######## design 1 ########
File: src/rtl/tag_mem_pkg.sv
// tag_mem_pkg -- shared types for the tag memory arbiter.
//   clr_state_e : clear sweep states (IDLE, CLEAR, DONE)
//   sel_e       : which source owns the RAM port this cycle
//   clog2_min1  : counter width helper that never returns zero
package tag_mem_pkg;

  typedef enum logic [1:0] {IDLE, CLEAR, DONE} clr_state_e;

  typedef enum logic [1:0] {SEL_NONE, SEL_A, SEL_B, SEL_CLR} sel_e;

  function automatic int clog2_min1(input int n);
    return (n <= 1) ? 1 : $clog2(n);
  endfunction

endpackage

File: src/rtl/tag_rr_arb2.sv
// tag_rr_arb2 -- 2-way round-robin arbiter.
//   clk, rst_i : clock, async active-high reset
//   en         : arbitration allowed this cycle (low -> no grants)
//   req[1:0]   : requests, bit 0 = port A, bit 1 = port B
//   gnt[1:0]   : one-hot (or zero) combinational grant
// With both requesting, the port that did not win last time wins; the
// history bit only moves when a grant is actually issued.
module tag_rr_arb2 (
  input  logic       clk,
  input  logic       rst_i,
  input  logic       en,
  input  logic [1:0] req,
  output logic [1:0] gnt
);

  logic last_b;

  always_comb begin
    gnt = 2'b00;
    if (en) begin
      if (req == 2'b11) gnt = last_b ? 2'b01 : 2'b10;
      else              gnt = req;
    end
  end

  always_ff @(posedge clk or posedge rst_i) begin
    if (rst_i)      last_b <= 1'b0;
    else if (|gnt)  last_b <= gnt[1];
  end

endmodule

File: src/rtl/tag_mem_arbiter.sv
// tag_mem_arbiter -- shares one tag RAM (one tag bit per data byte) between
// a load/store port A (read/write), a fetch port B (read-only) and an
// optional whole-RAM clear engine.
//   clk, rst_i                    : clock, async active-high reset
//   a_req_i/a_gnt_o, a_addr_i,
//   a_we_i, a_be_i, a_wdata_i     : port A request, combinational grant
//   a_rvalid_o, a_rdata_o         : port A response, one cycle after grant
//   b_req_i/b_gnt_o, b_addr_i     : port B read request
//   b_rvalid_o, b_rdata_o         : port B response
//   clr_start_i, clr_busy_o,
//   clr_done_o                    : clear sweep control/status
//   ram_*                         : RAM port, 1-cycle registered read
// Build option: define TAG_CLEAR_EN to include the clear engine; without it
// clr_start_i is ignored and the busy/done flags are tied low.
module tag_mem_arbiter
  import tag_mem_pkg::*;
#(
  parameter int ADDR_WIDTH = 16,
  parameter int DATA_WIDTH = 32,
  parameter int NUM_WORDS  = 32768
) (
  input  logic                    clk,
  input  logic                    rst_i,
  input  logic                    a_req_i,
  output logic                    a_gnt_o,
  input  logic [ADDR_WIDTH-1:0]   a_addr_i,
  input  logic                    a_we_i,
  input  logic [DATA_WIDTH/8-1:0] a_be_i,
  input  logic                    a_wdata_i,
  output logic                    a_rvalid_o,
  output logic [DATA_WIDTH/8-1:0] a_rdata_o,
  input  logic                    b_req_i,
  output logic                    b_gnt_o,
  input  logic [ADDR_WIDTH-1:0]   b_addr_i,
  output logic                    b_rvalid_o,
  output logic [DATA_WIDTH/8-1:0] b_rdata_o,
  input  logic                    clr_start_i,
  output logic                    clr_busy_o,
  output logic                    clr_done_o,
  output logic                    ram_en_o,
  output logic                    ram_we_o,
  output logic                    ram_wdata_o,
  output logic [ADDR_WIDTH-1:0]   ram_addr_o,
  output logic [DATA_WIDTH/8-1:0] ram_be_o,
  input  logic [DATA_WIDTH/8-1:0] ram_rdata_i
);

  localparam int BE_W  = DATA_WIDTH / 8;
  localparam int ROWS  = NUM_WORDS / BE_W;
  localparam int ROW_W = clog2_min1(ROWS);
  localparam int BE_SH = $clog2(BE_W);

  logic [1:0]       gnt;
  logic [1:0]       rvld_q;   // [0] = A, [1] = B response due this cycle
  logic             clr_act;
  logic             arb_en;
  logic [ROW_W-1:0] row_q;
  sel_e             sel;

`ifdef TAG_CLEAR_EN
  clr_state_e       state_q, state_d;
  logic [ROW_W-1:0] row_d;

  always_ff @(posedge clk or posedge rst_i) begin
    if (rst_i) begin
      state_q <= IDLE;
      row_q   <= '0;
    end else begin
      state_q <= state_d;
      row_q   <= row_d;
    end
  end

  // Start is only honoured in IDLE; the sweep stops at the last row
  // rather than wrapping, so DONE is reached after exactly ROWS writes.
  always_comb begin
    state_d = state_q;
    row_d   = row_q;
    case (state_q)
      IDLE:  if (clr_start_i) begin
               state_d = CLEAR;
               row_d   = '0;
             end
      CLEAR: if (row_q == ROW_W'(ROWS - 1)) state_d = DONE;
             else                           row_d   = row_q + 1'b1;
      DONE:  state_d = IDLE;
      default: state_d = IDLE;
    endcase
  end

  assign clr_act    = (state_q == CLEAR);
  assign clr_busy_o = clr_act;
  assign clr_done_o = (state_q == DONE);
`else
  logic unused_clr_start;
  assign unused_clr_start = clr_start_i;
  assign row_q      = '0;
  assign clr_act    = 1'b0;
  assign clr_busy_o = 1'b0;
  assign clr_done_o = 1'b0;
`endif

  // Grants are held off during reset so every output reads zero there.
  assign arb_en = !rst_i && !clr_act;

  tag_rr_arb2 u_arb (
    .clk   (clk),
    .rst_i (rst_i),
    .en    (arb_en),
    .req   ({b_req_i, a_req_i}),
    .gnt   (gnt)
  );

  assign a_gnt_o = gnt[0];
  assign b_gnt_o = gnt[1];

  always_comb begin
    sel = SEL_NONE;
    if (clr_act)     sel = SEL_CLR;
    else if (gnt[0]) sel = SEL_A;
    else if (gnt[1]) sel = SEL_B;
  end

  always_comb begin
    ram_en_o    = 1'b0;
    ram_we_o    = 1'b0;
    ram_wdata_o = 1'b0;
    ram_addr_o  = '0;
    ram_be_o    = '0;
    case (sel)
      SEL_A: begin
        ram_en_o    = 1'b1;
        ram_we_o    = a_we_i;
        ram_wdata_o = a_wdata_i;
        ram_addr_o  = a_addr_i;
        ram_be_o    = a_be_i;
      end
      SEL_B: begin
        ram_en_o   = 1'b1;
        ram_addr_o = b_addr_i;
      end
      SEL_CLR: begin
        ram_en_o   = 1'b1;
        ram_we_o   = 1'b1;
        ram_addr_o = ADDR_WIDTH'(row_q) << BE_SH;
        ram_be_o   = '1;
      end
      default: ;
    endcase
  end

  // Response tracking is independent of the clear FSM, so a grant issued
  // the cycle before a sweep starts still gets its response.
  always_ff @(posedge clk or posedge rst_i) begin
    if (rst_i) rvld_q <= 2'b00;
    else       rvld_q <= gnt;
  end

  assign a_rvalid_o = rvld_q[0];
  assign b_rvalid_o = rvld_q[1];
  assign a_rdata_o  = rvld_q[0] ? ram_rdata_i : '0;
  assign b_rdata_o  = rvld_q[1] ? ram_rdata_i : '0;

endmodule

File: config.mk
export PLATFORM = sky130hd
export DESIGN_NAME = tag_mem_arbiter
export DESIGN_NICKNAME = d
export VERILOG_FILES = /design/src/rtl/tag_mem_pkg.sv /design/src/rtl/tag_rr_arb2.sv /design/src/rtl/tag_mem_arbiter.sv
export SDC_FILE = /design/constraint.sdc
export NUM_CORES = 1
export LEC_CHECK = 0
export CORE_MARGIN = 2
export CORE_UTILIZATION = 30
export DETAILED_ROUTE_END_ITERATION = 8
export PLACE_DENSITY = 0.94
export SKIP_CTS_REPAIR_TIMING = 1
export SYNTH_ARGS = -nofsm -noshare
export SYNTH_HDL_FRONTEND = slang
export SYNTH_SLANG_ARGS = --single-unit
File: constraint.sdc
create_clock -name clk -period 2.9 [get_ports clk]
set_input_delay 0.435 -clock clk [delete_from_list [all_inputs] [get_ports clk]]
set_output_delay 0.435 -clock clk [all_outputs]
set_load 0.02 [all_outputs]
######## design 2 ########
===== config.mk =====
export PLATFORM = sky130hd
export DESIGN_NAME = button_debouncer
export DESIGN_NICKNAME = d
export VERILOG_FILES = /design/src/rtl/button_debouncer.sv
export SDC_FILE = /design/constraint.sdc
export NUM_CORES = 1
export LEC_CHECK = 0
export CAP_MARGIN = 20
export CORE_AREA = 8 8 45 47
export DETAILED_ROUTE_END_ITERATION = 6
export DIE_AREA = 0 0 53 55
export GPL_ROUTABILITY_DRIVEN = 0
export PLACE_DENSITY = 0.47
export SYNTH_ARGS = -nofsm -noshare
export SYNTH_HDL_FRONTEND = slang
export SYNTH_SLANG_ARGS = --single-unit

===== constraint.sdc =====
create_clock -name clock -period 2.2 [get_ports clock]
set_clock_uncertainty 0.1 [all_clocks]
set_input_delay 0.66 -clock clock [delete_from_list [all_inputs] [get_ports clock]]
set_output_delay 0.66 -clock clock [all_outputs]
set_load 0.05 [all_outputs]

===== src/rtl/button_debouncer.sv =====
// Button debouncer: 2-flop synchronizer feeding a 4-state stability FSM.
// Latency: a held input change shows on level/rise/fall STABLE_CYCLES+1 edges after capture.
// No backpressure: free-running, one synchronized sample consumed per clock.
module button_debouncer #(
  parameter int STABLE_CYCLES = 4,
  parameter int INVERT        = 0
) (
  input  logic clock,
  input  logic reset,
  input  logic btn_in,
  output logic level,
  output logic rise,
  output logic fall
);

  localparam int CNT_W = $clog2(STABLE_CYCLES + 1);
  localparam logic [CNT_W-1:0] LAST = CNT_W'(STABLE_CYCLES - 1);
  localparam logic INV = (INVERT != 0);

  typedef enum logic [1:0] {
    STABLE_LOW,
    WAIT_HIGH,
    STABLE_HIGH,
    WAIT_LOW
  } state_t;

  logic             x;
  logic             s1;
  logic             s2;
  state_t           state;
  state_t           state_nxt;
  logic [CNT_W-1:0] cnt;
  logic [CNT_W-1:0] cnt_nxt;
  logic             level_nxt;
  logic             rise_nxt;
  logic             fall_nxt;

  // Active-low buttons are flipped before synchronizing so the FSM always sees active-high.
  assign x = btn_in ^ INV;

  // Two-flop synchronizer for the asynchronous button input.
  always_ff @(posedge clock or posedge reset) begin
    if (reset) begin
      s1 <= 1'b0;
      s2 <= 1'b0;
    end else begin
      s1 <= x;
      s2 <= s1;
    end
  end

  // FSM state, sample counter and registered outputs.
  always_ff @(posedge clock or posedge reset) begin
    if (reset) begin
      state <= STABLE_LOW;
      cnt   <= '0;
      level <= 1'b0;
      rise  <= 1'b0;
      fall  <= 1'b0;
    end else begin
      state <= state_nxt;
      cnt   <= cnt_nxt;
      level <= level_nxt;
      rise  <= rise_nxt;
      fall  <= fall_nxt;
    end
  end

  // Next-state logic: the first differing sample counts as one, so entering a WAIT
  // state loads cnt with 1 and the threshold is reached on the STABLE_CYCLES-th sample.
  // Any sample matching the current level abandons the pending transition.
  always_comb begin
    state_nxt = state;
    cnt_nxt   = cnt;
    level_nxt = level;
    rise_nxt  = 1'b0;
    fall_nxt  = 1'b0;
    case (state)
      STABLE_LOW: begin
        if (s2) begin
          state_nxt = WAIT_HIGH;
          cnt_nxt   = CNT_W'(1);
        end
      end
      WAIT_HIGH: begin
        if (!s2) begin
          state_nxt = STABLE_LOW;
          cnt_nxt   = '0;
        end else if (cnt == LAST) begin
          state_nxt = STABLE_HIGH;
          cnt_nxt   = '0;
          level_nxt = 1'b1;
          rise_nxt  = 1'b1;
        end else begin
          cnt_nxt = cnt + CNT_W'(1);
        end
      end
      STABLE_HIGH: begin
        if (!s2) begin
          state_nxt = WAIT_LOW;
          cnt_nxt   = CNT_W'(1);
        end
      end
      WAIT_LOW: begin
        if (s2) begin
          state_nxt = STABLE_HIGH;
          cnt_nxt   = '0;
        end else if (cnt == LAST) begin
          state_nxt = STABLE_LOW;
          cnt_nxt   = '0;
          level_nxt = 1'b0;
          fall_nxt  = 1'b1;
        end else begin
          cnt_nxt = cnt + CNT_W'(1);
        end
      end
      default: begin
        state_nxt = STABLE_LOW;
        cnt_nxt   = '0;
        level_nxt = 1'b0;
      end
    endcase
  end

endmodule



==> notes/layouts.md <==
Pictures saved along the way, in no particular order.

Supply network.
Bar = 20 um. Pins as bars on the die edge.
(a)
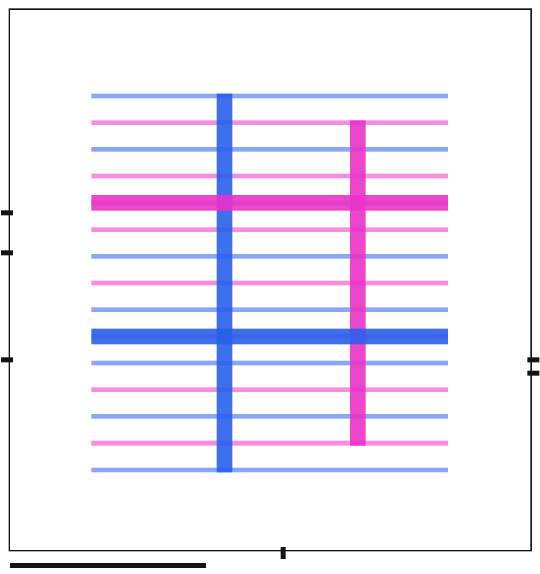
(b)
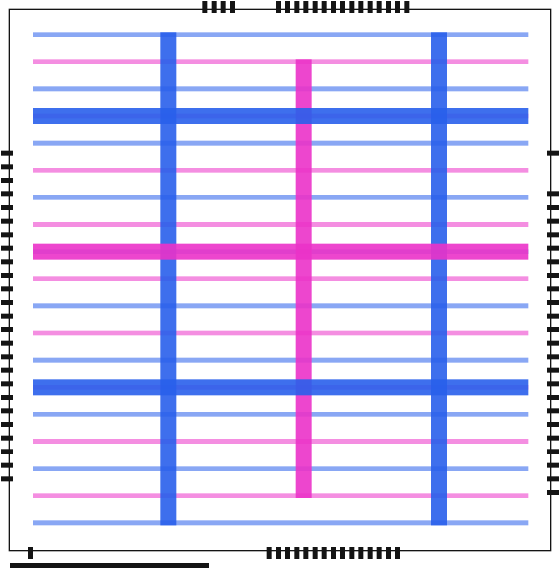
- design 2 = (a)
- design 1 = (b)
- most pins: (b)

Key to (b):
Key: magenta = VDD; blue = VSS
3 straps on met5. 84 signal pins sit on the boundary. 3 straps on met4. The core has 18 rows. 19 met1 rails follow the rows.

**Design 1: clock network drawn from the DEF**

Bar = 20 um.
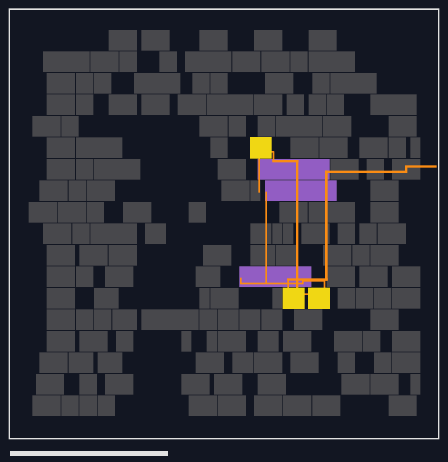
Key: yellow = cells driving clock nets [count 3]; orange = clock wires [length 91.7 um]; purple = flip-flops [count 3]
There are 4 routed clock nets.
fraction of power consumed by the clock network: 18.8%
clock-net power: 74.8 uW
skew final: 6.54 ps

==> CHANGELOG.md, design 1 <==
### Changed

- Outcome: finished clean
- Clock transition at the registers of the reported paths: 40 ps
- Non-clock buffer total of the final layout: 83
- Data required time of the critical path: 2470 ps
- Power, Total: 399 uW
- Chip Height: 54.2 um
- DRT Wirelength: 2590 um
- Synthesized netlist cell count: 88
- FFs & Latches: 3
- Post-synth regs: 3
- Area enclosed by the die boundary: 2930 sq um
- Root buffer cell: sky130_fd_sc_hd__clkbuf_4
- Most common library cell in the layout ignoring fill and taps: sky130_fd_sc_hd__clkdlybuf4s50_1
- Distinct cells, synth: 17
- Share of final-layout standard cells stronger than drive strength 1: 12.8%
- Sequential fraction of total cell area: 4.80%
- Core Area: 2430 sq um
- Avg Synthesized Cell Area: 8.57 sq um
- Post-Syn Area: 754 sq um
- Post-layout period usage of the worst path: 93.4%
- Area taken by multi-input logic gates: 582 sq um
- GRT Residual Overflow: 0
- Worst min-delay path endpoint: u_arb.last_b
- Number of cells in the design after placement: 190
- Cell type with the highest aggregate area in the netlist: sky130_fd_sc_hd__nand2b_1
- Path depth of the worst reg2reg path: 3
- Combinational share of cell area: 37.2%
- Busiest layer in global routing: met2
[design 1: power by group]
part	switching (mW)	leakage (nW)	internal (mW)
Combinational	0.121	0.500	0.152
Clock	0.0231	0.0150	0.0517
Sequential	0.00491	0.0385	0.0467
[design 1: metrics by stage]
step,worst slack (ps),instance area [sq um]
floorplan,1120,758
global placement,236,1540
detailed placement,176,1540
CTS,180,1560
global route,72.9,1560
finish,191,1560
[design 1: sequential cells by signal, summed over array words and instances (netlist names)]
signal        cells
rvld_q            2
u_arb.last_b      1
**Design 2: wiring by layer**

Two of the layers only.
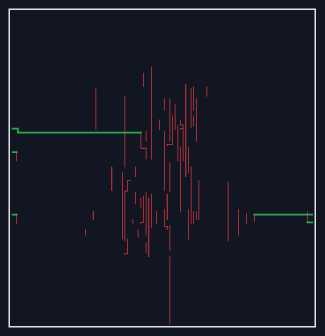
Key: green = met3 [wire length 35.3 um]; red = met2 [wire length 294 um]
GRT Resource Usage Total: 5.19%
DRT Wirelength: 640 um

==> CHANGELOG.md, design 2 <==
### Changed

- Row cnt: 14
- Well-tap cell count: 16
- Top-count cell post-synth: sky130_fd_sc_hd__dfrtp_1
- Yosys warns: 0
- Global-route wire length before repair: 1010 um
- Pin count of the biggest net entering global routing: 11
- Synthesized netlist cell count: 33
- Comb gates: 21
- Hold path startpoint: s1
- Post-synth regs: 10
- Path category of the worst min-delay check: register to register
- Crit-path leading delay family: flip-flops
- Sort of element at the start of the critical path: register
- Worst min-delay path endpoint: s2
- Vias in the first global route: 265
- Fraction of post-synthesis cell area in the top cell type by area: 63.3%
- Depth of the worst hold-timing path: 0
- Sequential fraction of total cell area: 50.6%
- Post-CTS resize count: 0
- Area Overhead vs Synth: 25.0%
- Area taken by multi-input logic gates: 138 sq um
- Post-layout period usage of the worst path: 72.9%
- Outcome: finished clean
- Max-cap violations: 0
- AND/OR/NAND/NOR Cells, Area Fraction: 16.8%
- Maximum clock insertion buffer count: 2
- Final HPWL from detailed placement: 509 um
- Distinct cells, synth: 16
- Count of buffers added by post-CTS timing repair for setup: 0
- Clock transition at the registers of the reported paths: 70 ps
- Final number of max-transition violations: 0
- Worst Tran Pin Value: 392 ps
- Most used flip-flop cell after synthesis: sky130_fd_sc_hd__dfrtp_1
## design 2: per-stage QoR
stage          total power [mW]  instance area, sq um  setup WS, ps  cells
6_report                  0.554                   494           596     58
4_1_cts                   0.564                   494           584     58
3_5_place_dp              0.396                   458           848     54
3_3_place_gp              0.392                   458           883     54
5_1_grt                   0.593                   494           557     58
2_1_floorplan             0.361                   395           830     33
## design 2: layer usage
metal,part of all wire (%),track usage [%],vias to the layer above
li1,-,-,129
met1,49,5.31,124
met2,46,7.62,5
met3,5.5,3.21,0
met4,0,3.88,0
met5,0,0,-

######## design 3 ########
## config.mk

```make
export PLATFORM = sky130hd
export DESIGN_NAME = latch_write_sequencer
export DESIGN_NICKNAME = d
export VERILOG_FILES = /design/src/rtl/latch_write_sequencer_pkg.sv /design/src/rtl/latch_write_sequencer_debounce_filter.sv /design/src/rtl/latch_write_sequencer.sv
export SDC_FILE = /design/constraint.sdc
export NUM_CORES = 1
export LEC_CHECK = 0
export CORE_ASPECT_RATIO = 0.9
export CORE_MARGIN = 4
export CORE_UTILIZATION = 51
export CTS_CLUSTER_DIAMETER = 50
export DETAILED_ROUTE_END_ITERATION = 6
export PLACE_DENSITY = 0.74
export SYNTH_ARGS = -nofsm -noshare
export SYNTH_HDL_FRONTEND = slang
export SYNTH_SLANG_ARGS = --single-unit
```

## constraint.sdc

```tcl
create_clock -name clk -period 2 [get_ports clk]
set_input_delay 0.3 -clock clk [delete_from_list [all_inputs] [get_ports clk]]
set_output_delay 0.3 -clock clk [all_outputs]
set_load 0.02 [all_outputs]
```

## src/rtl/latch_write_sequencer_pkg.sv

```systemverilog
// Shared definitions for the latch write sequencer: write FSM encodings,
// default parameter values and the registered latch-drive bundle.
package latch_write_sequencer_pkg;

  localparam int unsigned DEF_DEBOUNCE_CYCLES = 4;
  localparam int unsigned DEF_DB_CNT_WIDTH    = 4;
  localparam int unsigned DEF_EN_PULSE_CYCLES = 2;
  localparam int unsigned PULSE_CNT_WIDTH     = 4;
  localparam int unsigned STATE_WIDTH         = 2;

  typedef enum logic [STATE_WIDTH-1:0] {
    ST_IDLE  = 2'd0,
    ST_SETUP = 2'd1,
    ST_PULSE = 2'd2,
    ST_HOLD  = 2'd3
  } state_t;

  // Everything the sequencer presents to the latch, registered together.
  typedef struct packed {
    logic d;
    logic enable;
    logic busy;
    logic done;
  } latch_drive_t;

endpackage

```

## src/rtl/latch_write_sequencer_debounce_filter.sv

```systemverilog
// Two-flop synchroniser followed by a run-length debounce: clean_out only follows the
// synchronised level after it has differed for DEBOUNCE_CYCLES consecutive cycles.
module latch_write_sequencer_debounce_filter
  import latch_write_sequencer_pkg::*;
#(
  parameter int unsigned DEBOUNCE_CYCLES = DEF_DEBOUNCE_CYCLES,
  parameter int unsigned DB_CNT_WIDTH    = DEF_DB_CNT_WIDTH
) (
  input  logic clk,
  input  logic reset,
  input  logic raw_in,
  output logic clean_out
);

  logic                    sync_meta;
  logic                    sync_q;
  logic [DB_CNT_WIDTH-1:0] cnt_q;
  logic                    cnt_last;

  assign cnt_last = (cnt_q == DB_CNT_WIDTH'(DEBOUNCE_CYCLES - 1));

  always_ff @(posedge clk or posedge reset) begin
    if (reset) begin
      sync_meta <= 1'b0;
      sync_q    <= 1'b0;
    end else begin
      sync_meta <= raw_in;
      sync_q    <= sync_meta;
    end
  end

  // The update fires on the edge where the run length would reach DEBOUNCE_CYCLES.
  always_ff @(posedge clk or posedge reset) begin
    if (reset) begin
      cnt_q     <= '0;
      clean_out <= 1'b0;
    end else if (sync_q == clean_out) begin
      cnt_q <= '0;
    end else if (cnt_last) begin
      cnt_q     <= '0;
      clean_out <= sync_q;
    end else begin
      cnt_q <= cnt_q + 1'b1;
    end
  end

endmodule

```

## src/rtl/latch_write_sequencer.sv

```systemverilog
// Drives a downstream D latch: debounces raw_in, then on load_req snapshots the clean level
// into D and issues SETUP / enable PULSE / HOLD so D brackets the enable pulse by one cycle.
module latch_write_sequencer
  import latch_write_sequencer_pkg::*;
#(
  parameter int unsigned DEBOUNCE_CYCLES = DEF_DEBOUNCE_CYCLES,
  parameter int unsigned DB_CNT_WIDTH    = DEF_DB_CNT_WIDTH,
  parameter int unsigned EN_PULSE_CYCLES = DEF_EN_PULSE_CYCLES
) (
  input  logic clk,
  input  logic reset,
  input  logic raw_in,
  input  logic load_req,
  output logic clean_out,
  output logic D,
  output logic enable,
  output logic busy,
  output logic done
);

  state_t                     state_q;
  state_t                     state_d;
  logic [PULSE_CNT_WIDTH-1:0] pulse_cnt_q;
  logic [PULSE_CNT_WIDTH-1:0] pulse_cnt_d;
  logic                       pulse_last;
  latch_drive_t               drive_q;
  latch_drive_t               drive_d;

  latch_write_sequencer_debounce_filter #(
    .DEBOUNCE_CYCLES (DEBOUNCE_CYCLES),
    .DB_CNT_WIDTH    (DB_CNT_WIDTH)
  ) u_debounce (
    .clk       (clk),
    .reset     (reset),
    .raw_in    (raw_in),
    .clean_out (clean_out)
  );

  assign pulse_last = (pulse_cnt_q == PULSE_CNT_WIDTH'(EN_PULSE_CYCLES - 1));

  // State, pulse counter and output registers; reset kills enable immediately.
  always_ff @(posedge clk or posedge reset) begin
    if (reset) begin
      state_q     <= ST_IDLE;
      pulse_cnt_q <= '0;
      drive_q     <= '0;
    end else begin
      state_q     <= state_d;
      pulse_cnt_q <= pulse_cnt_d;
      drive_q     <= drive_d;
    end
  end

  // HOLD accepts a pending request so back-to-back writes repeat every 2+EN_PULSE_CYCLES cycles.
  always_comb begin
    state_d     = state_q;
    pulse_cnt_d = '0;
    case (state_q)
      ST_IDLE: begin
        if (load_req) state_d = ST_SETUP;
      end
      ST_SETUP: begin
        state_d = ST_PULSE;
      end
      ST_PULSE: begin
        if (pulse_last) begin
          state_d = ST_HOLD;
        end else begin
          pulse_cnt_d = pulse_cnt_q + 1'b1;
        end
      end
      ST_HOLD: begin
        state_d = load_req ? ST_SETUP : ST_IDLE;
      end
      default: begin
        state_d = ST_IDLE;
      end
    endcase
  end

  // Outputs decoded from the next state so they register in step with it.
  // Entering SETUP is the only point D may change; it takes clean_out before any same-edge update.
  always_comb begin
    drive_d   = '0;
    drive_d.d = drive_q.d;
    case (state_d)
      ST_SETUP: begin
        drive_d.d    = clean_out;
        drive_d.busy = 1'b1;
      end
      ST_PULSE: begin
        drive_d.enable = 1'b1;
        drive_d.busy   = 1'b1;
      end
      ST_HOLD: begin
        drive_d.busy = 1'b1;
        drive_d.done = 1'b1;
      end
      default: begin
        drive_d.enable = 1'b0;
      end
    endcase
  end

  assign D      = drive_q.d;
  assign enable = drive_q.enable;
  assign busy   = drive_q.busy;
  assign done   = drive_q.done;

endmodule

```

######## design 4 ########
`config.mk`:
```
export PLATFORM = sky130hd
export DESIGN_NAME = cache_tag_ctrl
export DESIGN_NICKNAME = d
export VERILOG_FILES = /design/src/rtl/cache_tag_ctrl.sv
export SDC_FILE = /design/constraint.sdc
export NUM_CORES = 1
export LEC_CHECK = 0
export ABC_AREA = 1
export CAP_MARGIN = 20
export CELL_PAD_IN_SITES_DETAIL_PLACEMENT = 2
export CELL_PAD_IN_SITES_GLOBAL_PLACEMENT = 2
export CORE_MARGIN = 1.5
export CORE_UTILIZATION = 21
export DETAILED_ROUTE_END_ITERATION = 12
export PLACE_DENSITY_LB_ADDON = 0.1
export SYNTH_ARGS = -nofsm -noshare
export SYNTH_HDL_FRONTEND = slang
export SYNTH_SLANG_ARGS = --single-unit
```
`constraint.sdc`:
```
create_clock -name clk -period 1.8 [get_ports clk]
set_clock_uncertainty 0.1 [all_clocks]
set_input_delay 0.18 -clock clk [delete_from_list [all_inputs] [get_ports clk]]
set_output_delay 0.18 -clock clk [all_outputs]
set_load 0.02 [all_outputs]
```
`src/rtl/cache_tag_ctrl.sv`:
```
// cache_tag_ctrl
// Direct-mapped cache lookup/refill controller. It accepts one CPU request at
// a time and sorts it into a hit, a cold miss or a conflict miss. A conflict
// miss first evicts the resident line. Every miss then refills the line from
// memory and writes the new tag into the tag store.
//
// Ports
//   clk, rst                 clock and asynchronous active-high reset
//   req_valid_i/req_addr_i   CPU request; accepted when req_ready_o is high
//   req_ready_o              high only while idle
//   done_o, hit_o            one-cycle completion pulse; hit_o qualifies it
//   index_o, tag_o           tag store address and tag (captured request)
//   we_o, deload_o           tag store write / invalidate strobes
//   tag_i, free_i            combinational tag store read data at index_o
//   mem_req_o/mem_addr_o     line refill request, held until mem_ack_i
//   mem_ack_i, mem_beat_i    refill accept and data beat strobes
//   evict_o                  one-cycle pulse when a valid line is evicted
//   hit_count_o/miss_count_o saturating statistics counters
module cache_tag_ctrl #(
    parameter int ADDR_WIDTH    = 32,
    parameter int INDEX_LENGTH  = 4,
    parameter int TAG_LENGTH    = 22,
    parameter int OFFSET_LENGTH = 6,
    parameter int REFILL_BEATS  = 4,
    parameter int CNT_WIDTH     = 16
) (
    input  logic                    clk,
    input  logic                    rst,
    input  logic                    req_valid_i,
    input  logic [ADDR_WIDTH-1:0]   req_addr_i,
    output logic                    req_ready_o,
    output logic                    done_o,
    output logic                    hit_o,
    output logic [INDEX_LENGTH-1:0] index_o,
    output logic [TAG_LENGTH-1:0]   tag_o,
    output logic                    we_o,
    output logic                    deload_o,
    input  logic [TAG_LENGTH-1:0]   tag_i,
    input  logic                    free_i,
    output logic                    mem_req_o,
    output logic [ADDR_WIDTH-1:0]   mem_addr_o,
    input  logic                    mem_ack_i,
    input  logic                    mem_beat_i,
    output logic                    evict_o,
    output logic [CNT_WIDTH-1:0]    hit_count_o,
    output logic [CNT_WIDTH-1:0]    miss_count_o
);

    // Wide enough to hold the value REFILL_BEATS itself.
    localparam int BEAT_WIDTH = $clog2(REFILL_BEATS + 1);
    localparam logic [BEAT_WIDTH-1:0] LAST_BEAT = BEAT_WIDTH'(REFILL_BEATS - 1);

    typedef enum logic [2:0] {
        S_IDLE,
        S_LOOKUP,
        S_EVICT,
        S_REFILL_REQ,
        S_REFILL,
        S_ALLOC,
        S_DONE
    } state_t;

    state_t                  state_reg, state_next;
    logic [TAG_LENGTH-1:0]   tag_reg;
    logic [INDEX_LENGTH-1:0] index_reg;
    logic                    hit_reg;
    logic [BEAT_WIDTH-1:0]   beat_cnt_reg;
    logic [CNT_WIDTH-1:0]    hit_count_reg;
    logic [CNT_WIDTH-1:0]    miss_count_reg;

    logic lookup_hit;
    logic last_beat;
    // The byte offset plays no part in line lookup.
    logic offset_unused;

    assign offset_unused = ^req_addr_i[OFFSET_LENGTH-1:0];
    assign lookup_hit    = !free_i && (tag_i == tag_reg);
    assign last_beat     = mem_beat_i && (beat_cnt_reg == LAST_BEAT);

    assign index_o      = index_reg;
    assign tag_o        = tag_reg;
    assign mem_addr_o   = {tag_reg, index_reg, {OFFSET_LENGTH{1'b0}}};
    assign hit_count_o  = hit_count_reg;
    assign miss_count_o = miss_count_reg;

    always_ff @(posedge clk or posedge rst) begin
        if (rst) begin
            state_reg      <= S_IDLE;
            tag_reg        <= '0;
            index_reg      <= '0;
            hit_reg        <= 1'b0;
            beat_cnt_reg   <= '0;
            hit_count_reg  <= '0;
            miss_count_reg <= '0;
        end else begin
            state_reg <= state_next;
            case (state_reg)
                S_IDLE: begin
                    if (req_valid_i) begin
                        tag_reg   <= req_addr_i[ADDR_WIDTH-1 -: TAG_LENGTH];
                        index_reg <= req_addr_i[OFFSET_LENGTH +: INDEX_LENGTH];
                    end
                end
                S_LOOKUP:     hit_reg <= lookup_hit;
                S_REFILL_REQ: if (mem_ack_i) beat_cnt_reg <= '0;
                S_REFILL:     if (mem_beat_i) beat_cnt_reg <= beat_cnt_reg + 1'b1;
                S_DONE: begin
                    if (hit_reg) begin
                        if (hit_count_reg != '1) hit_count_reg <= hit_count_reg + 1'b1;
                    end else begin
                        if (miss_count_reg != '1) miss_count_reg <= miss_count_reg + 1'b1;
                    end
                end
                default: ;
            endcase
        end
    end

    always_comb begin
        state_next  = state_reg;
        req_ready_o = 1'b0;
        done_o      = 1'b0;
        hit_o       = 1'b0;
        we_o        = 1'b0;
        deload_o    = 1'b0;
        evict_o     = 1'b0;
        mem_req_o   = 1'b0;
        case (state_reg)
            S_IDLE: begin
                req_ready_o = 1'b1;
                if (req_valid_i) state_next = S_LOOKUP;
            end
            S_LOOKUP: begin
                if (lookup_hit)  state_next = S_DONE;
                else if (free_i) state_next = S_REFILL_REQ;
                else             state_next = S_EVICT;
            end
            S_EVICT: begin
                deload_o   = 1'b1;
                evict_o    = 1'b1;
                state_next = S_REFILL_REQ;
            end
            S_REFILL_REQ: begin
                mem_req_o = 1'b1;
                if (mem_ack_i) state_next = S_REFILL;
            end
            S_REFILL: begin
                if (last_beat) state_next = S_ALLOC;
            end
            S_ALLOC: begin
                we_o       = 1'b1;
                state_next = S_DONE;
            end
            S_DONE: begin
                done_o     = 1'b1;
                hit_o      = hit_reg;
                state_next = S_IDLE;
            end
            default: state_next = S_IDLE;
        endcase
    end

endmodule

```
######## design 5 ########
**config.mk**
```make
export PLATFORM = sky130hd
export DESIGN_NAME = axil_mem_core
export DESIGN_NICKNAME = d
export VERILOG_FILES = /design/src/rtl/axil_mem_pkg.sv /design/src/rtl/axil_mem_rdpipe.sv /design/src/rtl/axil_mem_core.sv
export SDC_FILE = /design/constraint.sdc
export NUM_CORES = 2
export LEC_CHECK = 0
export ABC_AREA = 0
export CELL_PAD_IN_SITES_DETAIL_PLACEMENT = 1
export CELL_PAD_IN_SITES_GLOBAL_PLACEMENT = 2
export CORE_MARGIN = 2
export CORE_UTILIZATION = 45
export CTS_CLUSTER_DIAMETER = 150
export DETAILED_ROUTE_END_ITERATION = 10
export PLACE_DENSITY = 0.87
export SYNTH_ARGS = -nofsm -noshare
export SYNTH_HDL_FRONTEND = slang
export SYNTH_SLANG_ARGS = --single-unit
export TNS_END_PERCENT = 30
```
**constraint.sdc**
```tcl
create_clock -name clk -period 1.58 [get_ports clk]
set_input_delay 0.158 -clock clk [delete_from_list [all_inputs] [get_ports clk]]
set_output_delay 0.158 -clock clk [all_outputs]
set_load 0.005 [all_outputs]
```
**src/rtl/axil_mem_pkg.sv**
```systemverilog
// Shared response encoding and error-counter helper for the AXI-Lite style memory core.
// Latency: n/a (types, constants and a pure function only).
// Backpressure: n/a.
package axil_mem_pkg;

    typedef enum logic [1:0] {
        RESP_OKAY   = 2'b00,
        RESP_SLVERR = 2'b10,
        RESP_DECERR = 2'b11
    } resp_t;

    localparam logic [7:0] ERR_CNT_MAX = 8'hFF;

    // Add 0..2 error events to an 8-bit counter, sticking at the maximum.
    function automatic logic [7:0] err_sat_add(input logic [7:0] cnt, input logic [1:0] inc);
        logic [8:0] sum;
        sum = {1'b0, cnt} + {7'b0, inc};
        return sum[8] ? ERR_CNT_MAX : sum[7:0];
    endfunction

endpackage

```
**src/rtl/axil_mem_rdpipe.sv**
```systemverilog
// Read response delay line: valid, response and data travel READ_LATENCY register stages.
// Latency: exactly READ_LATENCY cycles from in_vld to out_vld; one entry accepted per cycle.
// Backpressure: none; the consumer must take every out_vld pulse. Data stages load only on valid, so outputs hold.
module axil_mem_rdpipe
    import axil_mem_pkg::*;
#(
    parameter int DATA_WIDTH   = 32,
    parameter int READ_LATENCY = 2
) (
    input  logic                  clk,
    input  logic                  resetn,
    input  logic                  in_vld,
    input  resp_t                 in_resp,
    input  logic [DATA_WIDTH-1:0] in_dat,
    output logic                  out_vld,
    output resp_t                 out_resp,
    output logic [DATA_WIDTH-1:0] out_dat
);

    logic [READ_LATENCY-1:0] vld_q;
    resp_t                   resp_q [READ_LATENCY];
    logic [DATA_WIDTH-1:0]   dat_q  [READ_LATENCY];

    // Shift valid every cycle; payload stages only load when a valid entry arrives so the last stage holds between pulses.
    always_ff @(posedge clk or negedge resetn) begin
        if (!resetn) begin
            vld_q <= '0;
            for (int i = 0; i < READ_LATENCY; i++) begin
                resp_q[i] <= RESP_DECERR;
                dat_q[i]  <= '0;
            end
        end else begin
            vld_q[0] <= in_vld;
            if (in_vld) begin
                resp_q[0] <= in_resp;
                dat_q[0]  <= in_dat;
            end
            for (int i = 1; i < READ_LATENCY; i++) begin
                vld_q[i] <= vld_q[i-1];
                if (vld_q[i-1]) begin
                    resp_q[i] <= resp_q[i-1];
                    dat_q[i]  <= dat_q[i-1];
                end
            end
        end
    end

    assign out_vld  = vld_q[READ_LATENCY-1];
    assign out_resp = resp_q[READ_LATENCY-1];
    assign out_dat  = dat_q[READ_LATENCY-1];

endmodule

```
**src/rtl/axil_mem_core.sv**
```systemverilog
// Word-addressed memory with byte-strobed writes, a read-only constant low region and error counting.
// Latency: write response 1 cycle after WEN; read response READ_LATENCY cycles after REN, fully pipelined.
// Backpressure: none; one write and one read accepted every cycle, responses are unconditional pulses.
module axil_mem_core
    import axil_mem_pkg::*;
#(
    parameter int DATA_WIDTH   = 32,
    parameter int DATA_DEPTH   = 64,
    parameter int ADDR_WIDTH   = 8,
    parameter int RO_LIMIT     = 10,
    parameter int READ_LATENCY = 2
) (
    input  logic                    clk,
    input  logic                    resetn,
    input  logic                    WEN,
    input  logic [ADDR_WIDTH-1:0]   AWADDR,
    input  logic [DATA_WIDTH/8-1:0] WSTRB,
    input  logic [DATA_WIDTH-1:0]   WDATA,
    output logic [1:0]              WRESP,
    output logic                    WDONE,
    input  logic                    REN,
    input  logic [ADDR_WIDTH-1:0]   ARADDR,
    output logic [DATA_WIDTH-1:0]   RDATA,
    output logic [1:0]              RRESP,
    output logic                    RDONE,
    output logic [7:0]              ERR_CNT
);

    localparam int          IDX_W   = (DATA_DEPTH > 1) ? $clog2(DATA_DEPTH) : 1;
    localparam int          NBYTES  = DATA_WIDTH / 8;
    localparam logic [31:0] DEPTH_U = 32'(DATA_DEPTH);
    localparam logic [31:0] RO_U    = 32'(RO_LIMIT);

    // Array has no reset. The read-only words are never stored here: their
    // power-up constants are produced by the read mux, so no write or reset can touch them.
    logic [DATA_WIDTH-1:0] mem [DATA_DEPTH];

    logic [IDX_W-1:0]      wr_idx;
    logic [IDX_W-1:0]      rd_idx;
    resp_t                 wr_resp_nxt;
    resp_t                 rd_resp_in;
    logic [DATA_WIDTH-1:0] rd_dat_in;
    logic [31:0]           ro_val;
    logic                  wr_ok;
    logic                  wr_err;
    logic                  rd_err;
    logic [1:0]            err_inc;
    logic                  rd_vld;
    resp_t                 rd_resp;
    logic [DATA_WIDTH-1:0] rd_dat;

    // Decode both requests; the read samples the array before this cycle's write lands (read-first).
    always_comb begin
        wr_idx      = AWADDR[IDX_W-1:0];
        rd_idx      = ARADDR[IDX_W-1:0];
        wr_resp_nxt = RESP_OKAY;
        rd_resp_in  = RESP_OKAY;
        rd_dat_in   = '0;
        ro_val      = RO_U - 32'(ARADDR);
        if (32'(AWADDR) >= DEPTH_U) begin
            wr_resp_nxt = RESP_DECERR;
        end else if (32'(AWADDR) < RO_U) begin
            wr_resp_nxt = RESP_SLVERR;
        end
        if (32'(ARADDR) >= DEPTH_U) begin
            rd_resp_in = RESP_DECERR;
        end else if (32'(ARADDR) < RO_U) begin
            rd_dat_in = DATA_WIDTH'(ro_val);
        end else begin
            rd_dat_in = mem[rd_idx];
        end
        wr_ok = WEN && (wr_resp_nxt == RESP_OKAY);
    end

    // Byte-lane write into the array; rejected writes never reach it.
    always_ff @(posedge clk) begin
        if (wr_ok) begin
            for (int b = 0; b < NBYTES; b++) begin
                if (WSTRB[b]) begin
                    mem[wr_idx][b*8 +: 8] <= WDATA[b*8 +: 8];
                end
            end
        end
    end

    // Write response: one-cycle done pulse, response held until the next write.
    always_ff @(posedge clk or negedge resetn) begin
        if (!resetn) begin
            WDONE <= 1'b0;
            WRESP <= RESP_DECERR;
        end else begin
            WDONE <= WEN;
            if (WEN) begin
                WRESP <= wr_resp_nxt;
            end
        end
    end

    axil_mem_rdpipe #(
        .DATA_WIDTH   (DATA_WIDTH),
        .READ_LATENCY (READ_LATENCY)
    ) u_rdpipe (
        .clk      (clk),
        .resetn   (resetn),
        .in_vld   (REN),
        .in_resp  (rd_resp_in),
        .in_dat   (rd_dat_in),
        .out_vld  (rd_vld),
        .out_resp (rd_resp),
        .out_dat  (rd_dat)
    );

    assign RDONE = rd_vld;
    assign RRESP = rd_resp;
    assign RDATA = rd_dat;

    // Count error responses as they are emitted on the output pulses.
    always_comb begin
        wr_err  = WDONE && (WRESP != RESP_OKAY);
        rd_err  = RDONE && (RRESP != RESP_OKAY);
        err_inc = {1'b0, wr_err} + {1'b0, rd_err};
    end

    // Saturating error counter.
    always_ff @(posedge clk or negedge resetn) begin
        if (!resetn) begin
            ERR_CNT <= '0;
        end else begin
            ERR_CNT <= err_sat_add(ERR_CNT, err_inc);
        end
    end

endmodule

```
######## design 6 ########
--- src/rtl/uart_rx_fifo.sv ---
// UART receiver (mid-bit sampling, start-glitch rejection) feeding a show-ahead receive FIFO.
// Define UART_RX_PARITY_EN to add the parity_odd input and a parity check state.
module uart_rx_fifo #(
  parameter int unsigned MAX_DATA_BITS = 8,
  parameter int unsigned FIFO_DEPTH    = 4,
  parameter int unsigned PERIOD_W      = 14
) (
  input  logic                          clk,
  input  logic                          n_rst,
  input  logic [3:0]                    data_size,
  input  logic [PERIOD_W-1:0]           bit_period,
  input  logic                          serial_in,
  input  logic                          data_read,
`ifdef UART_RX_PARITY_EN
  input  logic                          parity_odd,
`endif
  output logic [MAX_DATA_BITS-1:0]      rx_data,
  output logic                          data_ready,
  output logic [$clog2(FIFO_DEPTH):0]   fifo_count,
  output logic                          overrun_error,
  output logic                          framing_error,
  output logic                          parity_error
);

  localparam int unsigned      PtrW    = $clog2(FIFO_DEPTH);
  localparam int unsigned      CntW    = PtrW + 1;
  localparam logic [4:0]       MaxBits = 5'(MAX_DATA_BITS);
  localparam logic [CntW-1:0]  Full    = CntW'(FIFO_DEPTH);

  typedef enum logic [2:0] {StIdle, StStart, StData, StParity, StStop, StLoad} state_e;

  state_e                     state_q, state_d;
  logic                       sync1_q, sync2_q, line_prev_q;
  logic [PERIOD_W-1:0]        period_q, period_d, timer_q, timer_d;
  logic [4:0]                 size_q, size_d, idx_q, idx_d, size_clamped;
  logic [MAX_DATA_BITS-1:0]   shift_q, shift_d;
  logic                       framing_q, framing_d;
  logic                       start, tick, push;

  // Serial line synchroniser; line_prev_q gives the falling-edge reference.
  always_ff @(posedge clk or negedge n_rst) begin
    if (!n_rst) begin
      sync1_q     <= 1'b1;
      sync2_q     <= 1'b1;
      line_prev_q <= 1'b1;
    end else begin
      sync1_q     <= serial_in;
      sync2_q     <= sync1_q;
      line_prev_q <= sync2_q;
    end
  end

  assign start = (state_q == StIdle) && line_prev_q && !sync2_q;
  assign tick  = (timer_q == PERIOD_W'(1));

  always_comb begin
    size_clamped = {1'b0, data_size};
    if (size_clamped < 5'd5)         size_clamped = 5'd5;
    else if (size_clamped > MaxBits) size_clamped = MaxBits;
  end

`ifdef UART_RX_PARITY_EN
  logic parity_odd_q, parity_odd_d, parity_err_q, parity_err_d;
`endif

  always_comb begin
    state_d   = state_q;
    timer_d   = timer_q;
    period_d  = period_q;
    size_d    = size_q;
    idx_d     = idx_q;
    shift_d   = shift_q;
    framing_d = framing_q;
    push      = 1'b0;
`ifdef UART_RX_PARITY_EN
    parity_odd_d = parity_odd_q;
    parity_err_d = parity_err_q;
`endif
    if (state_q != StIdle && state_q != StLoad) begin
      timer_d = tick ? period_q : timer_q - PERIOD_W'(1);
    end
    unique case (state_q)
      StIdle: begin
        if (start) begin
          state_d  = StStart;
          timer_d  = bit_period >> 1;
          period_d = bit_period;
          size_d   = size_clamped;
          idx_d    = '0;
          shift_d  = '0;
`ifdef UART_RX_PARITY_EN
          parity_odd_d = parity_odd;
`endif
        end
      end
      StStart: if (tick) state_d = sync2_q ? StIdle : StData;
      StData: begin
        if (tick) begin
          for (int unsigned i = 0; i < MAX_DATA_BITS; i++) begin
            if (idx_q == 5'(i)) shift_d[i] = sync2_q;
          end
          if (idx_q == size_q - 5'd1) begin
`ifdef UART_RX_PARITY_EN
            state_d = StParity;
`else
            state_d = StStop;
`endif
          end else begin
            idx_d = idx_q + 5'd1;
          end
        end
      end
`ifdef UART_RX_PARITY_EN
      StParity: begin
        if (tick) begin
          // Expected bit makes the total count of ones odd when parity_odd is set.
          parity_err_d = sync2_q != (^shift_q ^ parity_odd_q);
          state_d      = StStop;
        end
      end
`endif
      StStop: begin
        if (tick) begin
          framing_d = !sync2_q;
          state_d   = sync2_q ? StLoad : StIdle;
        end
      end
      StLoad: begin
        push    = 1'b1;
        state_d = StIdle;
      end
      default: state_d = StIdle;
    endcase
  end

  always_ff @(posedge clk or negedge n_rst) begin
    if (!n_rst) begin
      state_q   <= StIdle;
      timer_q   <= '0;
      period_q  <= '0;
      size_q    <= 5'd5;
      idx_q     <= '0;
      shift_q   <= '0;
      framing_q <= 1'b0;
    end else begin
      state_q   <= state_d;
      timer_q   <= timer_d;
      period_q  <= period_d;
      size_q    <= size_d;
      idx_q     <= idx_d;
      shift_q   <= shift_d;
      framing_q <= framing_d;
    end
  end

`ifdef UART_RX_PARITY_EN
  always_ff @(posedge clk or negedge n_rst) begin
    if (!n_rst) begin
      parity_odd_q <= 1'b0;
      parity_err_q <= 1'b0;
    end else begin
      parity_odd_q <= parity_odd_d;
      parity_err_q <= parity_err_d;
    end
  end
  assign parity_error = parity_err_q;
`else
  assign parity_error = 1'b0;
`endif

  // Receive FIFO
  logic [MAX_DATA_BITS-1:0] mem [FIFO_DEPTH];
  logic [PtrW-1:0]          wr_ptr_q, rd_ptr_q;
  logic [CntW-1:0]          count_q, count_d;
  logic                     overrun_q, overrun_d;
  logic                     pop, full, wr_en;

  assign pop   = data_read && (count_q != '0);
  assign full  = (count_q == Full);
  // A simultaneous pop frees the slot, so a push into a full FIFO still lands.
  assign wr_en = push && (!full || pop);

  always_comb begin
    count_d = count_q;
    if (wr_en && !pop)      count_d = count_q + CntW'(1);
    else if (!wr_en && pop) count_d = count_q - CntW'(1);
    overrun_d = overrun_q;
    if (push && full && !pop)  overrun_d = 1'b1;
    else if (pop && overrun_q) overrun_d = 1'b0;
  end

  always_ff @(posedge clk) begin
    if (wr_en) mem[wr_ptr_q] <= shift_q;
  end

  always_ff @(posedge clk or negedge n_rst) begin
    if (!n_rst) begin
      wr_ptr_q  <= '0;
      rd_ptr_q  <= '0;
      count_q   <= '0;
      overrun_q <= 1'b0;
    end else begin
      if (wr_en) wr_ptr_q <= wr_ptr_q + PtrW'(1);
      if (pop)   rd_ptr_q <= rd_ptr_q + PtrW'(1);
      count_q   <= count_d;
      overrun_q <= overrun_d;
    end
  end

  assign data_ready    = (count_q != '0);
  assign rx_data       = data_ready ? mem[rd_ptr_q] : '0;
  assign fifo_count    = count_q;
  assign overrun_error = overrun_q;
  assign framing_error = framing_q;

endmodule

--- config.mk ---
export PLATFORM = sky130hd
export DESIGN_NAME = uart_rx_fifo
export DESIGN_NICKNAME = d
export VERILOG_FILES = /design/src/rtl/uart_rx_fifo.sv
export SDC_FILE = /design/constraint.sdc
export NUM_CORES = 1
export LEC_CHECK = 0
export CELL_PAD_IN_SITES_DETAIL_PLACEMENT = 1
export CELL_PAD_IN_SITES_GLOBAL_PLACEMENT = 1
export CORE_ASPECT_RATIO = 0.5
export CORE_MARGIN = 2
export CORE_UTILIZATION = 28
export CTS_CLUSTER_SIZE = 12
export DETAILED_ROUTE_END_ITERATION = 7
export GPL_ROUTABILITY_DRIVEN = 0
export PLACE_DENSITY_LB_ADDON = 0.1
export SYNTH_ARGS = -nofsm -noshare
export SYNTH_HDL_FRONTEND = slang
export SYNTH_SLANG_ARGS = --single-unit
--- constraint.sdc ---
create_clock -name clk -period 4.1 [get_ports clk]
set_clock_uncertainty 0.1 [all_clocks]
set_input_delay 0.82 -clock clk [delete_from_list [all_inputs] [get_ports clk]]
set_output_delay 0.82 -clock clk [all_outputs]
set_load 0.1 [all_outputs]
**Design 6: clock network drawn from the DEF**

Bar = 50 um.
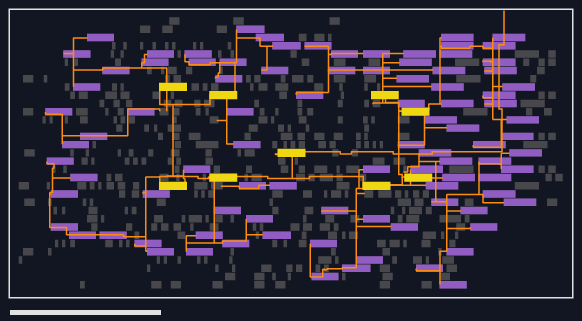
Key: orange = clock wires [length 1,290 um]; purple = flip-flops [count 92]; yellow = cells driving clock nets [count 9]
Position of the flops: widely spread. There are 10 routed clock nets.
clock-net power: 804 uW
Clk Latency, worst-skew pair: 340 ps

**Design 6: supply network**

Bar = 50 um. Pins as bars on the die edge.
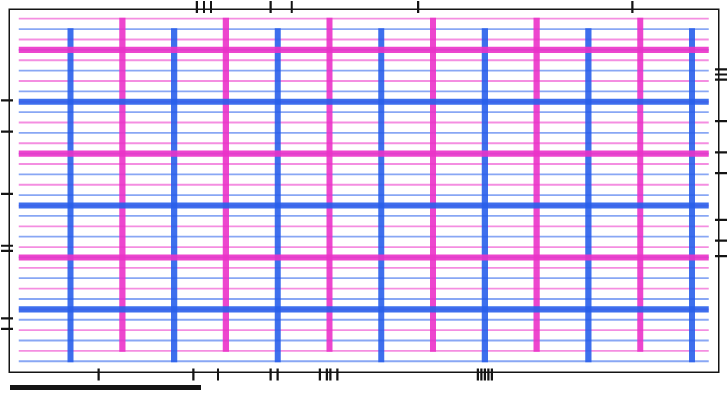
Key: blue = VSS; magenta = VDD
The core has 33 rows. 13 straps on met4. 34 met1 rails follow the rows.
Chip Height: 94.8 um
Core Area: 16,200 sq um

==> CHANGELOG.md, design 6 <==
### Changed

- Share of final-layout standard cells stronger than drive strength 1: 16.0%
- I/O pins: 37
- Worst hold slack across all endpoints: 256 ps
- Row cnt: 33
- Post-CTS resize count: 0
- Static Leak: 2.14 nW
- Remaining design rule violation count: 0
- Mux contribution to synthesized area: 7.89%
- Final number of max-transition violations: 0
- Initial antenna violation count: 0
- Top library cells by usage in the layout, fill and taps aside: sky130_fd_sc_hd__nand2_1, sky130_fd_sc_hd__dfrtp_1, sky130_fd_sc_hd__nor2_1, sky130_fd_sc_hd__edfxtp_1, sky130_fd_sc_hd__clkdlybuf4s50_1
- Most used flip-flop cell after synthesis: sky130_fd_sc_hd__dfrtp_1
- DRT Wirelength: 10,600 um
- Count of cell instances traversed by the critical path: 2
- Inverters excl. clock: 13
- Outcome: finished clean
- Post-synth net total: 455
- Number of sinks handled by clock tree synthesis: 92
- Fp util: 28.4%
- Power per cell area: 455 nW/um^2
- Path category of the worst min-delay check: register to register
- Clk_buf instances: 9
- Root buffer cell: sky130_fd_sc_hd__clkbuf_16
- Hold path startpoint: sync1_q
- Internal power contribution: 1.71 mW
- Share of total power in sequential cells: 48.3%
- Top-count cell post-synth: sky130_fd_sc_hd__nand2_1
- Number of setup violations in the final report: 0
- Ao+oa area frac: 10.2%
- Highest clock rate: 304 MHz
- Worst Tran Pin Value: 981 ps
- Combinational Power Share: 19.3%
- Depth of the worst hold-timing path: 0
- Violation tally from detailed-route iteration zero: 139
design 6: stage by stage:
| stage | std cells | worst slack [ps] |
|---|---|---|
| floorplan | 420 | 98.9 |
| global placement | 668 | 1170 |
| detailed placement | 668 | 1130 |
| CTS | 684 | 766 |
| global route | 684 | 715 |
| finish | 684 | 809 |
design 6: layer usage:
| metal | vias to the layer above | GRT usage [%] |
|---|---|---|
| met4 | 0 | 2.98 |
| li1 | 1561 | - |
| met3 | 7 | 2.89 |
| met2 | 37 | 22.5 |
| met5 | - | 0 |
| met1 | 1534 | 17.9 |
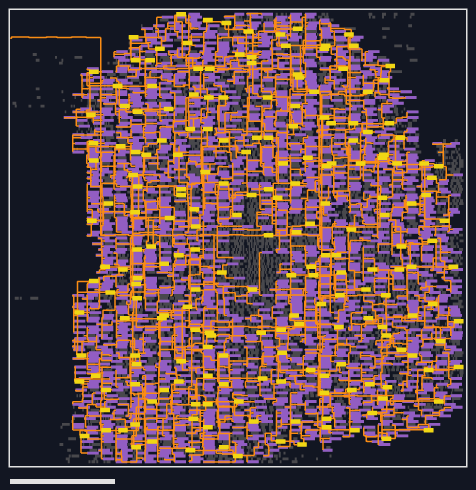
**Above:** design 5 (clock network drawn from the DEF).
Bar = 100 um.
Key: orange = clock wires [length 25.7 mm]; yellow = cells driving clock nets [count 206]; purple = flip-flops [count 2,127]
Position of the flops: widely spread.
Clk Latency, worst-skew pair: 870 ps
skew final: 38.9 ps
fraction of power consumed by the clock network: 40.9%

**Design 5: placement by cell class**

Bar = 100 um.
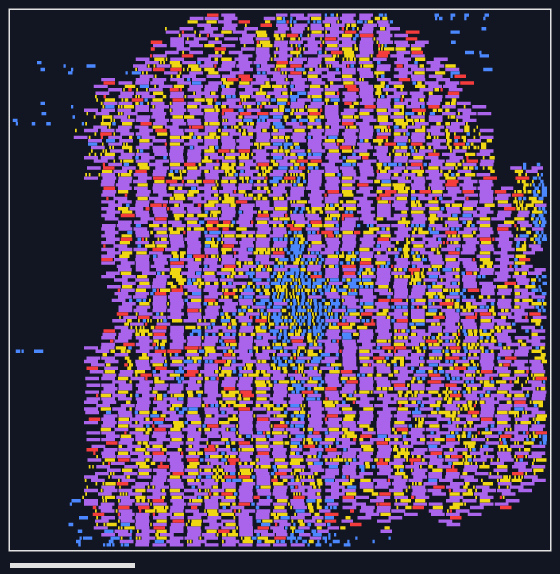
Key: blue = other buffers and delay cells [cells 866]; purple = flip-flops [cells 2,127]; red = clock drivers and dummy loads [cells 387]; yellow = all other logic [cells 1,921]
core occupancy in the finished layout: 56.0%
Core Area: 183,000 sq um

==> CHANGELOG.md, design 5 <==
### Changed

- Post-synth regs: 2,127
- YS chip area: 82,600 sq um
- Top area cell types: sky130_fd_sc_hd__edfxtp_1, sky130_fd_sc_hd__mux4_2, sky130_fd_sc_hd__mux2i_1
- Post-CTS resize count: 163
- Top-count cell post-synth: sky130_fd_sc_hd__edfxtp_1
- Non-clock buffer total of the final layout: 866
- Non-clock buffer area fraction after layout: 8.28%
- Switching part of the total power: 22.7%
- Clock buf/inv share: 6.57%
- GRT Residual Overflow: 0
- WL met1: 92,400 um
- Largest register FFs: 2,048
- DRT Wirelength: 271,000 um
- Share of total power in sequential cells: 51.9%
- Final number of hold-violating endpoints: 0
- GRT met3 Usage: 5.85%
- Outcome: complete, but fails checks
- Post-route setup TNS: -14,640 ps
- Highest clock rate: 426 MHz
- Area of all sequential standard cells: 63,500 sq um
- Well-tap cell count: 2,385
- Min Clock Period, post-route: 2350 ps
- Xor and xnor fraction of the mapped netlist area: 0.0318%
- AND/OR/NAND/NOR Cells, Area Fraction: 2.33%
- Worst setup slack after layout: -765 ps
- Count of buffers added by post-CTS timing repair for setup: 5
- Fin area: 102,000 sq um
- Synthesized netlist cell count: 4,008
- Pin count of the biggest net entering global routing: 65
- Root buffer cell: sky130_fd_sc_hd__clkbuf_16
- CTS tree: yes
- Number of setup violations in the final report: 58
- Crit-path leading delay family: AND-OR/OR-AND gates
- Area taken by multi-input logic gates: 20,600 sq um
- Worst hold slack across all endpoints: 120 ps
- Global-route wire length before repair: 376,000 um
- Switching power of the nets: 27.8 mW
- Most common library cell in the layout ignoring fill and taps: sky130_fd_sc_hd__edfxtp_1
- GRT Resource Usage Total: 28.4%
- Nets@finish: 5,182
- Failing checks: setup timing
[design 5: worst paths after layout]
| path | to | slack (ps) | cells after the start |
|---|---|---|---|
| worst max-delay path | u_rdpipe.dat_q[62] | -770 | 5 |
| worst min-delay path | u_rdpipe.dat_q[39] | 120 | 6 |
| worst max register to register | u_rdpipe.dat_q[62] | -770 | 5 |
| worst min register to register | u_rdpipe.resp_q[2] | 490 | 2 |
| max in group asynchronous | u_rdpipe.vld_q[0] | 750 | 4 |
| min in group asynchronous | u_rdpipe.dat_q[34] | 600 | 4 |
**Design 4: supply network**

Bar = 50 um. Pins as bars on the die edge.
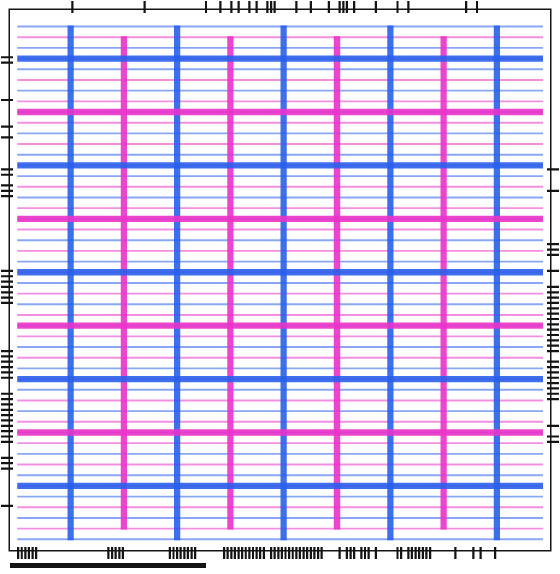
Key: blue = VSS; magenta = VDD
49 met1 rails follow the rows. The core has 48 rows. 157 signal pins sit on the boundary.
VDD IR-drop max: 0.000762 V
Core Area: 17,500 sq um

**Design 4: placed standard cells**

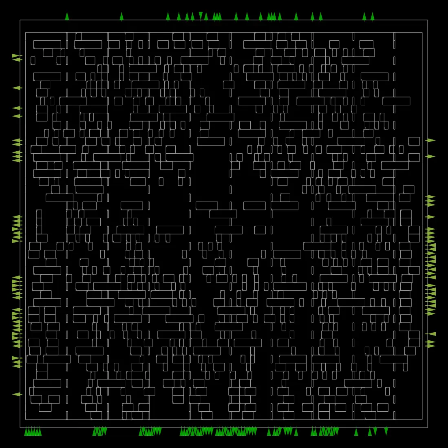
core occupancy in the finished layout: 33.5%
final instance count without filler cells: 886

==> CHANGELOG.md, design 4 <==
### Changed

- Wire length on met2: 6920 um
- Hold buffer count at CTS: 0
- Post-synth regs: 65
- Number of filler cells placed in the layout: 1,999
- Sequential fraction of total cell area: 27.8%
- Highest layer used for signal routing: met4
- Number of cells in the design after placement: 863
- Max-cap violations: 0
- Distinct cells, synth: 35
- Post-layout period usage of the worst path: 96.8%
- Area of all sequential standard cells: 1630 sq um
- Critical Path Sink: hit_count_o[1]
- Placed Area: 5470 sq um
- Routability congestion estimate from global placement: 0.705
- Comb gates: 333
- Clock transition at the registers of the reported paths: 60 ps
- Non-clock buffer area fraction after layout: 28.8%
- Combinational share of cell area: 28.4%
- Met3 wire len: 620 um
- Final number of hold-violating endpoints: 0
- Clk_buf instances: 14
- Setup slack on the worst flop-to-flop path: 120 ps
- Count of port buffers added during placement: 144
- Worst hold slack across all endpoints: 116 ps
- Ao+oa area frac: 5.47%
- Outcome: finished clean
- I/O pins: 157
-- design 4: power by group --
group / leakage (nW) / switching, mW / internal (mW) / total (mW)
Sequential: 0.814 / 0.393 / 1.87 / 2.26
Combinational: 1.80 / 2.09 / 1.82 / 3.91
Clock: 0.153 / 0.682 / 1.19 / 1.87
-- design 4: critical path, cell delays in order (launching register included) --
cell and delay (ps):
sky130_fd_sc_hd__dfrtp_1 380, sky130_fd_sc_hd__buf_4 130, sky130_fd_sc_hd__clkdlybuf4s50_1 610
**Design 3: clock network drawn from the DEF**

Bar = 10 um.
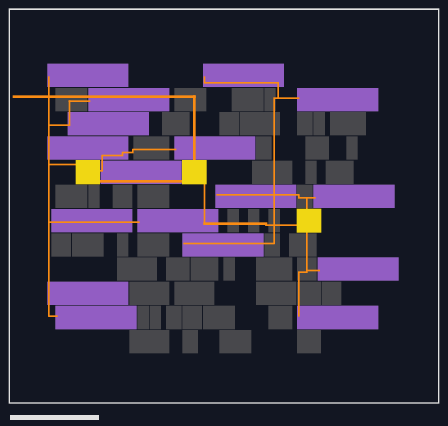
Key: purple = flip-flops [count 17]; yellow = cells driving clock nets [count 3]; orange = clock wires [length 188 um]
There are 4 routed clock nets.
Clk Latency, worst-skew pair: 280 ps
clock-net power: 177 uW
skew final: 4.15 ps
fraction of power consumed by the clock network: 14.8%

==> CHANGELOG.md, design 3 <==
### Changed

- Well-tap cell count: 14
- Share of final-layout standard cells stronger than drive strength 1: 11.1%
- Hold path startpoint: u_debounce.sync_meta
- Met2 layer usage reported by global route: 17.2%
- Number of setup violations in the final report: 0
- Cell count in the Yosys report: 60
- Number of inserted diodes: 0
- Number of iterations in the first detailed-routing pass: 4
- Cell type with the highest aggregate area in the netlist: sky130_fd_sc_hd__dfrtp_1
- Data required time of the critical path: 2180 ps
- Area enclosed by the die boundary: 2120 sq um
- Worst setup slack after layout: 379 ps
- Top-count cell post-synth: sky130_fd_sc_hd__dfrtp_1
- Post-synth ARST share: 100%
- Placed Area: 835 sq um
- Post-layout period usage of the worst path: 81.1%
- Detailed-route via count: 448
- GRT Resource Usage Total: 11.9%
- Core Area: 1290 sq um
- Highest clock rate: 617 MHz
- Row cnt: 12
- Post-Syn Area: 737 sq um
- Chip Height: 44.1 um
- Routability congestion estimate from global placement: 0.727
- Xor and xnor fraction of the mapped netlist area: 3.57%
- Clk_buf instances: 3
- Depth of the worst hold-timing path: 0
- Final number of hold-violating endpoints: 0
- Unrepaired setup endpoints after global routing: no
- Outcome: finished clean
- Remaining design rule violation count: 0
- AND/OR/NAND/NOR Cells, Area Fraction: 15.3%
- Global-route wire length before repair: 1760 um
- Comb gates: 38
- Worst min-delay path endpoint: u_debounce.sync_q
- Crit-path leading delay family: AND-OR/OR-AND gates
## design 3: report_power, final
| group | switching (mW) | internal, mW |
|---|---|---|
| clock network | 0.102 | 0.0743 |
| registers | 0.0615 | 0.446 |
| logic | 0.268 | 0.244 |
| total | 0.432 | 0.764 |
## design 3: how the worst max path moves through the flow
stage                         start        end  depth (start not counted)
2_1_floorplan        pulse_cnt_q[1]          D                          5
3_3_place_gp         pulse_cnt_q[1]          D                          5
3_5_place_dp         pulse_cnt_q[1]          D                          5
4_1_cts        u_debounce.clean_out  clean_out                          1
5_1_grt                  state_q[0]          D                          5
6_report             pulse_cnt_q[1]          D                          5

## Gallery

Wiring by layer.
Two of the layers only.
panel A
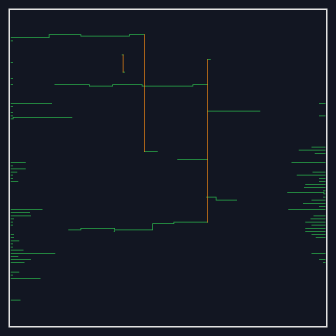
panel B
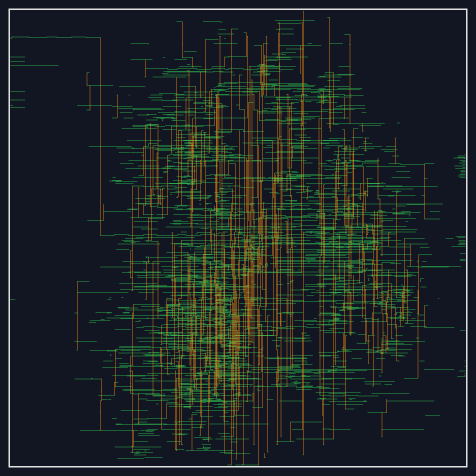
panel C
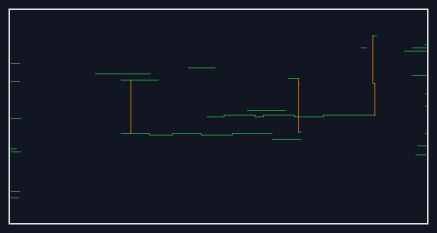
panel D
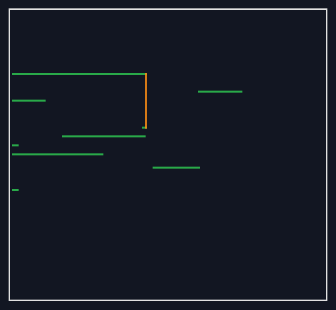
For design 4, see panel A.
For design 5, see panel B.
For design 3, see panel D.
For design 6, see panel C.

Key to panel B:
Key: green = met3 [wire length 28.2 mm]; orange = met4 [wire length 19,000 um]


######## design 7 ########
**Design 7: clock network drawn from the DEF**

Bar = 20 um.
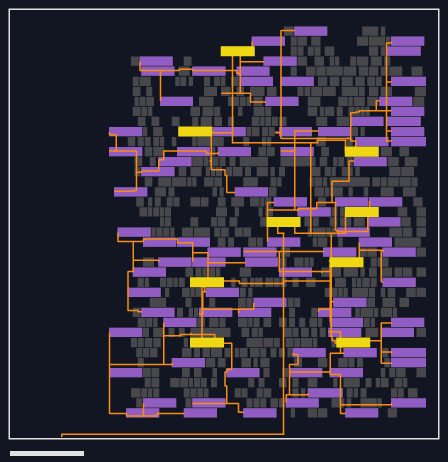

`src/rtl/mole_scheduler.sv`:
```
// Round controller for whack-an-engineer: gap / pop / judge sequencing,
// score and seconds countdown, all outputs registered.
module mole_scheduler #(
  parameter int SEC_CYCLES   = 50_000_000,
  parameter int GAME_SECONDS = 60,
  parameter int MOLE_CYCLES  = 25_000_000,
  parameter int GAP_CYCLES   = 12_500_000
) (
  input  logic       clock,
  input  logic       resetn,
  input  logic       start,
  input  logic       key_valid,
  input  logic [2:0] key_hole,
  output logic [4:0] moles,
  output logic [5:0] countdown,
  output logic [7:0] score,
  output logic       mole_hit,
  output logic       mole_miss,
  output logic [2:0] state,
  output logic       game_over
);

  localparam int PHASE_MAX = (MOLE_CYCLES > GAP_CYCLES) ? MOLE_CYCLES : GAP_CYCLES;
  localparam int PHASE_W   = $clog2(PHASE_MAX + 1);
  localparam int PRESC_W   = $clog2(SEC_CYCLES + 1);
  localparam logic [PHASE_W-1:0] GAP_LAST  = PHASE_W'(GAP_CYCLES - 1);
  localparam logic [PHASE_W-1:0] MOLE_LAST = PHASE_W'(MOLE_CYCLES - 1);
  localparam logic [PRESC_W-1:0] SEC_LAST  = PRESC_W'(SEC_CYCLES - 1);
  localparam logic [5:0]         GAME_SECS = 6'(GAME_SECONDS);

  typedef enum logic [2:0] {
    S_IDLE = 3'd0,
    S_GAP  = 3'd1,
    S_SHOW = 3'd2,
    S_HIT  = 3'd3,
    S_DONE = 3'd4
  } state_t;

  state_t               state_q, state_d;
  logic [7:0]           lfsr_q, lfsr_d;
  logic [2:0]           prev_hole_q, prev_hole_d;
  logic [PHASE_W-1:0]   phase_q, phase_d;
  logic [PRESC_W-1:0]   presc_q, presc_d;
  logic [4:0]           moles_d;
  logic [5:0]           countdown_d;
  logic [7:0]           score_d;
  logic                 hit_d, miss_d, game_over_d;
  logic                 active, sec_wrap, time_up, start_ok;
  logic                 gap_end, mole_end, key_match, key_wrong;
  logic [2:0]           pick;

  function automatic logic [7:0] lfsr_step(input logic [7:0] l);
    return {l[6:0], l[7] ^ l[5] ^ l[4] ^ l[3]};
  endfunction

  function automatic logic [7:0] sat_inc(input logic [7:0] v);
    return (v == 8'hFF) ? v : v + 8'd1;
  endfunction

  // Fold 0..7 onto 0..4, then step past the previous hole so pops never repeat.
  function automatic logic [2:0] pick_hole(input logic [2:0] r, input logic [2:0] prev);
    logic [2:0] h;
    h = (r >= 3'd5) ? r - 3'd5 : r;
    if (h == prev) h = (h == 3'd4) ? 3'd0 : h + 3'd1;
    return h;
  endfunction

  assign active    = (state_q == S_GAP) || (state_q == S_SHOW) || (state_q == S_HIT);
  assign sec_wrap  = active && (presc_q == SEC_LAST);
  assign time_up   = sec_wrap && (countdown == 6'd1);
  assign start_ok  = start && ((state_q == S_IDLE) || (state_q == S_DONE));
  assign gap_end   = (phase_q == GAP_LAST);
  assign mole_end  = (phase_q == MOLE_LAST);
  assign key_match = key_valid && (key_hole == prev_hole_q);
  assign key_wrong = key_valid && (key_hole < 3'd5) && (key_hole != prev_hole_q);
  assign pick      = pick_hole(lfsr_q[2:0], prev_hole_q);
  assign state     = state_q;

  always_ff @(posedge clock or negedge resetn) begin
    if (!resetn) begin
      state_q     <= S_IDLE;
      moles       <= '0;
      countdown   <= GAME_SECS;
      score       <= '0;
      mole_hit    <= 1'b0;
      mole_miss   <= 1'b0;
      game_over   <= 1'b0;
      lfsr_q      <= 8'hA5;
      prev_hole_q <= '0;
      phase_q     <= '0;
      presc_q     <= '0;
    end else begin
      state_q     <= state_d;
      moles       <= moles_d;
      countdown   <= countdown_d;
      score       <= score_d;
      mole_hit    <= hit_d;
      mole_miss   <= miss_d;
      game_over   <= game_over_d;
      lfsr_q      <= lfsr_d;
      prev_hole_q <= prev_hole_d;
      phase_q     <= phase_d;
      presc_q     <= presc_d;
    end
  end

  always_comb begin
    state_d = state_q;
    unique case (state_q)
      S_IDLE, S_DONE: if (start) state_d = S_GAP;
      S_GAP:          if (gap_end) state_d = S_SHOW;
      S_SHOW: begin
        if (key_match)     state_d = S_HIT;
        else if (mole_end) state_d = S_GAP;
      end
      S_HIT:          state_d = S_GAP;
      default:        state_d = S_IDLE;
    endcase
    // The last second expiring overrides whatever the round was doing.
    if (time_up) state_d = S_DONE;
  end

  always_comb begin
    moles_d     = moles;
    countdown_d = countdown;
    score_d     = score;
    hit_d       = 1'b0;
    miss_d      = 1'b0;
    lfsr_d      = lfsr_step(lfsr_q);
    prev_hole_d = prev_hole_q;
    phase_d     = phase_q;
    presc_d     = presc_q;

    if (start_ok) begin
      score_d     = '0;
      countdown_d = GAME_SECS;
      presc_d     = '0;
      phase_d     = '0;
      moles_d     = '0;
    end

    if (active) begin
      presc_d = sec_wrap ? '0 : presc_q + 1'b1;
      if (sec_wrap) countdown_d = countdown - 6'd1;
    end

    unique case (state_q)
      S_GAP: phase_d = gap_end ? '0 : phase_q + 1'b1;
      S_SHOW: begin
        if (key_match) begin
          hit_d   = 1'b1;
          score_d = sat_inc(score);
        end else if (mole_end) begin
          miss_d  = 1'b1;
          moles_d = '0;
          phase_d = '0;
        end else begin
          miss_d  = key_wrong;
          phase_d = phase_q + 1'b1;
        end
      end
      S_HIT: begin
        moles_d = '0;
        phase_d = '0;
      end
      default: ;
    endcase

    if ((state_q == S_GAP) && (state_d == S_SHOW)) begin
      moles_d     = 5'd1 << pick;
      prev_hole_d = pick;
    end
    if (time_up) moles_d = '0;

    game_over_d = (state_d == S_DONE);
  end

endmodule

```
`config.mk`:
```
export PLATFORM = sky130hd
export DESIGN_NAME = mole_scheduler
export DESIGN_NICKNAME = d
export VERILOG_FILES = /design/src/rtl/mole_scheduler.sv
export SDC_FILE = /design/constraint.sdc
export NUM_CORES = 1
export LEC_CHECK = 0
export CORE_MARGIN = 3
export CORE_UTILIZATION = 41
export CTS_CLUSTER_DIAMETER = 150
export DETAILED_ROUTE_END_ITERATION = 10
export PLACE_DENSITY = 0.71
export REMOVE_ABC_BUFFERS = 1
export SYNTH_ARGS = -nofsm -noshare
export SYNTH_HDL_FRONTEND = slang
export SYNTH_SLANG_ARGS = --single-unit
export TNS_END_PERCENT = 1
```
`constraint.sdc`:
```
create_clock -name clock -period 3 [get_ports clock]
set_input_delay 0.9 -clock clock [delete_from_list [all_inputs] [get_ports clock]]
set_output_delay 0.9 -clock clock [all_outputs]
set_load 0.1 [all_outputs]
```
######## design 8 ########
<file path="src/rtl/seq_38_decoder_pkg.sv">
// Shared widths, FSM state type and the code-to-one-hot helper for the 3-to-8 decoder.
package seq_38_decoder_pkg;

   localparam int unsigned CODE_W     = 3;
   localparam int unsigned OUT_W      = 8;
   localparam int unsigned FIFO_DEPTH = 2;

   typedef enum logic [1:0] {
      IDLE,
      DRIVE,
      GAP
   } state_t;

   function automatic logic [OUT_W-1:0] onehot8(input logic [CODE_W-1:0] code);
      logic [OUT_W-1:0] word;
      word       = '0;
      word[code] = 1'b1;
      return word;
   endfunction

endpackage

</file>
<file path="src/rtl/seq_38_decoder_code_fifo.sv">
// Two-entry synchronous FIFO holding pending codes; a push is refused whenever full.
module code_fifo
   import seq_38_decoder_pkg::*;
(
   input  logic              clk,
   input  logic              rst_n,
   input  logic              push,
   input  logic              pop,
   input  logic [CODE_W-1:0] wdata,
   output logic [CODE_W-1:0] rdata,
   output logic              full,
   output logic              empty,
   output logic              empty_next
);

   logic [CODE_W-1:0] mem_q [FIFO_DEPTH];
   logic [CODE_W-1:0] mem_d [FIFO_DEPTH];
   logic              wr_ptr_q, wr_ptr_d;
   logic              rd_ptr_q, rd_ptr_d;
   logic [1:0]        count_q, count_d;
   logic              do_push, do_pop;

   assign full  = (count_q == 2'(FIFO_DEPTH));
   assign empty = (count_q == 2'd0);
   assign rdata = mem_q[rd_ptr_q];

   always_comb begin
      do_push  = push && !full;
      do_pop   = pop && !empty;
      mem_d    = mem_q;
      wr_ptr_d = wr_ptr_q;
      rd_ptr_d = rd_ptr_q;
      if (do_push) begin
         mem_d[wr_ptr_q] = wdata;
         wr_ptr_d        = ~wr_ptr_q;
      end
      if (do_pop) begin
         rd_ptr_d = ~rd_ptr_q;
      end
      count_d    = count_q + 2'(do_push) - 2'(do_pop);
      empty_next = (count_d == 2'd0);
   end

   always_ff @(posedge clk) begin
      if (!rst_n) begin
         mem_q    <= '{default: '0};
         wr_ptr_q <= 1'b0;
         rd_ptr_q <= 1'b0;
         count_q  <= '0;
      end else begin
         mem_q    <= mem_d;
         wr_ptr_q <= wr_ptr_d;
         rd_ptr_q <= rd_ptr_d;
         count_q  <= count_d;
      end
   end

endmodule

</file>
<file path="src/rtl/seq_38_decoder.sv">
// Sequential 3-to-8 decoder: buffers codes in a small FIFO and replays each as a timed one-hot strobe.
module seq_38_decoder #(
   parameter int unsigned HOLD = 4,
   parameter int unsigned GAP  = 1
) (
   input  logic       clk,
   input  logic       rst_n,
   input  logic [2:0] Din,
   input  logic       Din_valid,
   output logic       Din_ready,
   input  logic       en,
   output logic [7:0] Dout,
   output logic       Dout_valid,
   output logic       busy
);
   import seq_38_decoder_pkg::*;

   state_t     state_q, state_d;
   logic [7:0] cnt_q, cnt_d;
   logic [7:0] dout_q, dout_d;
   logic       dout_valid_q, dout_valid_d;
   logic       busy_q, busy_d;

   logic [2:0] head;
   logic       fifo_full, fifo_empty, fifo_empty_next;
   logic       pop, start, word_done;

   code_fifo u_fifo (
      .clk        (clk),
      .rst_n      (rst_n),
      .push       (Din_valid),
      .pop        (pop),
      .wdata      (Din),
      .rdata      (head),
      .full       (fifo_full),
      .empty      (fifo_empty),
      .empty_next (fifo_empty_next)
   );

   assign Din_ready  = !fifo_full;
   assign Dout       = dout_q;
   assign Dout_valid = dout_valid_q;
   assign busy       = busy_q;

   // The parameter GAP shadows the imported state name, so the state is package-qualified.
   always_comb begin
      state_d   = state_q;
      cnt_d     = cnt_q;
      dout_d    = dout_q;
      pop       = 1'b0;
      word_done = 1'b0;
      start     = en && !fifo_empty;
      case (state_q)
         IDLE: word_done = 1'b1;
         DRIVE: begin
            if (cnt_q != '0) begin
               cnt_d = cnt_q - 8'd1;
            end else if (GAP != 0) begin
               dout_d  = '0;
               cnt_d   = 8'(GAP - 1);
               state_d = seq_38_decoder_pkg::GAP;
            end else begin
               word_done = 1'b1;
            end
         end
         seq_38_decoder_pkg::GAP: begin
            if (cnt_q != '0) cnt_d = cnt_q - 8'd1;
            else             word_done = 1'b1;
         end
         default: word_done = 1'b1;
      endcase
      if (word_done) begin
         if (start) begin
            pop     = 1'b1;
            dout_d  = onehot8(head);
            cnt_d   = 8'(HOLD - 1);
            state_d = DRIVE;
         end else begin
            dout_d  = '0;
            state_d = IDLE;
         end
      end
      dout_valid_d = |dout_d;
      busy_d       = (state_d != IDLE) || !fifo_empty_next;
   end

   always_ff @(posedge clk) begin
      if (!rst_n) begin
         state_q      <= IDLE;
         cnt_q        <= '0;
         dout_q       <= '0;
         dout_valid_q <= 1'b0;
         busy_q       <= 1'b0;
      end else begin
         state_q      <= state_d;
         cnt_q        <= cnt_d;
         dout_q       <= dout_d;
         dout_valid_q <= dout_valid_d;
         busy_q       <= busy_d;
      end
   end

endmodule

</file>
<file path="config.mk">
export PLATFORM = sky130hd
export DESIGN_NAME = seq_38_decoder
export DESIGN_NICKNAME = d
export VERILOG_FILES = /design/src/rtl/seq_38_decoder_pkg.sv /design/src/rtl/seq_38_decoder_code_fifo.sv /design/src/rtl/seq_38_decoder.sv
export SDC_FILE = /design/constraint.sdc
export NUM_CORES = 1
export LEC_CHECK = 0
export ABC_AREA = 1
export CAP_MARGIN = 20
export CORE_MARGIN = 2
export CORE_UTILIZATION = 55
export DETAILED_ROUTE_END_ITERATION = 7
export HOLD_SLACK_MARGIN = 0.06
export PLACE_DENSITY = 0.79
export SLEW_MARGIN = 20
export SYNTH_ARGS = -nofsm -noshare
export SYNTH_HDL_FRONTEND = slang
export SYNTH_SLANG_ARGS = --single-unit
</file>
<file path="constraint.sdc">
create_clock -name clk -period 2.4 [get_ports clk]
set_input_delay 0.36 -clock clk [delete_from_list [all_inputs] [get_ports clk]]
set_output_delay 0.36 -clock clk [all_outputs]
set_load 0.1 [all_outputs]
</file>

==> gallery <==
Placed standard cells.
shot_01.png
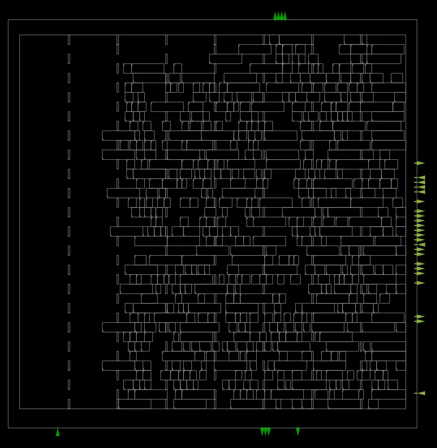
shot_02.png
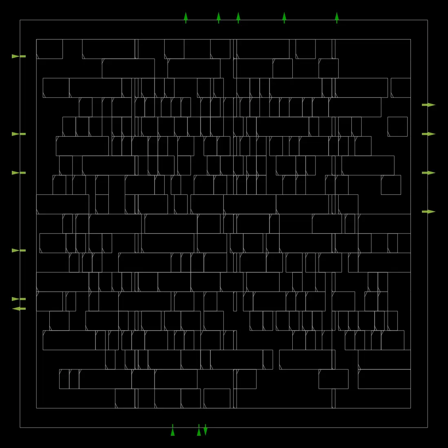
- design 8 = shot_02.png
- design 7 = shot_01.png

**Design 7: supply network**

Bar = 20 um. Pins as bars on the die edge.
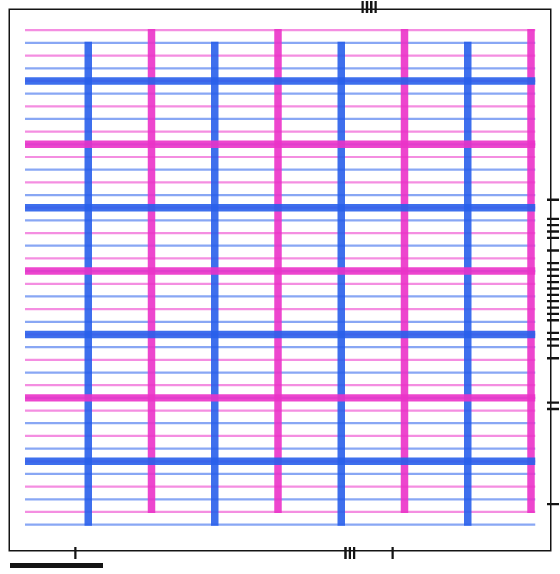
Key: magenta = VDD; blue = VSS
The core has 39 rows. 8 straps on met4. 40 met1 rails follow the rows.
VDD IR-drop max: 0.000282 V
die x size: 116 um
Chip Height: 116 um
Core Area: 11,600 sq um

Notes on 'clock network drawn from the DEF' of design 7 above:
Key: purple = flip-flops [count 87]; yellow = cells driving clock nets [count 9]; orange = clock wires [length 1,160 um]
There are 10 routed clock nets.
fraction of power consumed by the clock network: 37.5%
clock-net power: 1.19 mW

==> CHANGELOG.md, design 7 <==
### Changed

- Top area cell types: sky130_fd_sc_hd__dfrtp_1, sky130_fd_sc_hd__o21ai_0, sky130_fd_sc_hd__dfstp_2
- Cell type with the highest aggregate area in the netlist: sky130_fd_sc_hd__dfrtp_1
- Initial antenna violation count: 0
- Post-route ant nets: 0
- Power dissipated in sequential cells: 1.40 mW
- Post-Syn Area: 4950 sq um
- Worst slew margin relative to its limit: 54.5%
- Clock buf/inv share: 5.53%
- Top library cells by usage in the layout, fill and taps aside: sky130_fd_sc_hd__dfrtp_1, sky130_fd_sc_hd__nand2_1, sky130_fd_sc_hd__o21ai_0
- Seq share, synth: 44.2%
- Worst-path fanout max: 7
- Synthesized netlist cell count: 550
- Well-tap cell count: 143
- Number of iterations in the first detailed-routing pass: 4
- Reg2reg start: lfsr_q[1]
- Switching power of the nets: 954 uW
- Fraction of post-synthesis cell area in the top cell type by area: 39.9%
- Switching part of the total power: 30.1%
- Final number of hold-violating endpoints: 0
- Violation tally from detailed-route iteration zero: 386
- DRT Wirelength: 11,600 um
- Nets@finish: 601
- CTS buffer count: 9
- Busiest layer in global routing: met2
- Pin count of the biggest net entering global routing: 45
- Path depth of the worst reg2reg path: 11
- Count of buffers added by post-CTS timing repair for setup: 0
- EDFF count, synth: 0
- Outcome: finished clean
- Adder-cell share of the synthesized area: 2.28%
- Remaining design rule violation count: 0
- Comb. pwr: 575 uW
- Vias in the first global route: 4,046
- Row cnt: 39
- Detailed-route via count: 4,376
- GRT Residual Overflow: 0
- Hold path startpoint: lfsr_q[6]
- Number of setup violations in the final report: 0
design 7: through the flow:
| stage | util (%) | TNS (ps) | cells | area, sq um | hold WS, ps |
|---|---|---|---|---|---|
| floorplan | - | -20.9 | 529 | 4830 | 333 |
| global placement | 46.4 | 0 | 717 | 5390 | 344 |
| detailed placement | 46.4 | 0 | 717 | 5390 | 340 |
| CTS | 49.1 | 0 | 733 | 5700 | 363 |
| global route | 49.1 | 0 | 733 | 5700 | 366 |
| finish | 49.1 | 0 | 733 | 5700 | 360 |
**Design 8: placement by cell class**

Bar = 20 um.
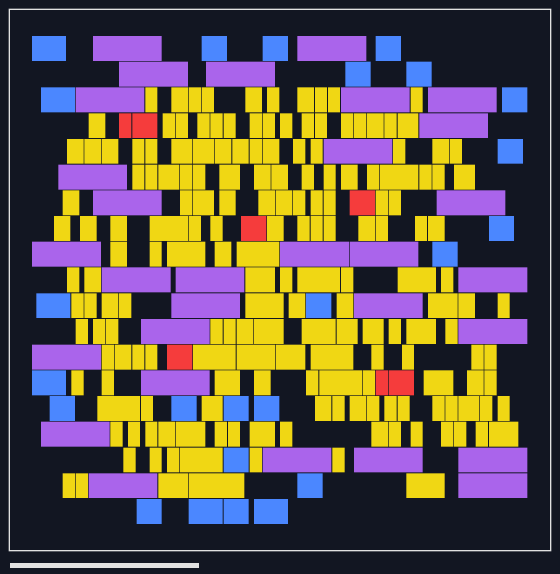
Key: yellow = all other logic [cells 182]; purple = flip-flops [cells 30]; red = clock drivers and dummy loads [cells 7]; blue = other buffers and delay cells [cells 24]
fin area: 1830 sq um
core occupancy in the finished layout: 67.4%
row cnt: 19

**Design 8: supply network**

Bar = 20 um. Pins as bars on the die edge.
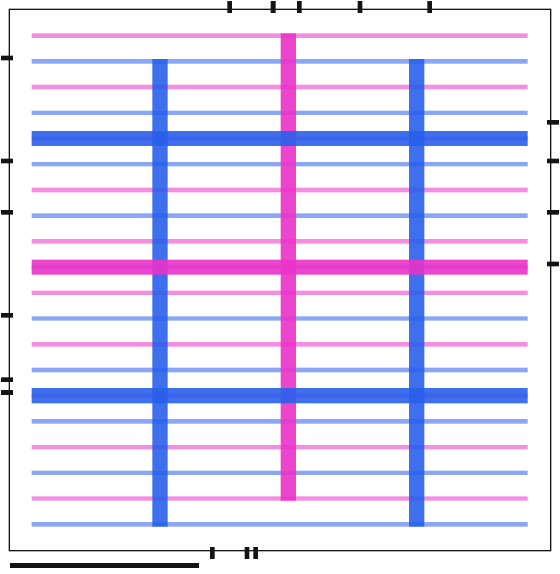
Key: blue = VSS; magenta = VDD
18 signal pins sit on the boundary. 3 straps on met4. 3 straps on met5. The core has 19 rows. 20 met1 rails follow the rows.
VDD IR-drop max: 0.00101 V
Chip Height: 57.1 um
Core Area: 2710 sq um
die x size: 57.1 um

==> CHANGELOG.md, design 8 <==
### Changed

- Cell count in the Yosys report: 214
- Vias in the first global route: 1,251
- Leading cell category by total area: logic gates
- Mux contribution to synthesized area: 0%
- Cell type with the highest aggregate area in the netlist: sky130_fd_sc_hd__dfxtp_1
- Number of sinks handled by clock tree synthesis: 30
- Highest clock rate: 446 MHz
- Number of filler cells placed in the layout: 246
- Violation tally from detailed-route iteration zero: 43
- Count of cell instances traversed by the critical path: 14
- Arrival time of data at the critical path endpoint: 2460 ps
- Top library cells by usage in the layout, fill and taps aside: sky130_fd_sc_hd__nand2_1, sky130_fd_sc_hd__dfxtp_1, sky130_fd_sc_hd__nor2_1
- Crit-path leading delay family: adder cells
- Post-layout period usage of the worst path: 93.3%
- CTS H-Tree Depth: 2
- Clock-net power: 267 uW
- Most used cell, CP: sky130_fd_sc_hd__ha_1
- CTS tree: yes
- Number of setup violations in the final report: 0
- Count of port buffers added during placement: 17
- Most common library cell in the layout ignoring fill and taps: sky130_fd_sc_hd__nand2_1
- Final HPWL from detailed placement: 2120 um
- Power dissipated in sequential cells: 687 uW
- Critical path class: register to register
- Area of all sequential standard cells: 601 sq um
- Outcome: finished clean
- Final instance count without filler cells: 274
- Power per cell area: 1180 nW/um^2
- Remaining design rule violation count: 0
- FFs & Latches: 30
- Series of cell instances along the critical path: inv_1 -> ha_1 -> or2_4 -> nand2_4 -> nand2_2 -> inv_2 -> ha_1 -> inv_1 -> ha_1 -> xnor2_1 -> xor2_1 -> nand2_1 -> a21oi_1 -> nand2_1
- Wire length on met2: 1250 um
- Skew final: 1.99 ps
- Commonest cells in the netlist: sky130_fd_sc_hd__nand2_1, sky130_fd_sc_hd__dfxtp_1, sky130_fd_sc_hd__nor2_1
- Post-synth ARST share: 0%
- Adder-cell share of the synthesized area: 4.84%
- Distinct cells, synth: 26
- Post-route ant nets: 0
- Worst-path fanout max: 3
- Combinational Power Share: 55.9%
- Comb. pwr: 1.21 mW
- Global-route wire length before repair: 5040 um
- Worst-path cell with the longest stage delay: sky130_fd_sc_hd__dfxtp_1
- Biggest cell delay along the critical path: 340 ps
- Share of final-layout standard cells stronger than drive strength 1: 21.8%
[design 8: worst max path at each step]
stage | to | slack [ps] | start
2_1_floorplan | busy | 150 | u_fifo.count_q[1]
3_5_place_dp | busy | 90 | en
6_report | busy | 160 | state_q[0]
5_1_grt | busy | -40 | cnt_q[1]
4_1_cts | busy | 80 | state_q[0]
3_3_place_gp | busy | 170 | en
[design 8: timing repair]
item                       in CTS  in global routing
resized                         0                  2
buffers inserted                0                  2
setup endpoints to repair       0                  1

######## design 9 ########
**Design 9: placement by cell class**

Bar = 100 um.
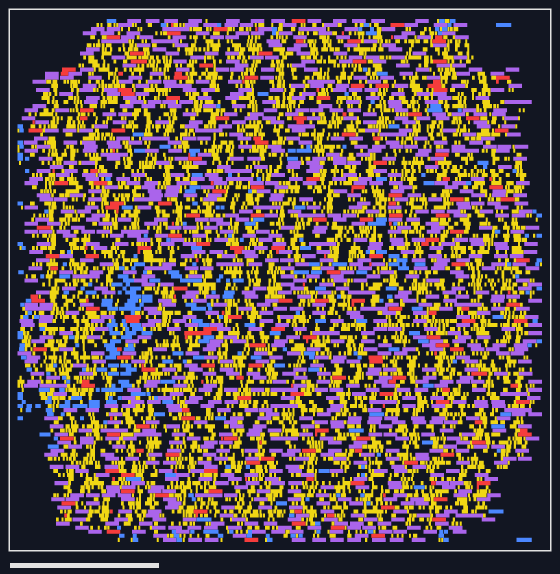

==> src/rtl/rf_pkg.sv <==
// Shared widths, types and constants for the multi-port register file.
package rf_pkg;
    localparam int RF_DATA_W   = 32;
    localparam int RF_NUM_REGS = 32;
    localparam int RF_ADDR_W   = $clog2(RF_NUM_REGS);
    localparam int RF_ZERO_REG = 0;

    typedef logic [RF_ADDR_W-1:0] rf_addr_t;
    typedef logic [RF_DATA_W-1:0] rf_data_t;
endpackage

==> src/rtl/rf_scoreboard.sv <==
// Per-register busy flags for RAW hazard detection: reservation sets, writeback clears.
// Flags change one edge after the request; no backpressure, a write is never refused.
module rf_scoreboard
    import rf_pkg::*;
#(
    parameter int NUM_REGS = RF_NUM_REGS,
    parameter int ADDR_W   = $clog2(NUM_REGS)
) (
    input  logic                clk,
    input  logic                rst_n,
    input  logic                rsv_en_i,
    input  logic [ADDR_W-1:0]   rsv_addr_i,
    input  logic                wr_en_i,
    input  logic [ADDR_W-1:0]   wr_addr_i,
    output logic [NUM_REGS-1:0] busy_o,
    output logic                any_busy_o
);

    logic [NUM_REGS-1:0] busy_d, busy_q;
    logic                rsv_ok, clr_ok;

    // R0 can never be reserved, so its flag stays 0 from reset onwards.
    assign rsv_ok = rsv_en_i && (32'(rsv_addr_i) < NUM_REGS) && (32'(rsv_addr_i) != RF_ZERO_REG);
    assign clr_ok = wr_en_i  && (32'(wr_addr_i)  < NUM_REGS);

    // Clear first, then set: a reservation in the same cycle as writeback wins.
    always_comb begin
        busy_d = busy_q;
        if (clr_ok) busy_d[wr_addr_i]  = 1'b0;
        if (rsv_ok) busy_d[rsv_addr_i] = 1'b1;
    end

    always_ff @(posedge clk or negedge rst_n) begin
        if (!rst_n) begin
            busy_q <= '0;
        end else begin
            busy_q <= busy_d;
        end
    end

    assign busy_o     = busy_q;
    assign any_busy_o = |busy_q;

endmodule

==> src/rtl/reg_file_mp.sv <==
// Multi-read-port register file with busy scoreboard; R0 reads zero. Option macro: RF_BYPASS_EN.
// Reads take 1 cycle (data held while rd_en low); no backpressure, decode stalls on rd_busy.
module reg_file_mp
    import rf_pkg::*;
#(
    parameter int  DATA_W   = RF_DATA_W,
    parameter int  NUM_REGS = RF_NUM_REGS,
    parameter int  NUM_RD   = 2,
    localparam int ADDR_W   = $clog2(NUM_REGS)
) (
    input  logic                     clk,
    input  logic                     rst_n,
    input  logic [NUM_RD-1:0]        rd_en,
    input  logic [NUM_RD*ADDR_W-1:0] rd_addr,
    output logic [NUM_RD*DATA_W-1:0] rd_data,
    output logic [NUM_RD-1:0]        rd_busy,
    input  logic                     wr_en,
    input  logic [ADDR_W-1:0]        wr_addr,
    input  logic [DATA_W-1:0]        wr_data,
    input  logic                     rsv_en,
    input  logic [ADDR_W-1:0]        rsv_addr,
    output logic                     any_busy
);

    logic [DATA_W-1:0]   regs_q [NUM_REGS];
    logic [NUM_REGS-1:0] busy;
    logic                wr_ok;

    assign wr_ok = wr_en && (32'(wr_addr) < NUM_REGS) && (32'(wr_addr) != RF_ZERO_REG);

    always_ff @(posedge clk or negedge rst_n) begin
        if (!rst_n) begin
            for (int i = 0; i < NUM_REGS; i++) regs_q[i] <= '0;
        end else if (wr_ok) begin
            regs_q[wr_addr] <= wr_data;
        end
    end

    rf_scoreboard #(
        .NUM_REGS (NUM_REGS),
        .ADDR_W   (ADDR_W)
    ) u_scoreboard (
        .clk        (clk),
        .rst_n      (rst_n),
        .rsv_en_i   (rsv_en),
        .rsv_addr_i (rsv_addr),
        .wr_en_i    (wr_en),
        .wr_addr_i  (wr_addr),
        .busy_o     (busy),
        .any_busy_o (any_busy)
    );

    for (genvar p = 0; p < NUM_RD; p++) begin : g_rd
        logic [ADDR_W-1:0] addr;
        logic              addr_ok;
        logic [DATA_W-1:0] rdata_d, rdata_q;

        assign addr    = rd_addr[p*ADDR_W +: ADDR_W];
        assign addr_ok = (32'(addr) < NUM_REGS) && (32'(addr) != RF_ZERO_REG);

`ifdef RF_BYPASS_EN
        logic fwd;
        assign fwd = rd_en[p] && wr_ok && (wr_addr == addr);

        always_comb begin
            rdata_d = rdata_q;
            if (fwd) begin
                rdata_d = wr_data;
            end else if (rd_en[p]) begin
                rdata_d = addr_ok ? regs_q[addr] : '0;
            end
        end

        // A forwarded write resolves the hazard now, unless the same cycle re-reserves it.
        assign rd_busy[p] = addr_ok && busy[addr] && !(fwd && !(rsv_en && (rsv_addr == addr)));
`else
        always_comb begin
            rdata_d = rdata_q;
            if (rd_en[p]) begin
                rdata_d = addr_ok ? regs_q[addr] : '0;
            end
        end

        assign rd_busy[p] = addr_ok && busy[addr];
`endif

        always_ff @(posedge clk or negedge rst_n) begin
            if (!rst_n) begin
                rdata_q <= '0;
            end else begin
                rdata_q <= rdata_d;
            end
        end

        assign rd_data[p*DATA_W +: DATA_W] = rdata_q;
    end

endmodule

==> config.mk <==
export PLATFORM = sky130hd
export DESIGN_NAME = reg_file_mp
export DESIGN_NICKNAME = d
export VERILOG_FILES = /design/src/rtl/rf_pkg.sv /design/src/rtl/rf_scoreboard.sv /design/src/rtl/reg_file_mp.sv
export SDC_FILE = /design/constraint.sdc
export NUM_CORES = 2
export LEC_CHECK = 0
export ABC_AREA = 1
export CORE_MARGIN = 5
export CORE_UTILIZATION = 49
export DETAILED_ROUTE_END_ITERATION = 8
export DONT_BUFFER_PORTS = 1
export PLACE_DENSITY = 0.61
export SYNTH_ARGS = -nofsm -noshare
export SYNTH_HDL_FRONTEND = slang
export SYNTH_SLANG_ARGS = --single-unit
==> constraint.sdc <==
create_clock -name clk -period 1.9 [get_ports clk]
set_input_delay 0.285 -clock clk [delete_from_list [all_inputs] [get_ports clk]]
set_output_delay 0.285 -clock clk [all_outputs]
set_load 0.01 [all_outputs]
######## design 10 ########
File: src/rtl/cb_search_ctrl_if.sv
// Handshake, ROM and result signals between the codebook search sequencer and its neighbours.
interface cb_search_ctrl_if #(
    parameter int N      = 32,
    parameter int ADDR_W = 4
);
    logic              start;
    logic [N-1:0]      target;
    logic [ADDR_W-1:0] rom_addr;
    logic [N-1:0]      rom_data;
    logic              busy;
    logic              done;
    logic [ADDR_W-1:0] best_index;
    logic [N:0]        best_err;

    modport master (
        output start, target, rom_data,
        input  rom_addr, busy, done, best_index, best_err
    );

    modport slave (
        input  start, target, rom_data,
        output rom_addr, busy, done, best_index, best_err
    );
endinterface

File: src/rtl/cb_search_ctrl.sv
// Nearest-entry search over the LSP codebook ROM, one entry per cycle.
// Optional early exit for ascending-sorted codebooks: define CB_MONOTONIC_EXIT_EN.
//
// state | meaning
// IDLE  | waiting for start; results hold the last search
// RUN   | comparing rom_data at rom_addr against the latched target
// DONE  | one-cycle done pulse, best_index/best_err valid
module cb_search_ctrl #(
    parameter int N       = 32,
    parameter int ADDR_W  = 4,
    parameter int CB_SIZE = 16
) (
    input logic            clk,
    input logic            rst,
    cb_search_ctrl_if.slave bus
);
    typedef enum logic [1:0] {IDLE, RUN, DONE} state_t;

    localparam logic [ADDR_W-1:0] LAST_ADDR = ADDR_W'(CB_SIZE - 1);
    localparam logic [N:0]        MIN_INIT  = '1;

    state_t            state_q, state_d;
    logic [ADDR_W-1:0] rom_addr_q;
    logic [ADDR_W-1:0] cand_q;
    logic [ADDR_W-1:0] best_index_q;
    logic [N-1:0]      target_q;
    logic [N:0]        run_min_q;
    logic [N:0]        best_err_q;

    logic [N:0] diff;
    logic [N:0] err;
    logic       better;
    logic       last;
    logic       stop;

    // N+1 bit difference of two sign-extended N-bit values cannot overflow
    always_comb begin
        diff   = {target_q[N-1], target_q} - {bus.rom_data[N-1], bus.rom_data};
        err    = diff[N] ? (~diff + {{N{1'b0}}, 1'b1}) : diff;
        better = err < run_min_q;
        last   = rom_addr_q == LAST_ADDR;
`ifdef CB_MONOTONIC_EXIT_EN
        stop   = last || ((rom_addr_q != '0) && (err > run_min_q));
`else
        stop   = last;
`endif
    end

    always_ff @(posedge clk or negedge rst) begin
        if (!rst) state_q <= IDLE;
        else      state_q <= state_d;
    end

    always_comb begin
        state_d = state_q;
        case (state_q)
            IDLE:    if (bus.start) state_d = RUN;
            RUN:     if (stop) state_d = DONE;
            DONE:    state_d = IDLE;
            default: state_d = IDLE;
        endcase
    end

    always_ff @(posedge clk or negedge rst) begin
        if (!rst) begin
            rom_addr_q   <= '0;
            cand_q       <= '0;
            best_index_q <= '0;
            target_q     <= '0;
            run_min_q    <= MIN_INIT;
            best_err_q   <= '0;
        end else begin
            case (state_q)
                IDLE: begin
                    if (bus.start) begin
                        target_q   <= bus.target;
                        rom_addr_q <= '0;
                        run_min_q  <= MIN_INIT;
                        cand_q     <= '0;
                    end
                end
                RUN: begin
                    if (better) begin
                        run_min_q <= err;
                        cand_q    <= rom_addr_q;
                    end
                    // the final entry's comparison is folded into the published result
                    if (stop) begin
                        best_index_q <= better ? rom_addr_q : cand_q;
                        best_err_q   <= better ? err : run_min_q;
                    end else begin
                        rom_addr_q <= rom_addr_q + 1'b1;
                    end
                end
                DONE:    rom_addr_q <= '0;
                default: rom_addr_q <= '0;
            endcase
        end
    end

    assign bus.rom_addr   = rom_addr_q;
    assign bus.busy       = state_q != IDLE;
    assign bus.done       = state_q == DONE;
    assign bus.best_index = best_index_q;
    assign bus.best_err   = best_err_q;
endmodule

File: src/flat_wrapper.sv
// flat-port wrapper written by rule: the top's interface ports become plain ports
module cb_search_ctrl_flat 
#(
    parameter int N       = 32,
    parameter int ADDR_W  = 4,
    parameter int CB_SIZE = 16
)
  (clk, rst, bus_start, bus_target, bus_rom_data, bus_rom_addr, bus_busy, bus_done, bus_best_index, bus_best_err);
  cb_search_ctrl_if #(.N(N), .ADDR_W(ADDR_W)) bus_i ();
  input logic clk;
  input logic rst;
  input wire logic [$bits(bus_i.start)-1:0] bus_start;
  input wire logic [$bits(bus_i.target)-1:0] bus_target;
  input wire logic [$bits(bus_i.rom_data)-1:0] bus_rom_data;
  output wire logic [$bits(bus_i.rom_addr)-1:0] bus_rom_addr;
  output wire logic [$bits(bus_i.busy)-1:0] bus_busy;
  output wire logic [$bits(bus_i.done)-1:0] bus_done;
  output wire logic [$bits(bus_i.best_index)-1:0] bus_best_index;
  output wire logic [$bits(bus_i.best_err)-1:0] bus_best_err;
  assign bus_i.start = bus_start;
  assign bus_i.target = bus_target;
  assign bus_i.rom_data = bus_rom_data;
  assign bus_rom_addr = bus_i.rom_addr;
  assign bus_busy = bus_i.busy;
  assign bus_done = bus_i.done;
  assign bus_best_index = bus_i.best_index;
  assign bus_best_err = bus_i.best_err;
  cb_search_ctrl #(.N(N), .ADDR_W(ADDR_W), .CB_SIZE(CB_SIZE)) u_core (.clk(clk), .rst(rst), .bus(bus_i));
endmodule
File: config.mk
export PLATFORM = sky130hd
export DESIGN_NAME = cb_search_ctrl_flat
export DESIGN_NICKNAME = d
export VERILOG_FILES = /design/src/rtl/cb_search_ctrl_if.sv /design/src/rtl/cb_search_ctrl.sv /design/src/flat_wrapper.sv
export SDC_FILE = /design/constraint.sdc
export NUM_CORES = 1
export LEC_CHECK = 0
export CORE_ASPECT_RATIO = 0.7
export CORE_UTILIZATION = 50
export DETAILED_ROUTE_END_ITERATION = 6
export GPL_ROUTABILITY_DRIVEN = 0
export HOLD_SLACK_MARGIN = 0.1
export PLACE_DENSITY = 0.73
export SYNTH_ARGS = -nofsm -noshare
export SYNTH_HDL_FRONTEND = slang
export SYNTH_SLANG_ARGS = --single-unit
File: constraint.sdc
create_clock -name clk -period 14.54 [get_ports clk]
set_clock_uncertainty 0.15 [all_clocks]
set_input_delay 1.454 -clock clk [delete_from_list [all_inputs] [get_ports clk]]
set_output_delay 1.454 -clock clk [all_outputs]
set_load 0.01 [all_outputs]
######## design 11 ########
--- config.mk ---
export PLATFORM = sky130hd
export DESIGN_NAME = fetch_unit
export DESIGN_NICKNAME = d
export VERILOG_FILES = /design/src/rtl/fetch_pkg.sv /design/src/rtl/fetch_queue.sv /design/src/rtl/fetch_unit.sv
export SDC_FILE = /design/constraint.sdc
export NUM_CORES = 1
export LEC_CHECK = 0
export ABC_AREA = 0
export CAP_MARGIN = 10
export CORE_UTILIZATION = 55
export CTS_CLUSTER_SIZE = 30
export DETAILED_ROUTE_END_ITERATION = 10
export PLACE_DENSITY = 0.85
export SLEW_MARGIN = 20
export SYNTH_ARGS = -nofsm -noshare
export SYNTH_HDL_FRONTEND = slang
export SYNTH_SLANG_ARGS = --single-unit
--- constraint.sdc ---
create_clock -name clk -period 4.5 [get_ports clk]
set_input_delay 0.9 -clock clk [delete_from_list [all_inputs] [get_ports clk]]
set_output_delay 0.9 -clock clk [all_outputs]
set_load 0.02 [all_outputs]
--- src/rtl/fetch_pkg.sv ---
// Shared fetch types: queue entry bundle and pc helpers.
// Also supplies the ROM address width default used across the slice.
`ifndef ROM_ADDRESS_BITWIDTH
`define ROM_ADDRESS_BITWIDTH 16
`endif

package fetch_pkg;

  localparam int AW_DEF = `ROM_ADDRESS_BITWIDTH;
  localparam int QDEPTH = 2;

  typedef logic [AW_DEF-1:0] pc_t;

  typedef struct packed {
    pc_t         pc;
    logic [31:0] instr;
  } fetch_entry_t;

  function automatic pc_t pc_align(input pc_t a);
    return {a[AW_DEF-1:2], 2'b00};
  endfunction

endpackage

--- src/rtl/fetch_queue.sv ---
// Two-entry in-order queue of fetched {pc, instr}; head is entry 0.
// Ports: clk, rst_n, push/wdata, pop, flush, count, head.
module fetch_queue
  import fetch_pkg::*;
(
  input  logic         clk,
  input  logic         rst_n,
  input  logic         push,
  input  fetch_entry_t wdata,
  input  logic         pop,
  input  logic         flush,
  output logic [1:0]   count,
  output fetch_entry_t head
);

  fetch_entry_t e0;
  fetch_entry_t e1;
  logic         pop_ok;

  assign pop_ok = pop && (count != 2'd0);
  assign head   = e0;

  always_ff @(posedge clk or negedge rst_n) begin
    if (!rst_n) begin
      count <= 2'd0;
      e0    <= '0;
      e1    <= '0;
    end else if (flush) begin
      count <= 2'd0;
    end else begin
      unique case (1'b1)
        push && !pop_ok: begin
          if (count == 2'd0) e0 <= wdata;
          else               e1 <= wdata;
          count <= count + 2'd1;
        end
        !push && pop_ok: begin
          e0    <= e1;
          count <= count - 2'd1;
        end
        push && pop_ok: begin
          if (count == 2'd1) begin
            e0 <= wdata;
          end else begin
            e0 <= e1;
            e1 <= wdata;
          end
        end
        default: ;
      endcase
    end
  end

  // The issue rule upstream keeps a full queue from seeing push+pop.
  always @(posedge clk) begin
    if (rst_n && !flush)
      assert (!(push && pop_ok && count == 2'd2));
  end

endmodule

--- src/rtl/fetch_unit.sv ---
// Instruction fetch: issues pcs to a registered ROM, buffers returns.
// Ports: clk, reset_n, rom_address/rom_data, redirect_*, out_* handshake.
`ifndef ROM_ADDRESS_BITWIDTH
`define ROM_ADDRESS_BITWIDTH 16
`endif

module fetch_unit
  import fetch_pkg::*;
#(
  parameter int            AW       = `ROM_ADDRESS_BITWIDTH,
  parameter logic [AW-1:0] RESET_PC = '0
) (
  input  logic          clk,
  input  logic          reset_n,
  output logic [AW-1:0] rom_address,
  input  logic [31:0]   rom_data,
  input  logic          redirect_valid,
  input  logic [AW-1:0] redirect_pc,
  output logic          out_valid,
  input  logic          out_ready,
  output logic [AW-1:0] out_pc,
  output logic [31:0]   out_instr
);

  logic [AW-1:0] pc;
  logic          inflight;
  logic [AW-1:0] inflight_pc;
  logic [1:0]    count;
  logic          pop;
  logic          push;
  logic          issue;
  logic [2:0]    occ;
  fetch_entry_t  wdata;
  fetch_entry_t  head;

  assign rom_address = pc;
  assign pop         = out_valid && out_ready;

  // Slots that will be occupied next cycle before any new issue.
  assign occ   = {1'b0, count} + {2'b0, inflight} - {2'b0, pop};
  assign issue = !redirect_valid && (occ <= 3'd1);
  assign push  = inflight && !redirect_valid;

  assign wdata.pc    = inflight_pc;
  assign wdata.instr = rom_data;

  always_ff @(posedge clk or negedge reset_n) begin
    if (!reset_n) begin
      pc          <= RESET_PC;
      inflight    <= 1'b0;
      inflight_pc <= '0;
    end else if (redirect_valid) begin
      pc       <= {redirect_pc[AW-1:2], 2'b00};
      inflight <= 1'b0;
    end else if (issue) begin
      pc          <= pc + AW'(4);
      inflight    <= 1'b1;
      inflight_pc <= pc;
    end else begin
      inflight <= 1'b0;
    end
  end

  fetch_queue u_queue (
    .clk   (clk),
    .rst_n (reset_n),
    .push  (push),
    .wdata (wdata),
    .pop   (pop),
    .flush (redirect_valid),
    .count (count),
    .head  (head)
  );

  assign out_valid = (count != 2'd0);
  assign out_pc    = head.pc;
  assign out_instr = head.instr;

endmodule
**Design 9: clock network drawn from the DEF**

Bar = 100 um.
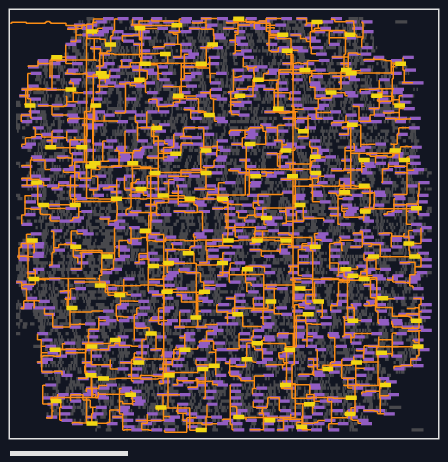
Key: yellow = cells driving clock nets [count 132]; purple = flip-flops [count 1,120]; orange = clock wires [length 15,600 um]
There are 133 routed clock nets.
skew final: 21.8 ps

**Design 9: placed standard cells**

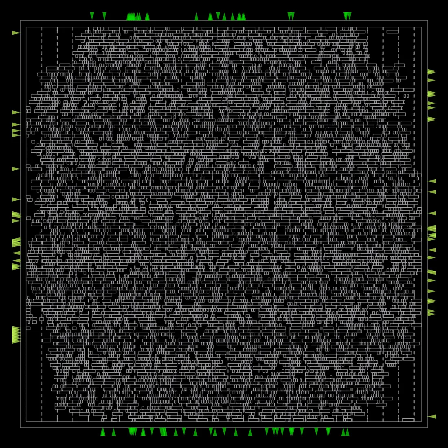
final instance count without filler cells: 10.1k
sequential fraction of total cell area: 41.2%
well-tap cell count: 1,637
core occupancy in the finished layout: 55.1%

About 'placement by cell class' of design 9:
Key: blue = other buffers and delay cells [cells 335]; purple = flip-flops [cells 1,120]; red = clock drivers and dummy loads [cells 227]; yellow = all other logic [cells 6,756]
Core Area: 123,000 sq um
fin area: 68,000 sq um

==> CHANGELOG.md, design 9 <==
### Changed

- Outcome: complete, but fails checks
- Failing checks: hold timing, slew limit, setup timing
- Worst slew margin relative to its limit: -152%
- Xor and xnor fraction of the mapped netlist area: 0%
- Chip Height: 362 um
- Worst setup slack after layout: -1380 ps
- Seq share, synth: 46.1%
- AND/OR/NAND/NOR Cells, Area Fraction: 38.4%
- Global-route wire length before repair: 356,000 um
- Final number of hold-violating endpoints: 184
- CTS H-Tree Depth: 4
- Leading cell category by total area: logic gates
- Hold buffer count at CTS: 75
- Worst hold slack across all endpoints: -798 ps
- Final number of max-transition violations: 482
- Number of setup violations in the final report: 28
## design 9: worst max-delay path: stages
cell                            delay [ps]
sky130_fd_sc_hd__nand2_1               630
sky130_fd_sc_hd__nand3_1               140
sky130_fd_sc_hd__nand3_1               100
sky130_fd_sc_hd__nand2_1                50
sky130_fd_sc_hd__nand2_1                50
sky130_fd_sc_hd__nand3_1                60
sky130_fd_sc_hd__nand3_1               160
sky130_fd_sc_hd__nand2_1                80
sky130_fd_sc_hd__dlygate4sd3_1         560
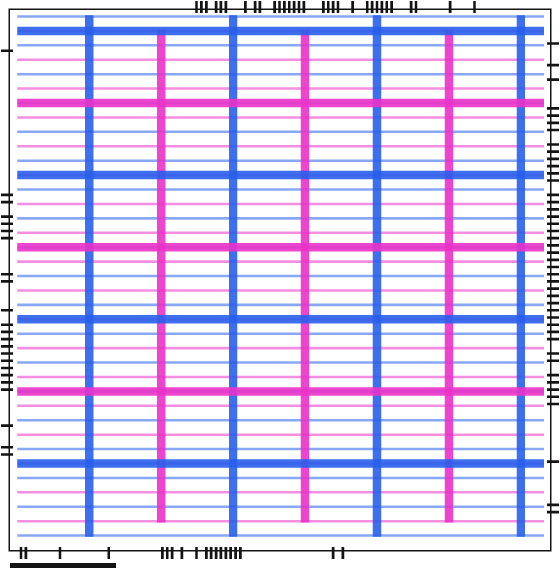
**Above:** design 11 (supply network).
Bar = 20 um. Pins as bars on the die edge.
Key: blue = VSS; magenta = VDD
7 straps on met5. 7 straps on met4.
Chip Height: 102 um
die x size: 102 um
Core Area: 9730 sq um

==> CHANGELOG.md, design 11 <==
### Changed

- Outcome: finished clean
- Clk_buf instances: 20
- Root buffer cell: sky130_fd_sc_hd__clkbuf_8
- Biggest cell delay along the critical path: 750 ps
- GRT Residual Overflow: 0
- Commonest cells in the netlist: sky130_fd_sc_hd__dfrtp_1, sky130_fd_sc_hd__mux2_2, sky130_fd_sc_hd__nor2_1
- Unrepaired setup endpoints after global routing: no
- WL per Instance: 16.9 um
- Top-count cell post-synth: sky130_fd_sc_hd__dfrtp_1
- Count of buffers added by post-CTS timing repair for setup: 0
- Cell type with the highest aggregate area in the netlist: sky130_fd_sc_hd__dfrtp_1
- Global-route wire length before repair: 19,500 um
- Top area cell types: sky130_fd_sc_hd__dfrtp_1, sky130_fd_sc_hd__mux2_2, sky130_fd_sc_hd__mux2i_1
- Non-clock buffer area fraction after layout: 16.0%
- Worst hold slack across all endpoints: 452 ps
- Post-CTS resize count: 0
- DRT Wirelength: 12,000 um
- Violation tally from detailed-route iteration zero: 104
- GRT Resource Usage Total: 24.7%
- Highest layer used for signal routing: met4
- Placed Area: 6660 sq um
- Met1 track demand over resource in global routing: 30.1%
- CTS H-Tree Depth: 4
- Wire length on met2: 6110 um
design 11: sequential cells by signal (all words and copies together), names as in the netlist:
name / count
inflight: 1
u_queue.e1: 46
u_queue.head: 46
inflight_pc: 14
rom_address: 14
u_queue.count: 2
**Design 10: supply network**

Bar = 50 um. Pins as bars on the die edge.
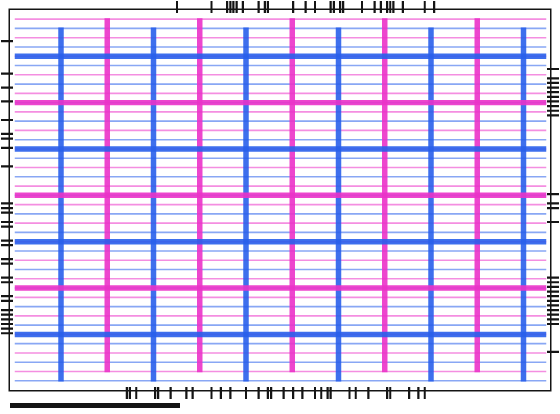
Key: magenta = VDD; blue = VSS
110 signal pins sit on the boundary. 7 straps on met5. 40 met1 rails follow the rows. 11 straps on met4.
Core Area: 16,500 sq um
die x size: 158 um
Chip Height: 111 um

==> CHANGELOG.md, design 10 <==
### Changed

- Adder-cell share of the synthesized area: 9.88%
- YS chip area: 8560 sq um
- Most used flip-flop cell after synthesis: sky130_fd_sc_hd__dfrtp_1
- AND/OR/NAND/NOR Cells, Area Fraction: 22.1%
- DRT Wirelength: 21,200 um
- Post-route ant nets: 0
- CTS buffer count: 9
- Number of setup violations in the final report: 0
- Xor and xnor fraction of the mapped netlist area: 5.33%
- Count of cell instances traversed by the critical path: 26
- Final instance count without filler cells: 1,388
- Most common library cell in the layout ignoring fill and taps: sky130_fd_sc_hd__nand2_1
- Biggest cell delay along the critical path: 510 ps
- Yosys warns: 0
- Worst hold slack across all endpoints: 332 ps
- I/O pins: 110
- Final HPWL from detailed placement: 15,800 um
- Crit-path leading delay family: AND-OR/OR-AND gates
- Worst R2R End: u_core.bus.best_err[8]
- Count of port buffers added during placement: 109
- Outcome: finished clean
- Share of final-layout standard cells stronger than drive strength 1: 7.82%
- Depth of the worst hold-timing path: 2
- Area Overhead vs Synth: 17.6%
- Critical path origin: bus_rom_data[7]
- Clock transition at the registers of the reported paths: 70 ps
- Met1 track demand over resource in global routing: 38.3%
- Fraction of post-synthesis cell area in the top cell type by area: 23.1%
- Post-layout period usage of the worst path: 52.8%
- Fp util: 51.8%
-- design 10: final cells by class --
| type | instances | area [sq um] | area share (%) |
|---|---|---|---|
| Multi-Input combinational cell | 838 | 5220 | 51.9 |
| Clock inverter | 5 | 40.0 | 0.398 |
| Inverter | 80 | 300 | 2.98 |
| Sequential cell | 112 | 2840 | 28.2 |
| Timing Repair Buffer | 117 | 1150 | 11.4 |
| Clock buffer | 11 | 233 | 2.31 |
| Tap cell | 225 | 282 | 2.80 |


==> notes/layouts.md <==
Pictures saved along the way, in no particular order.

Clock network drawn from the DEF.
image #1
Bar = 20 um.
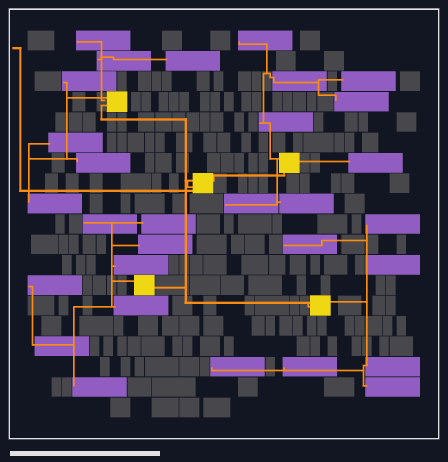
image #2
Bar = 50 um.
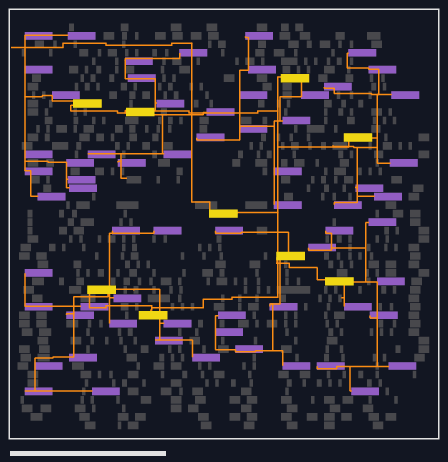
image #3
Bar = 50 um.
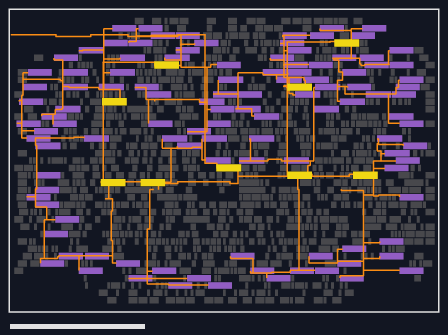
image #4
Bar = 20 um.
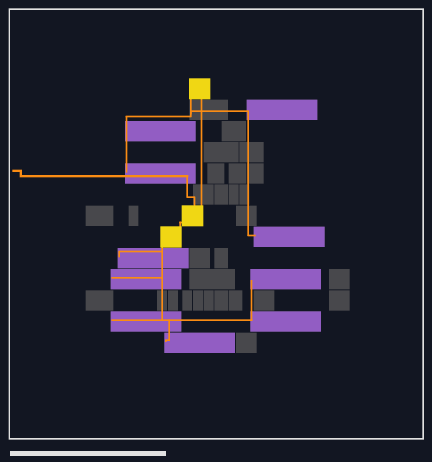
image #5
Bar = 20 um.
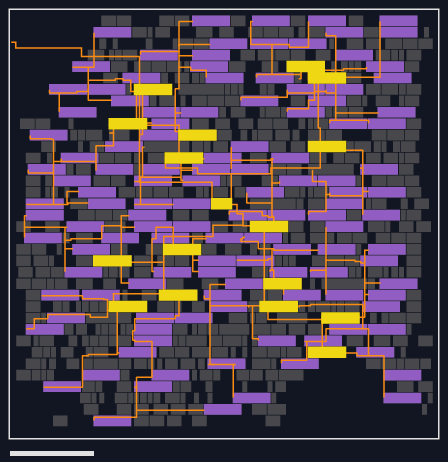
Of these, fewest sequential cells: image #4
| from | picture |
|---|---|
| design 2 | image #4 |
| design 8 | image #1 |
| design 11 | image #5 |
| design 10 | image #3 |
| design 4 | image #2 |


## Gallery

Placed standard cells.
picture 1
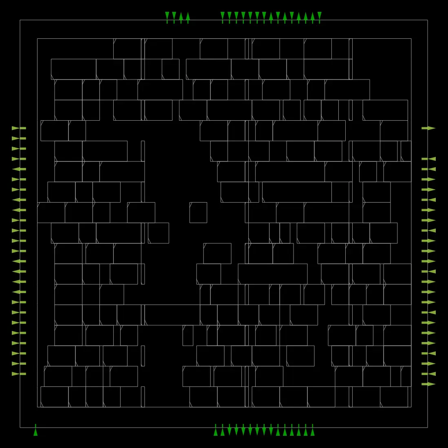
picture 2
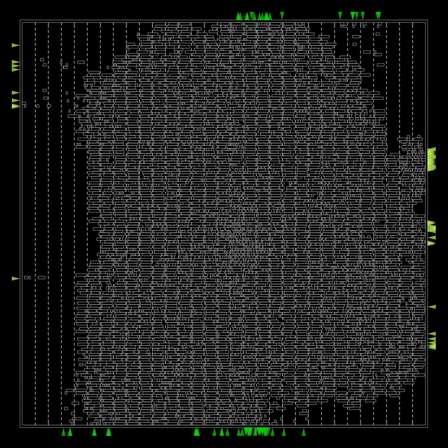
picture 3
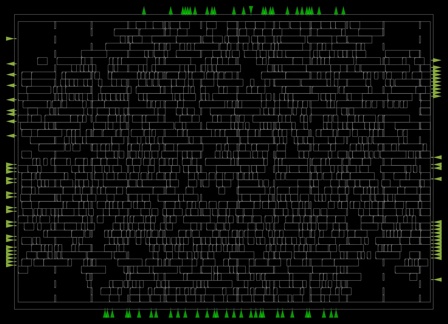
picture 4
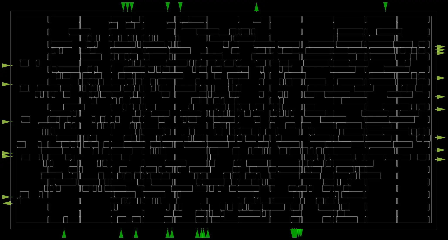
picture 5
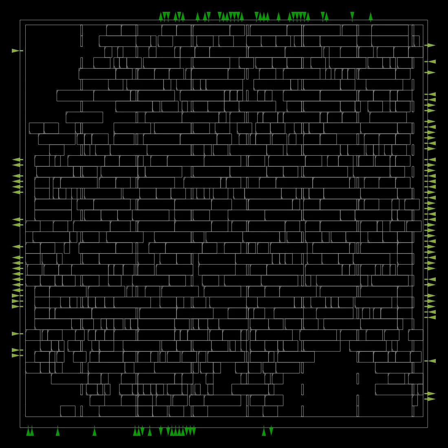
- design 1 = picture 1
- design 10 = picture 3
- design 5 = picture 2
- design 6 = picture 4
- design 11 = picture 5
- highest utilization: picture 5
- fewest cells: picture 1

Power is estimated from default activity; no workload was simulated.
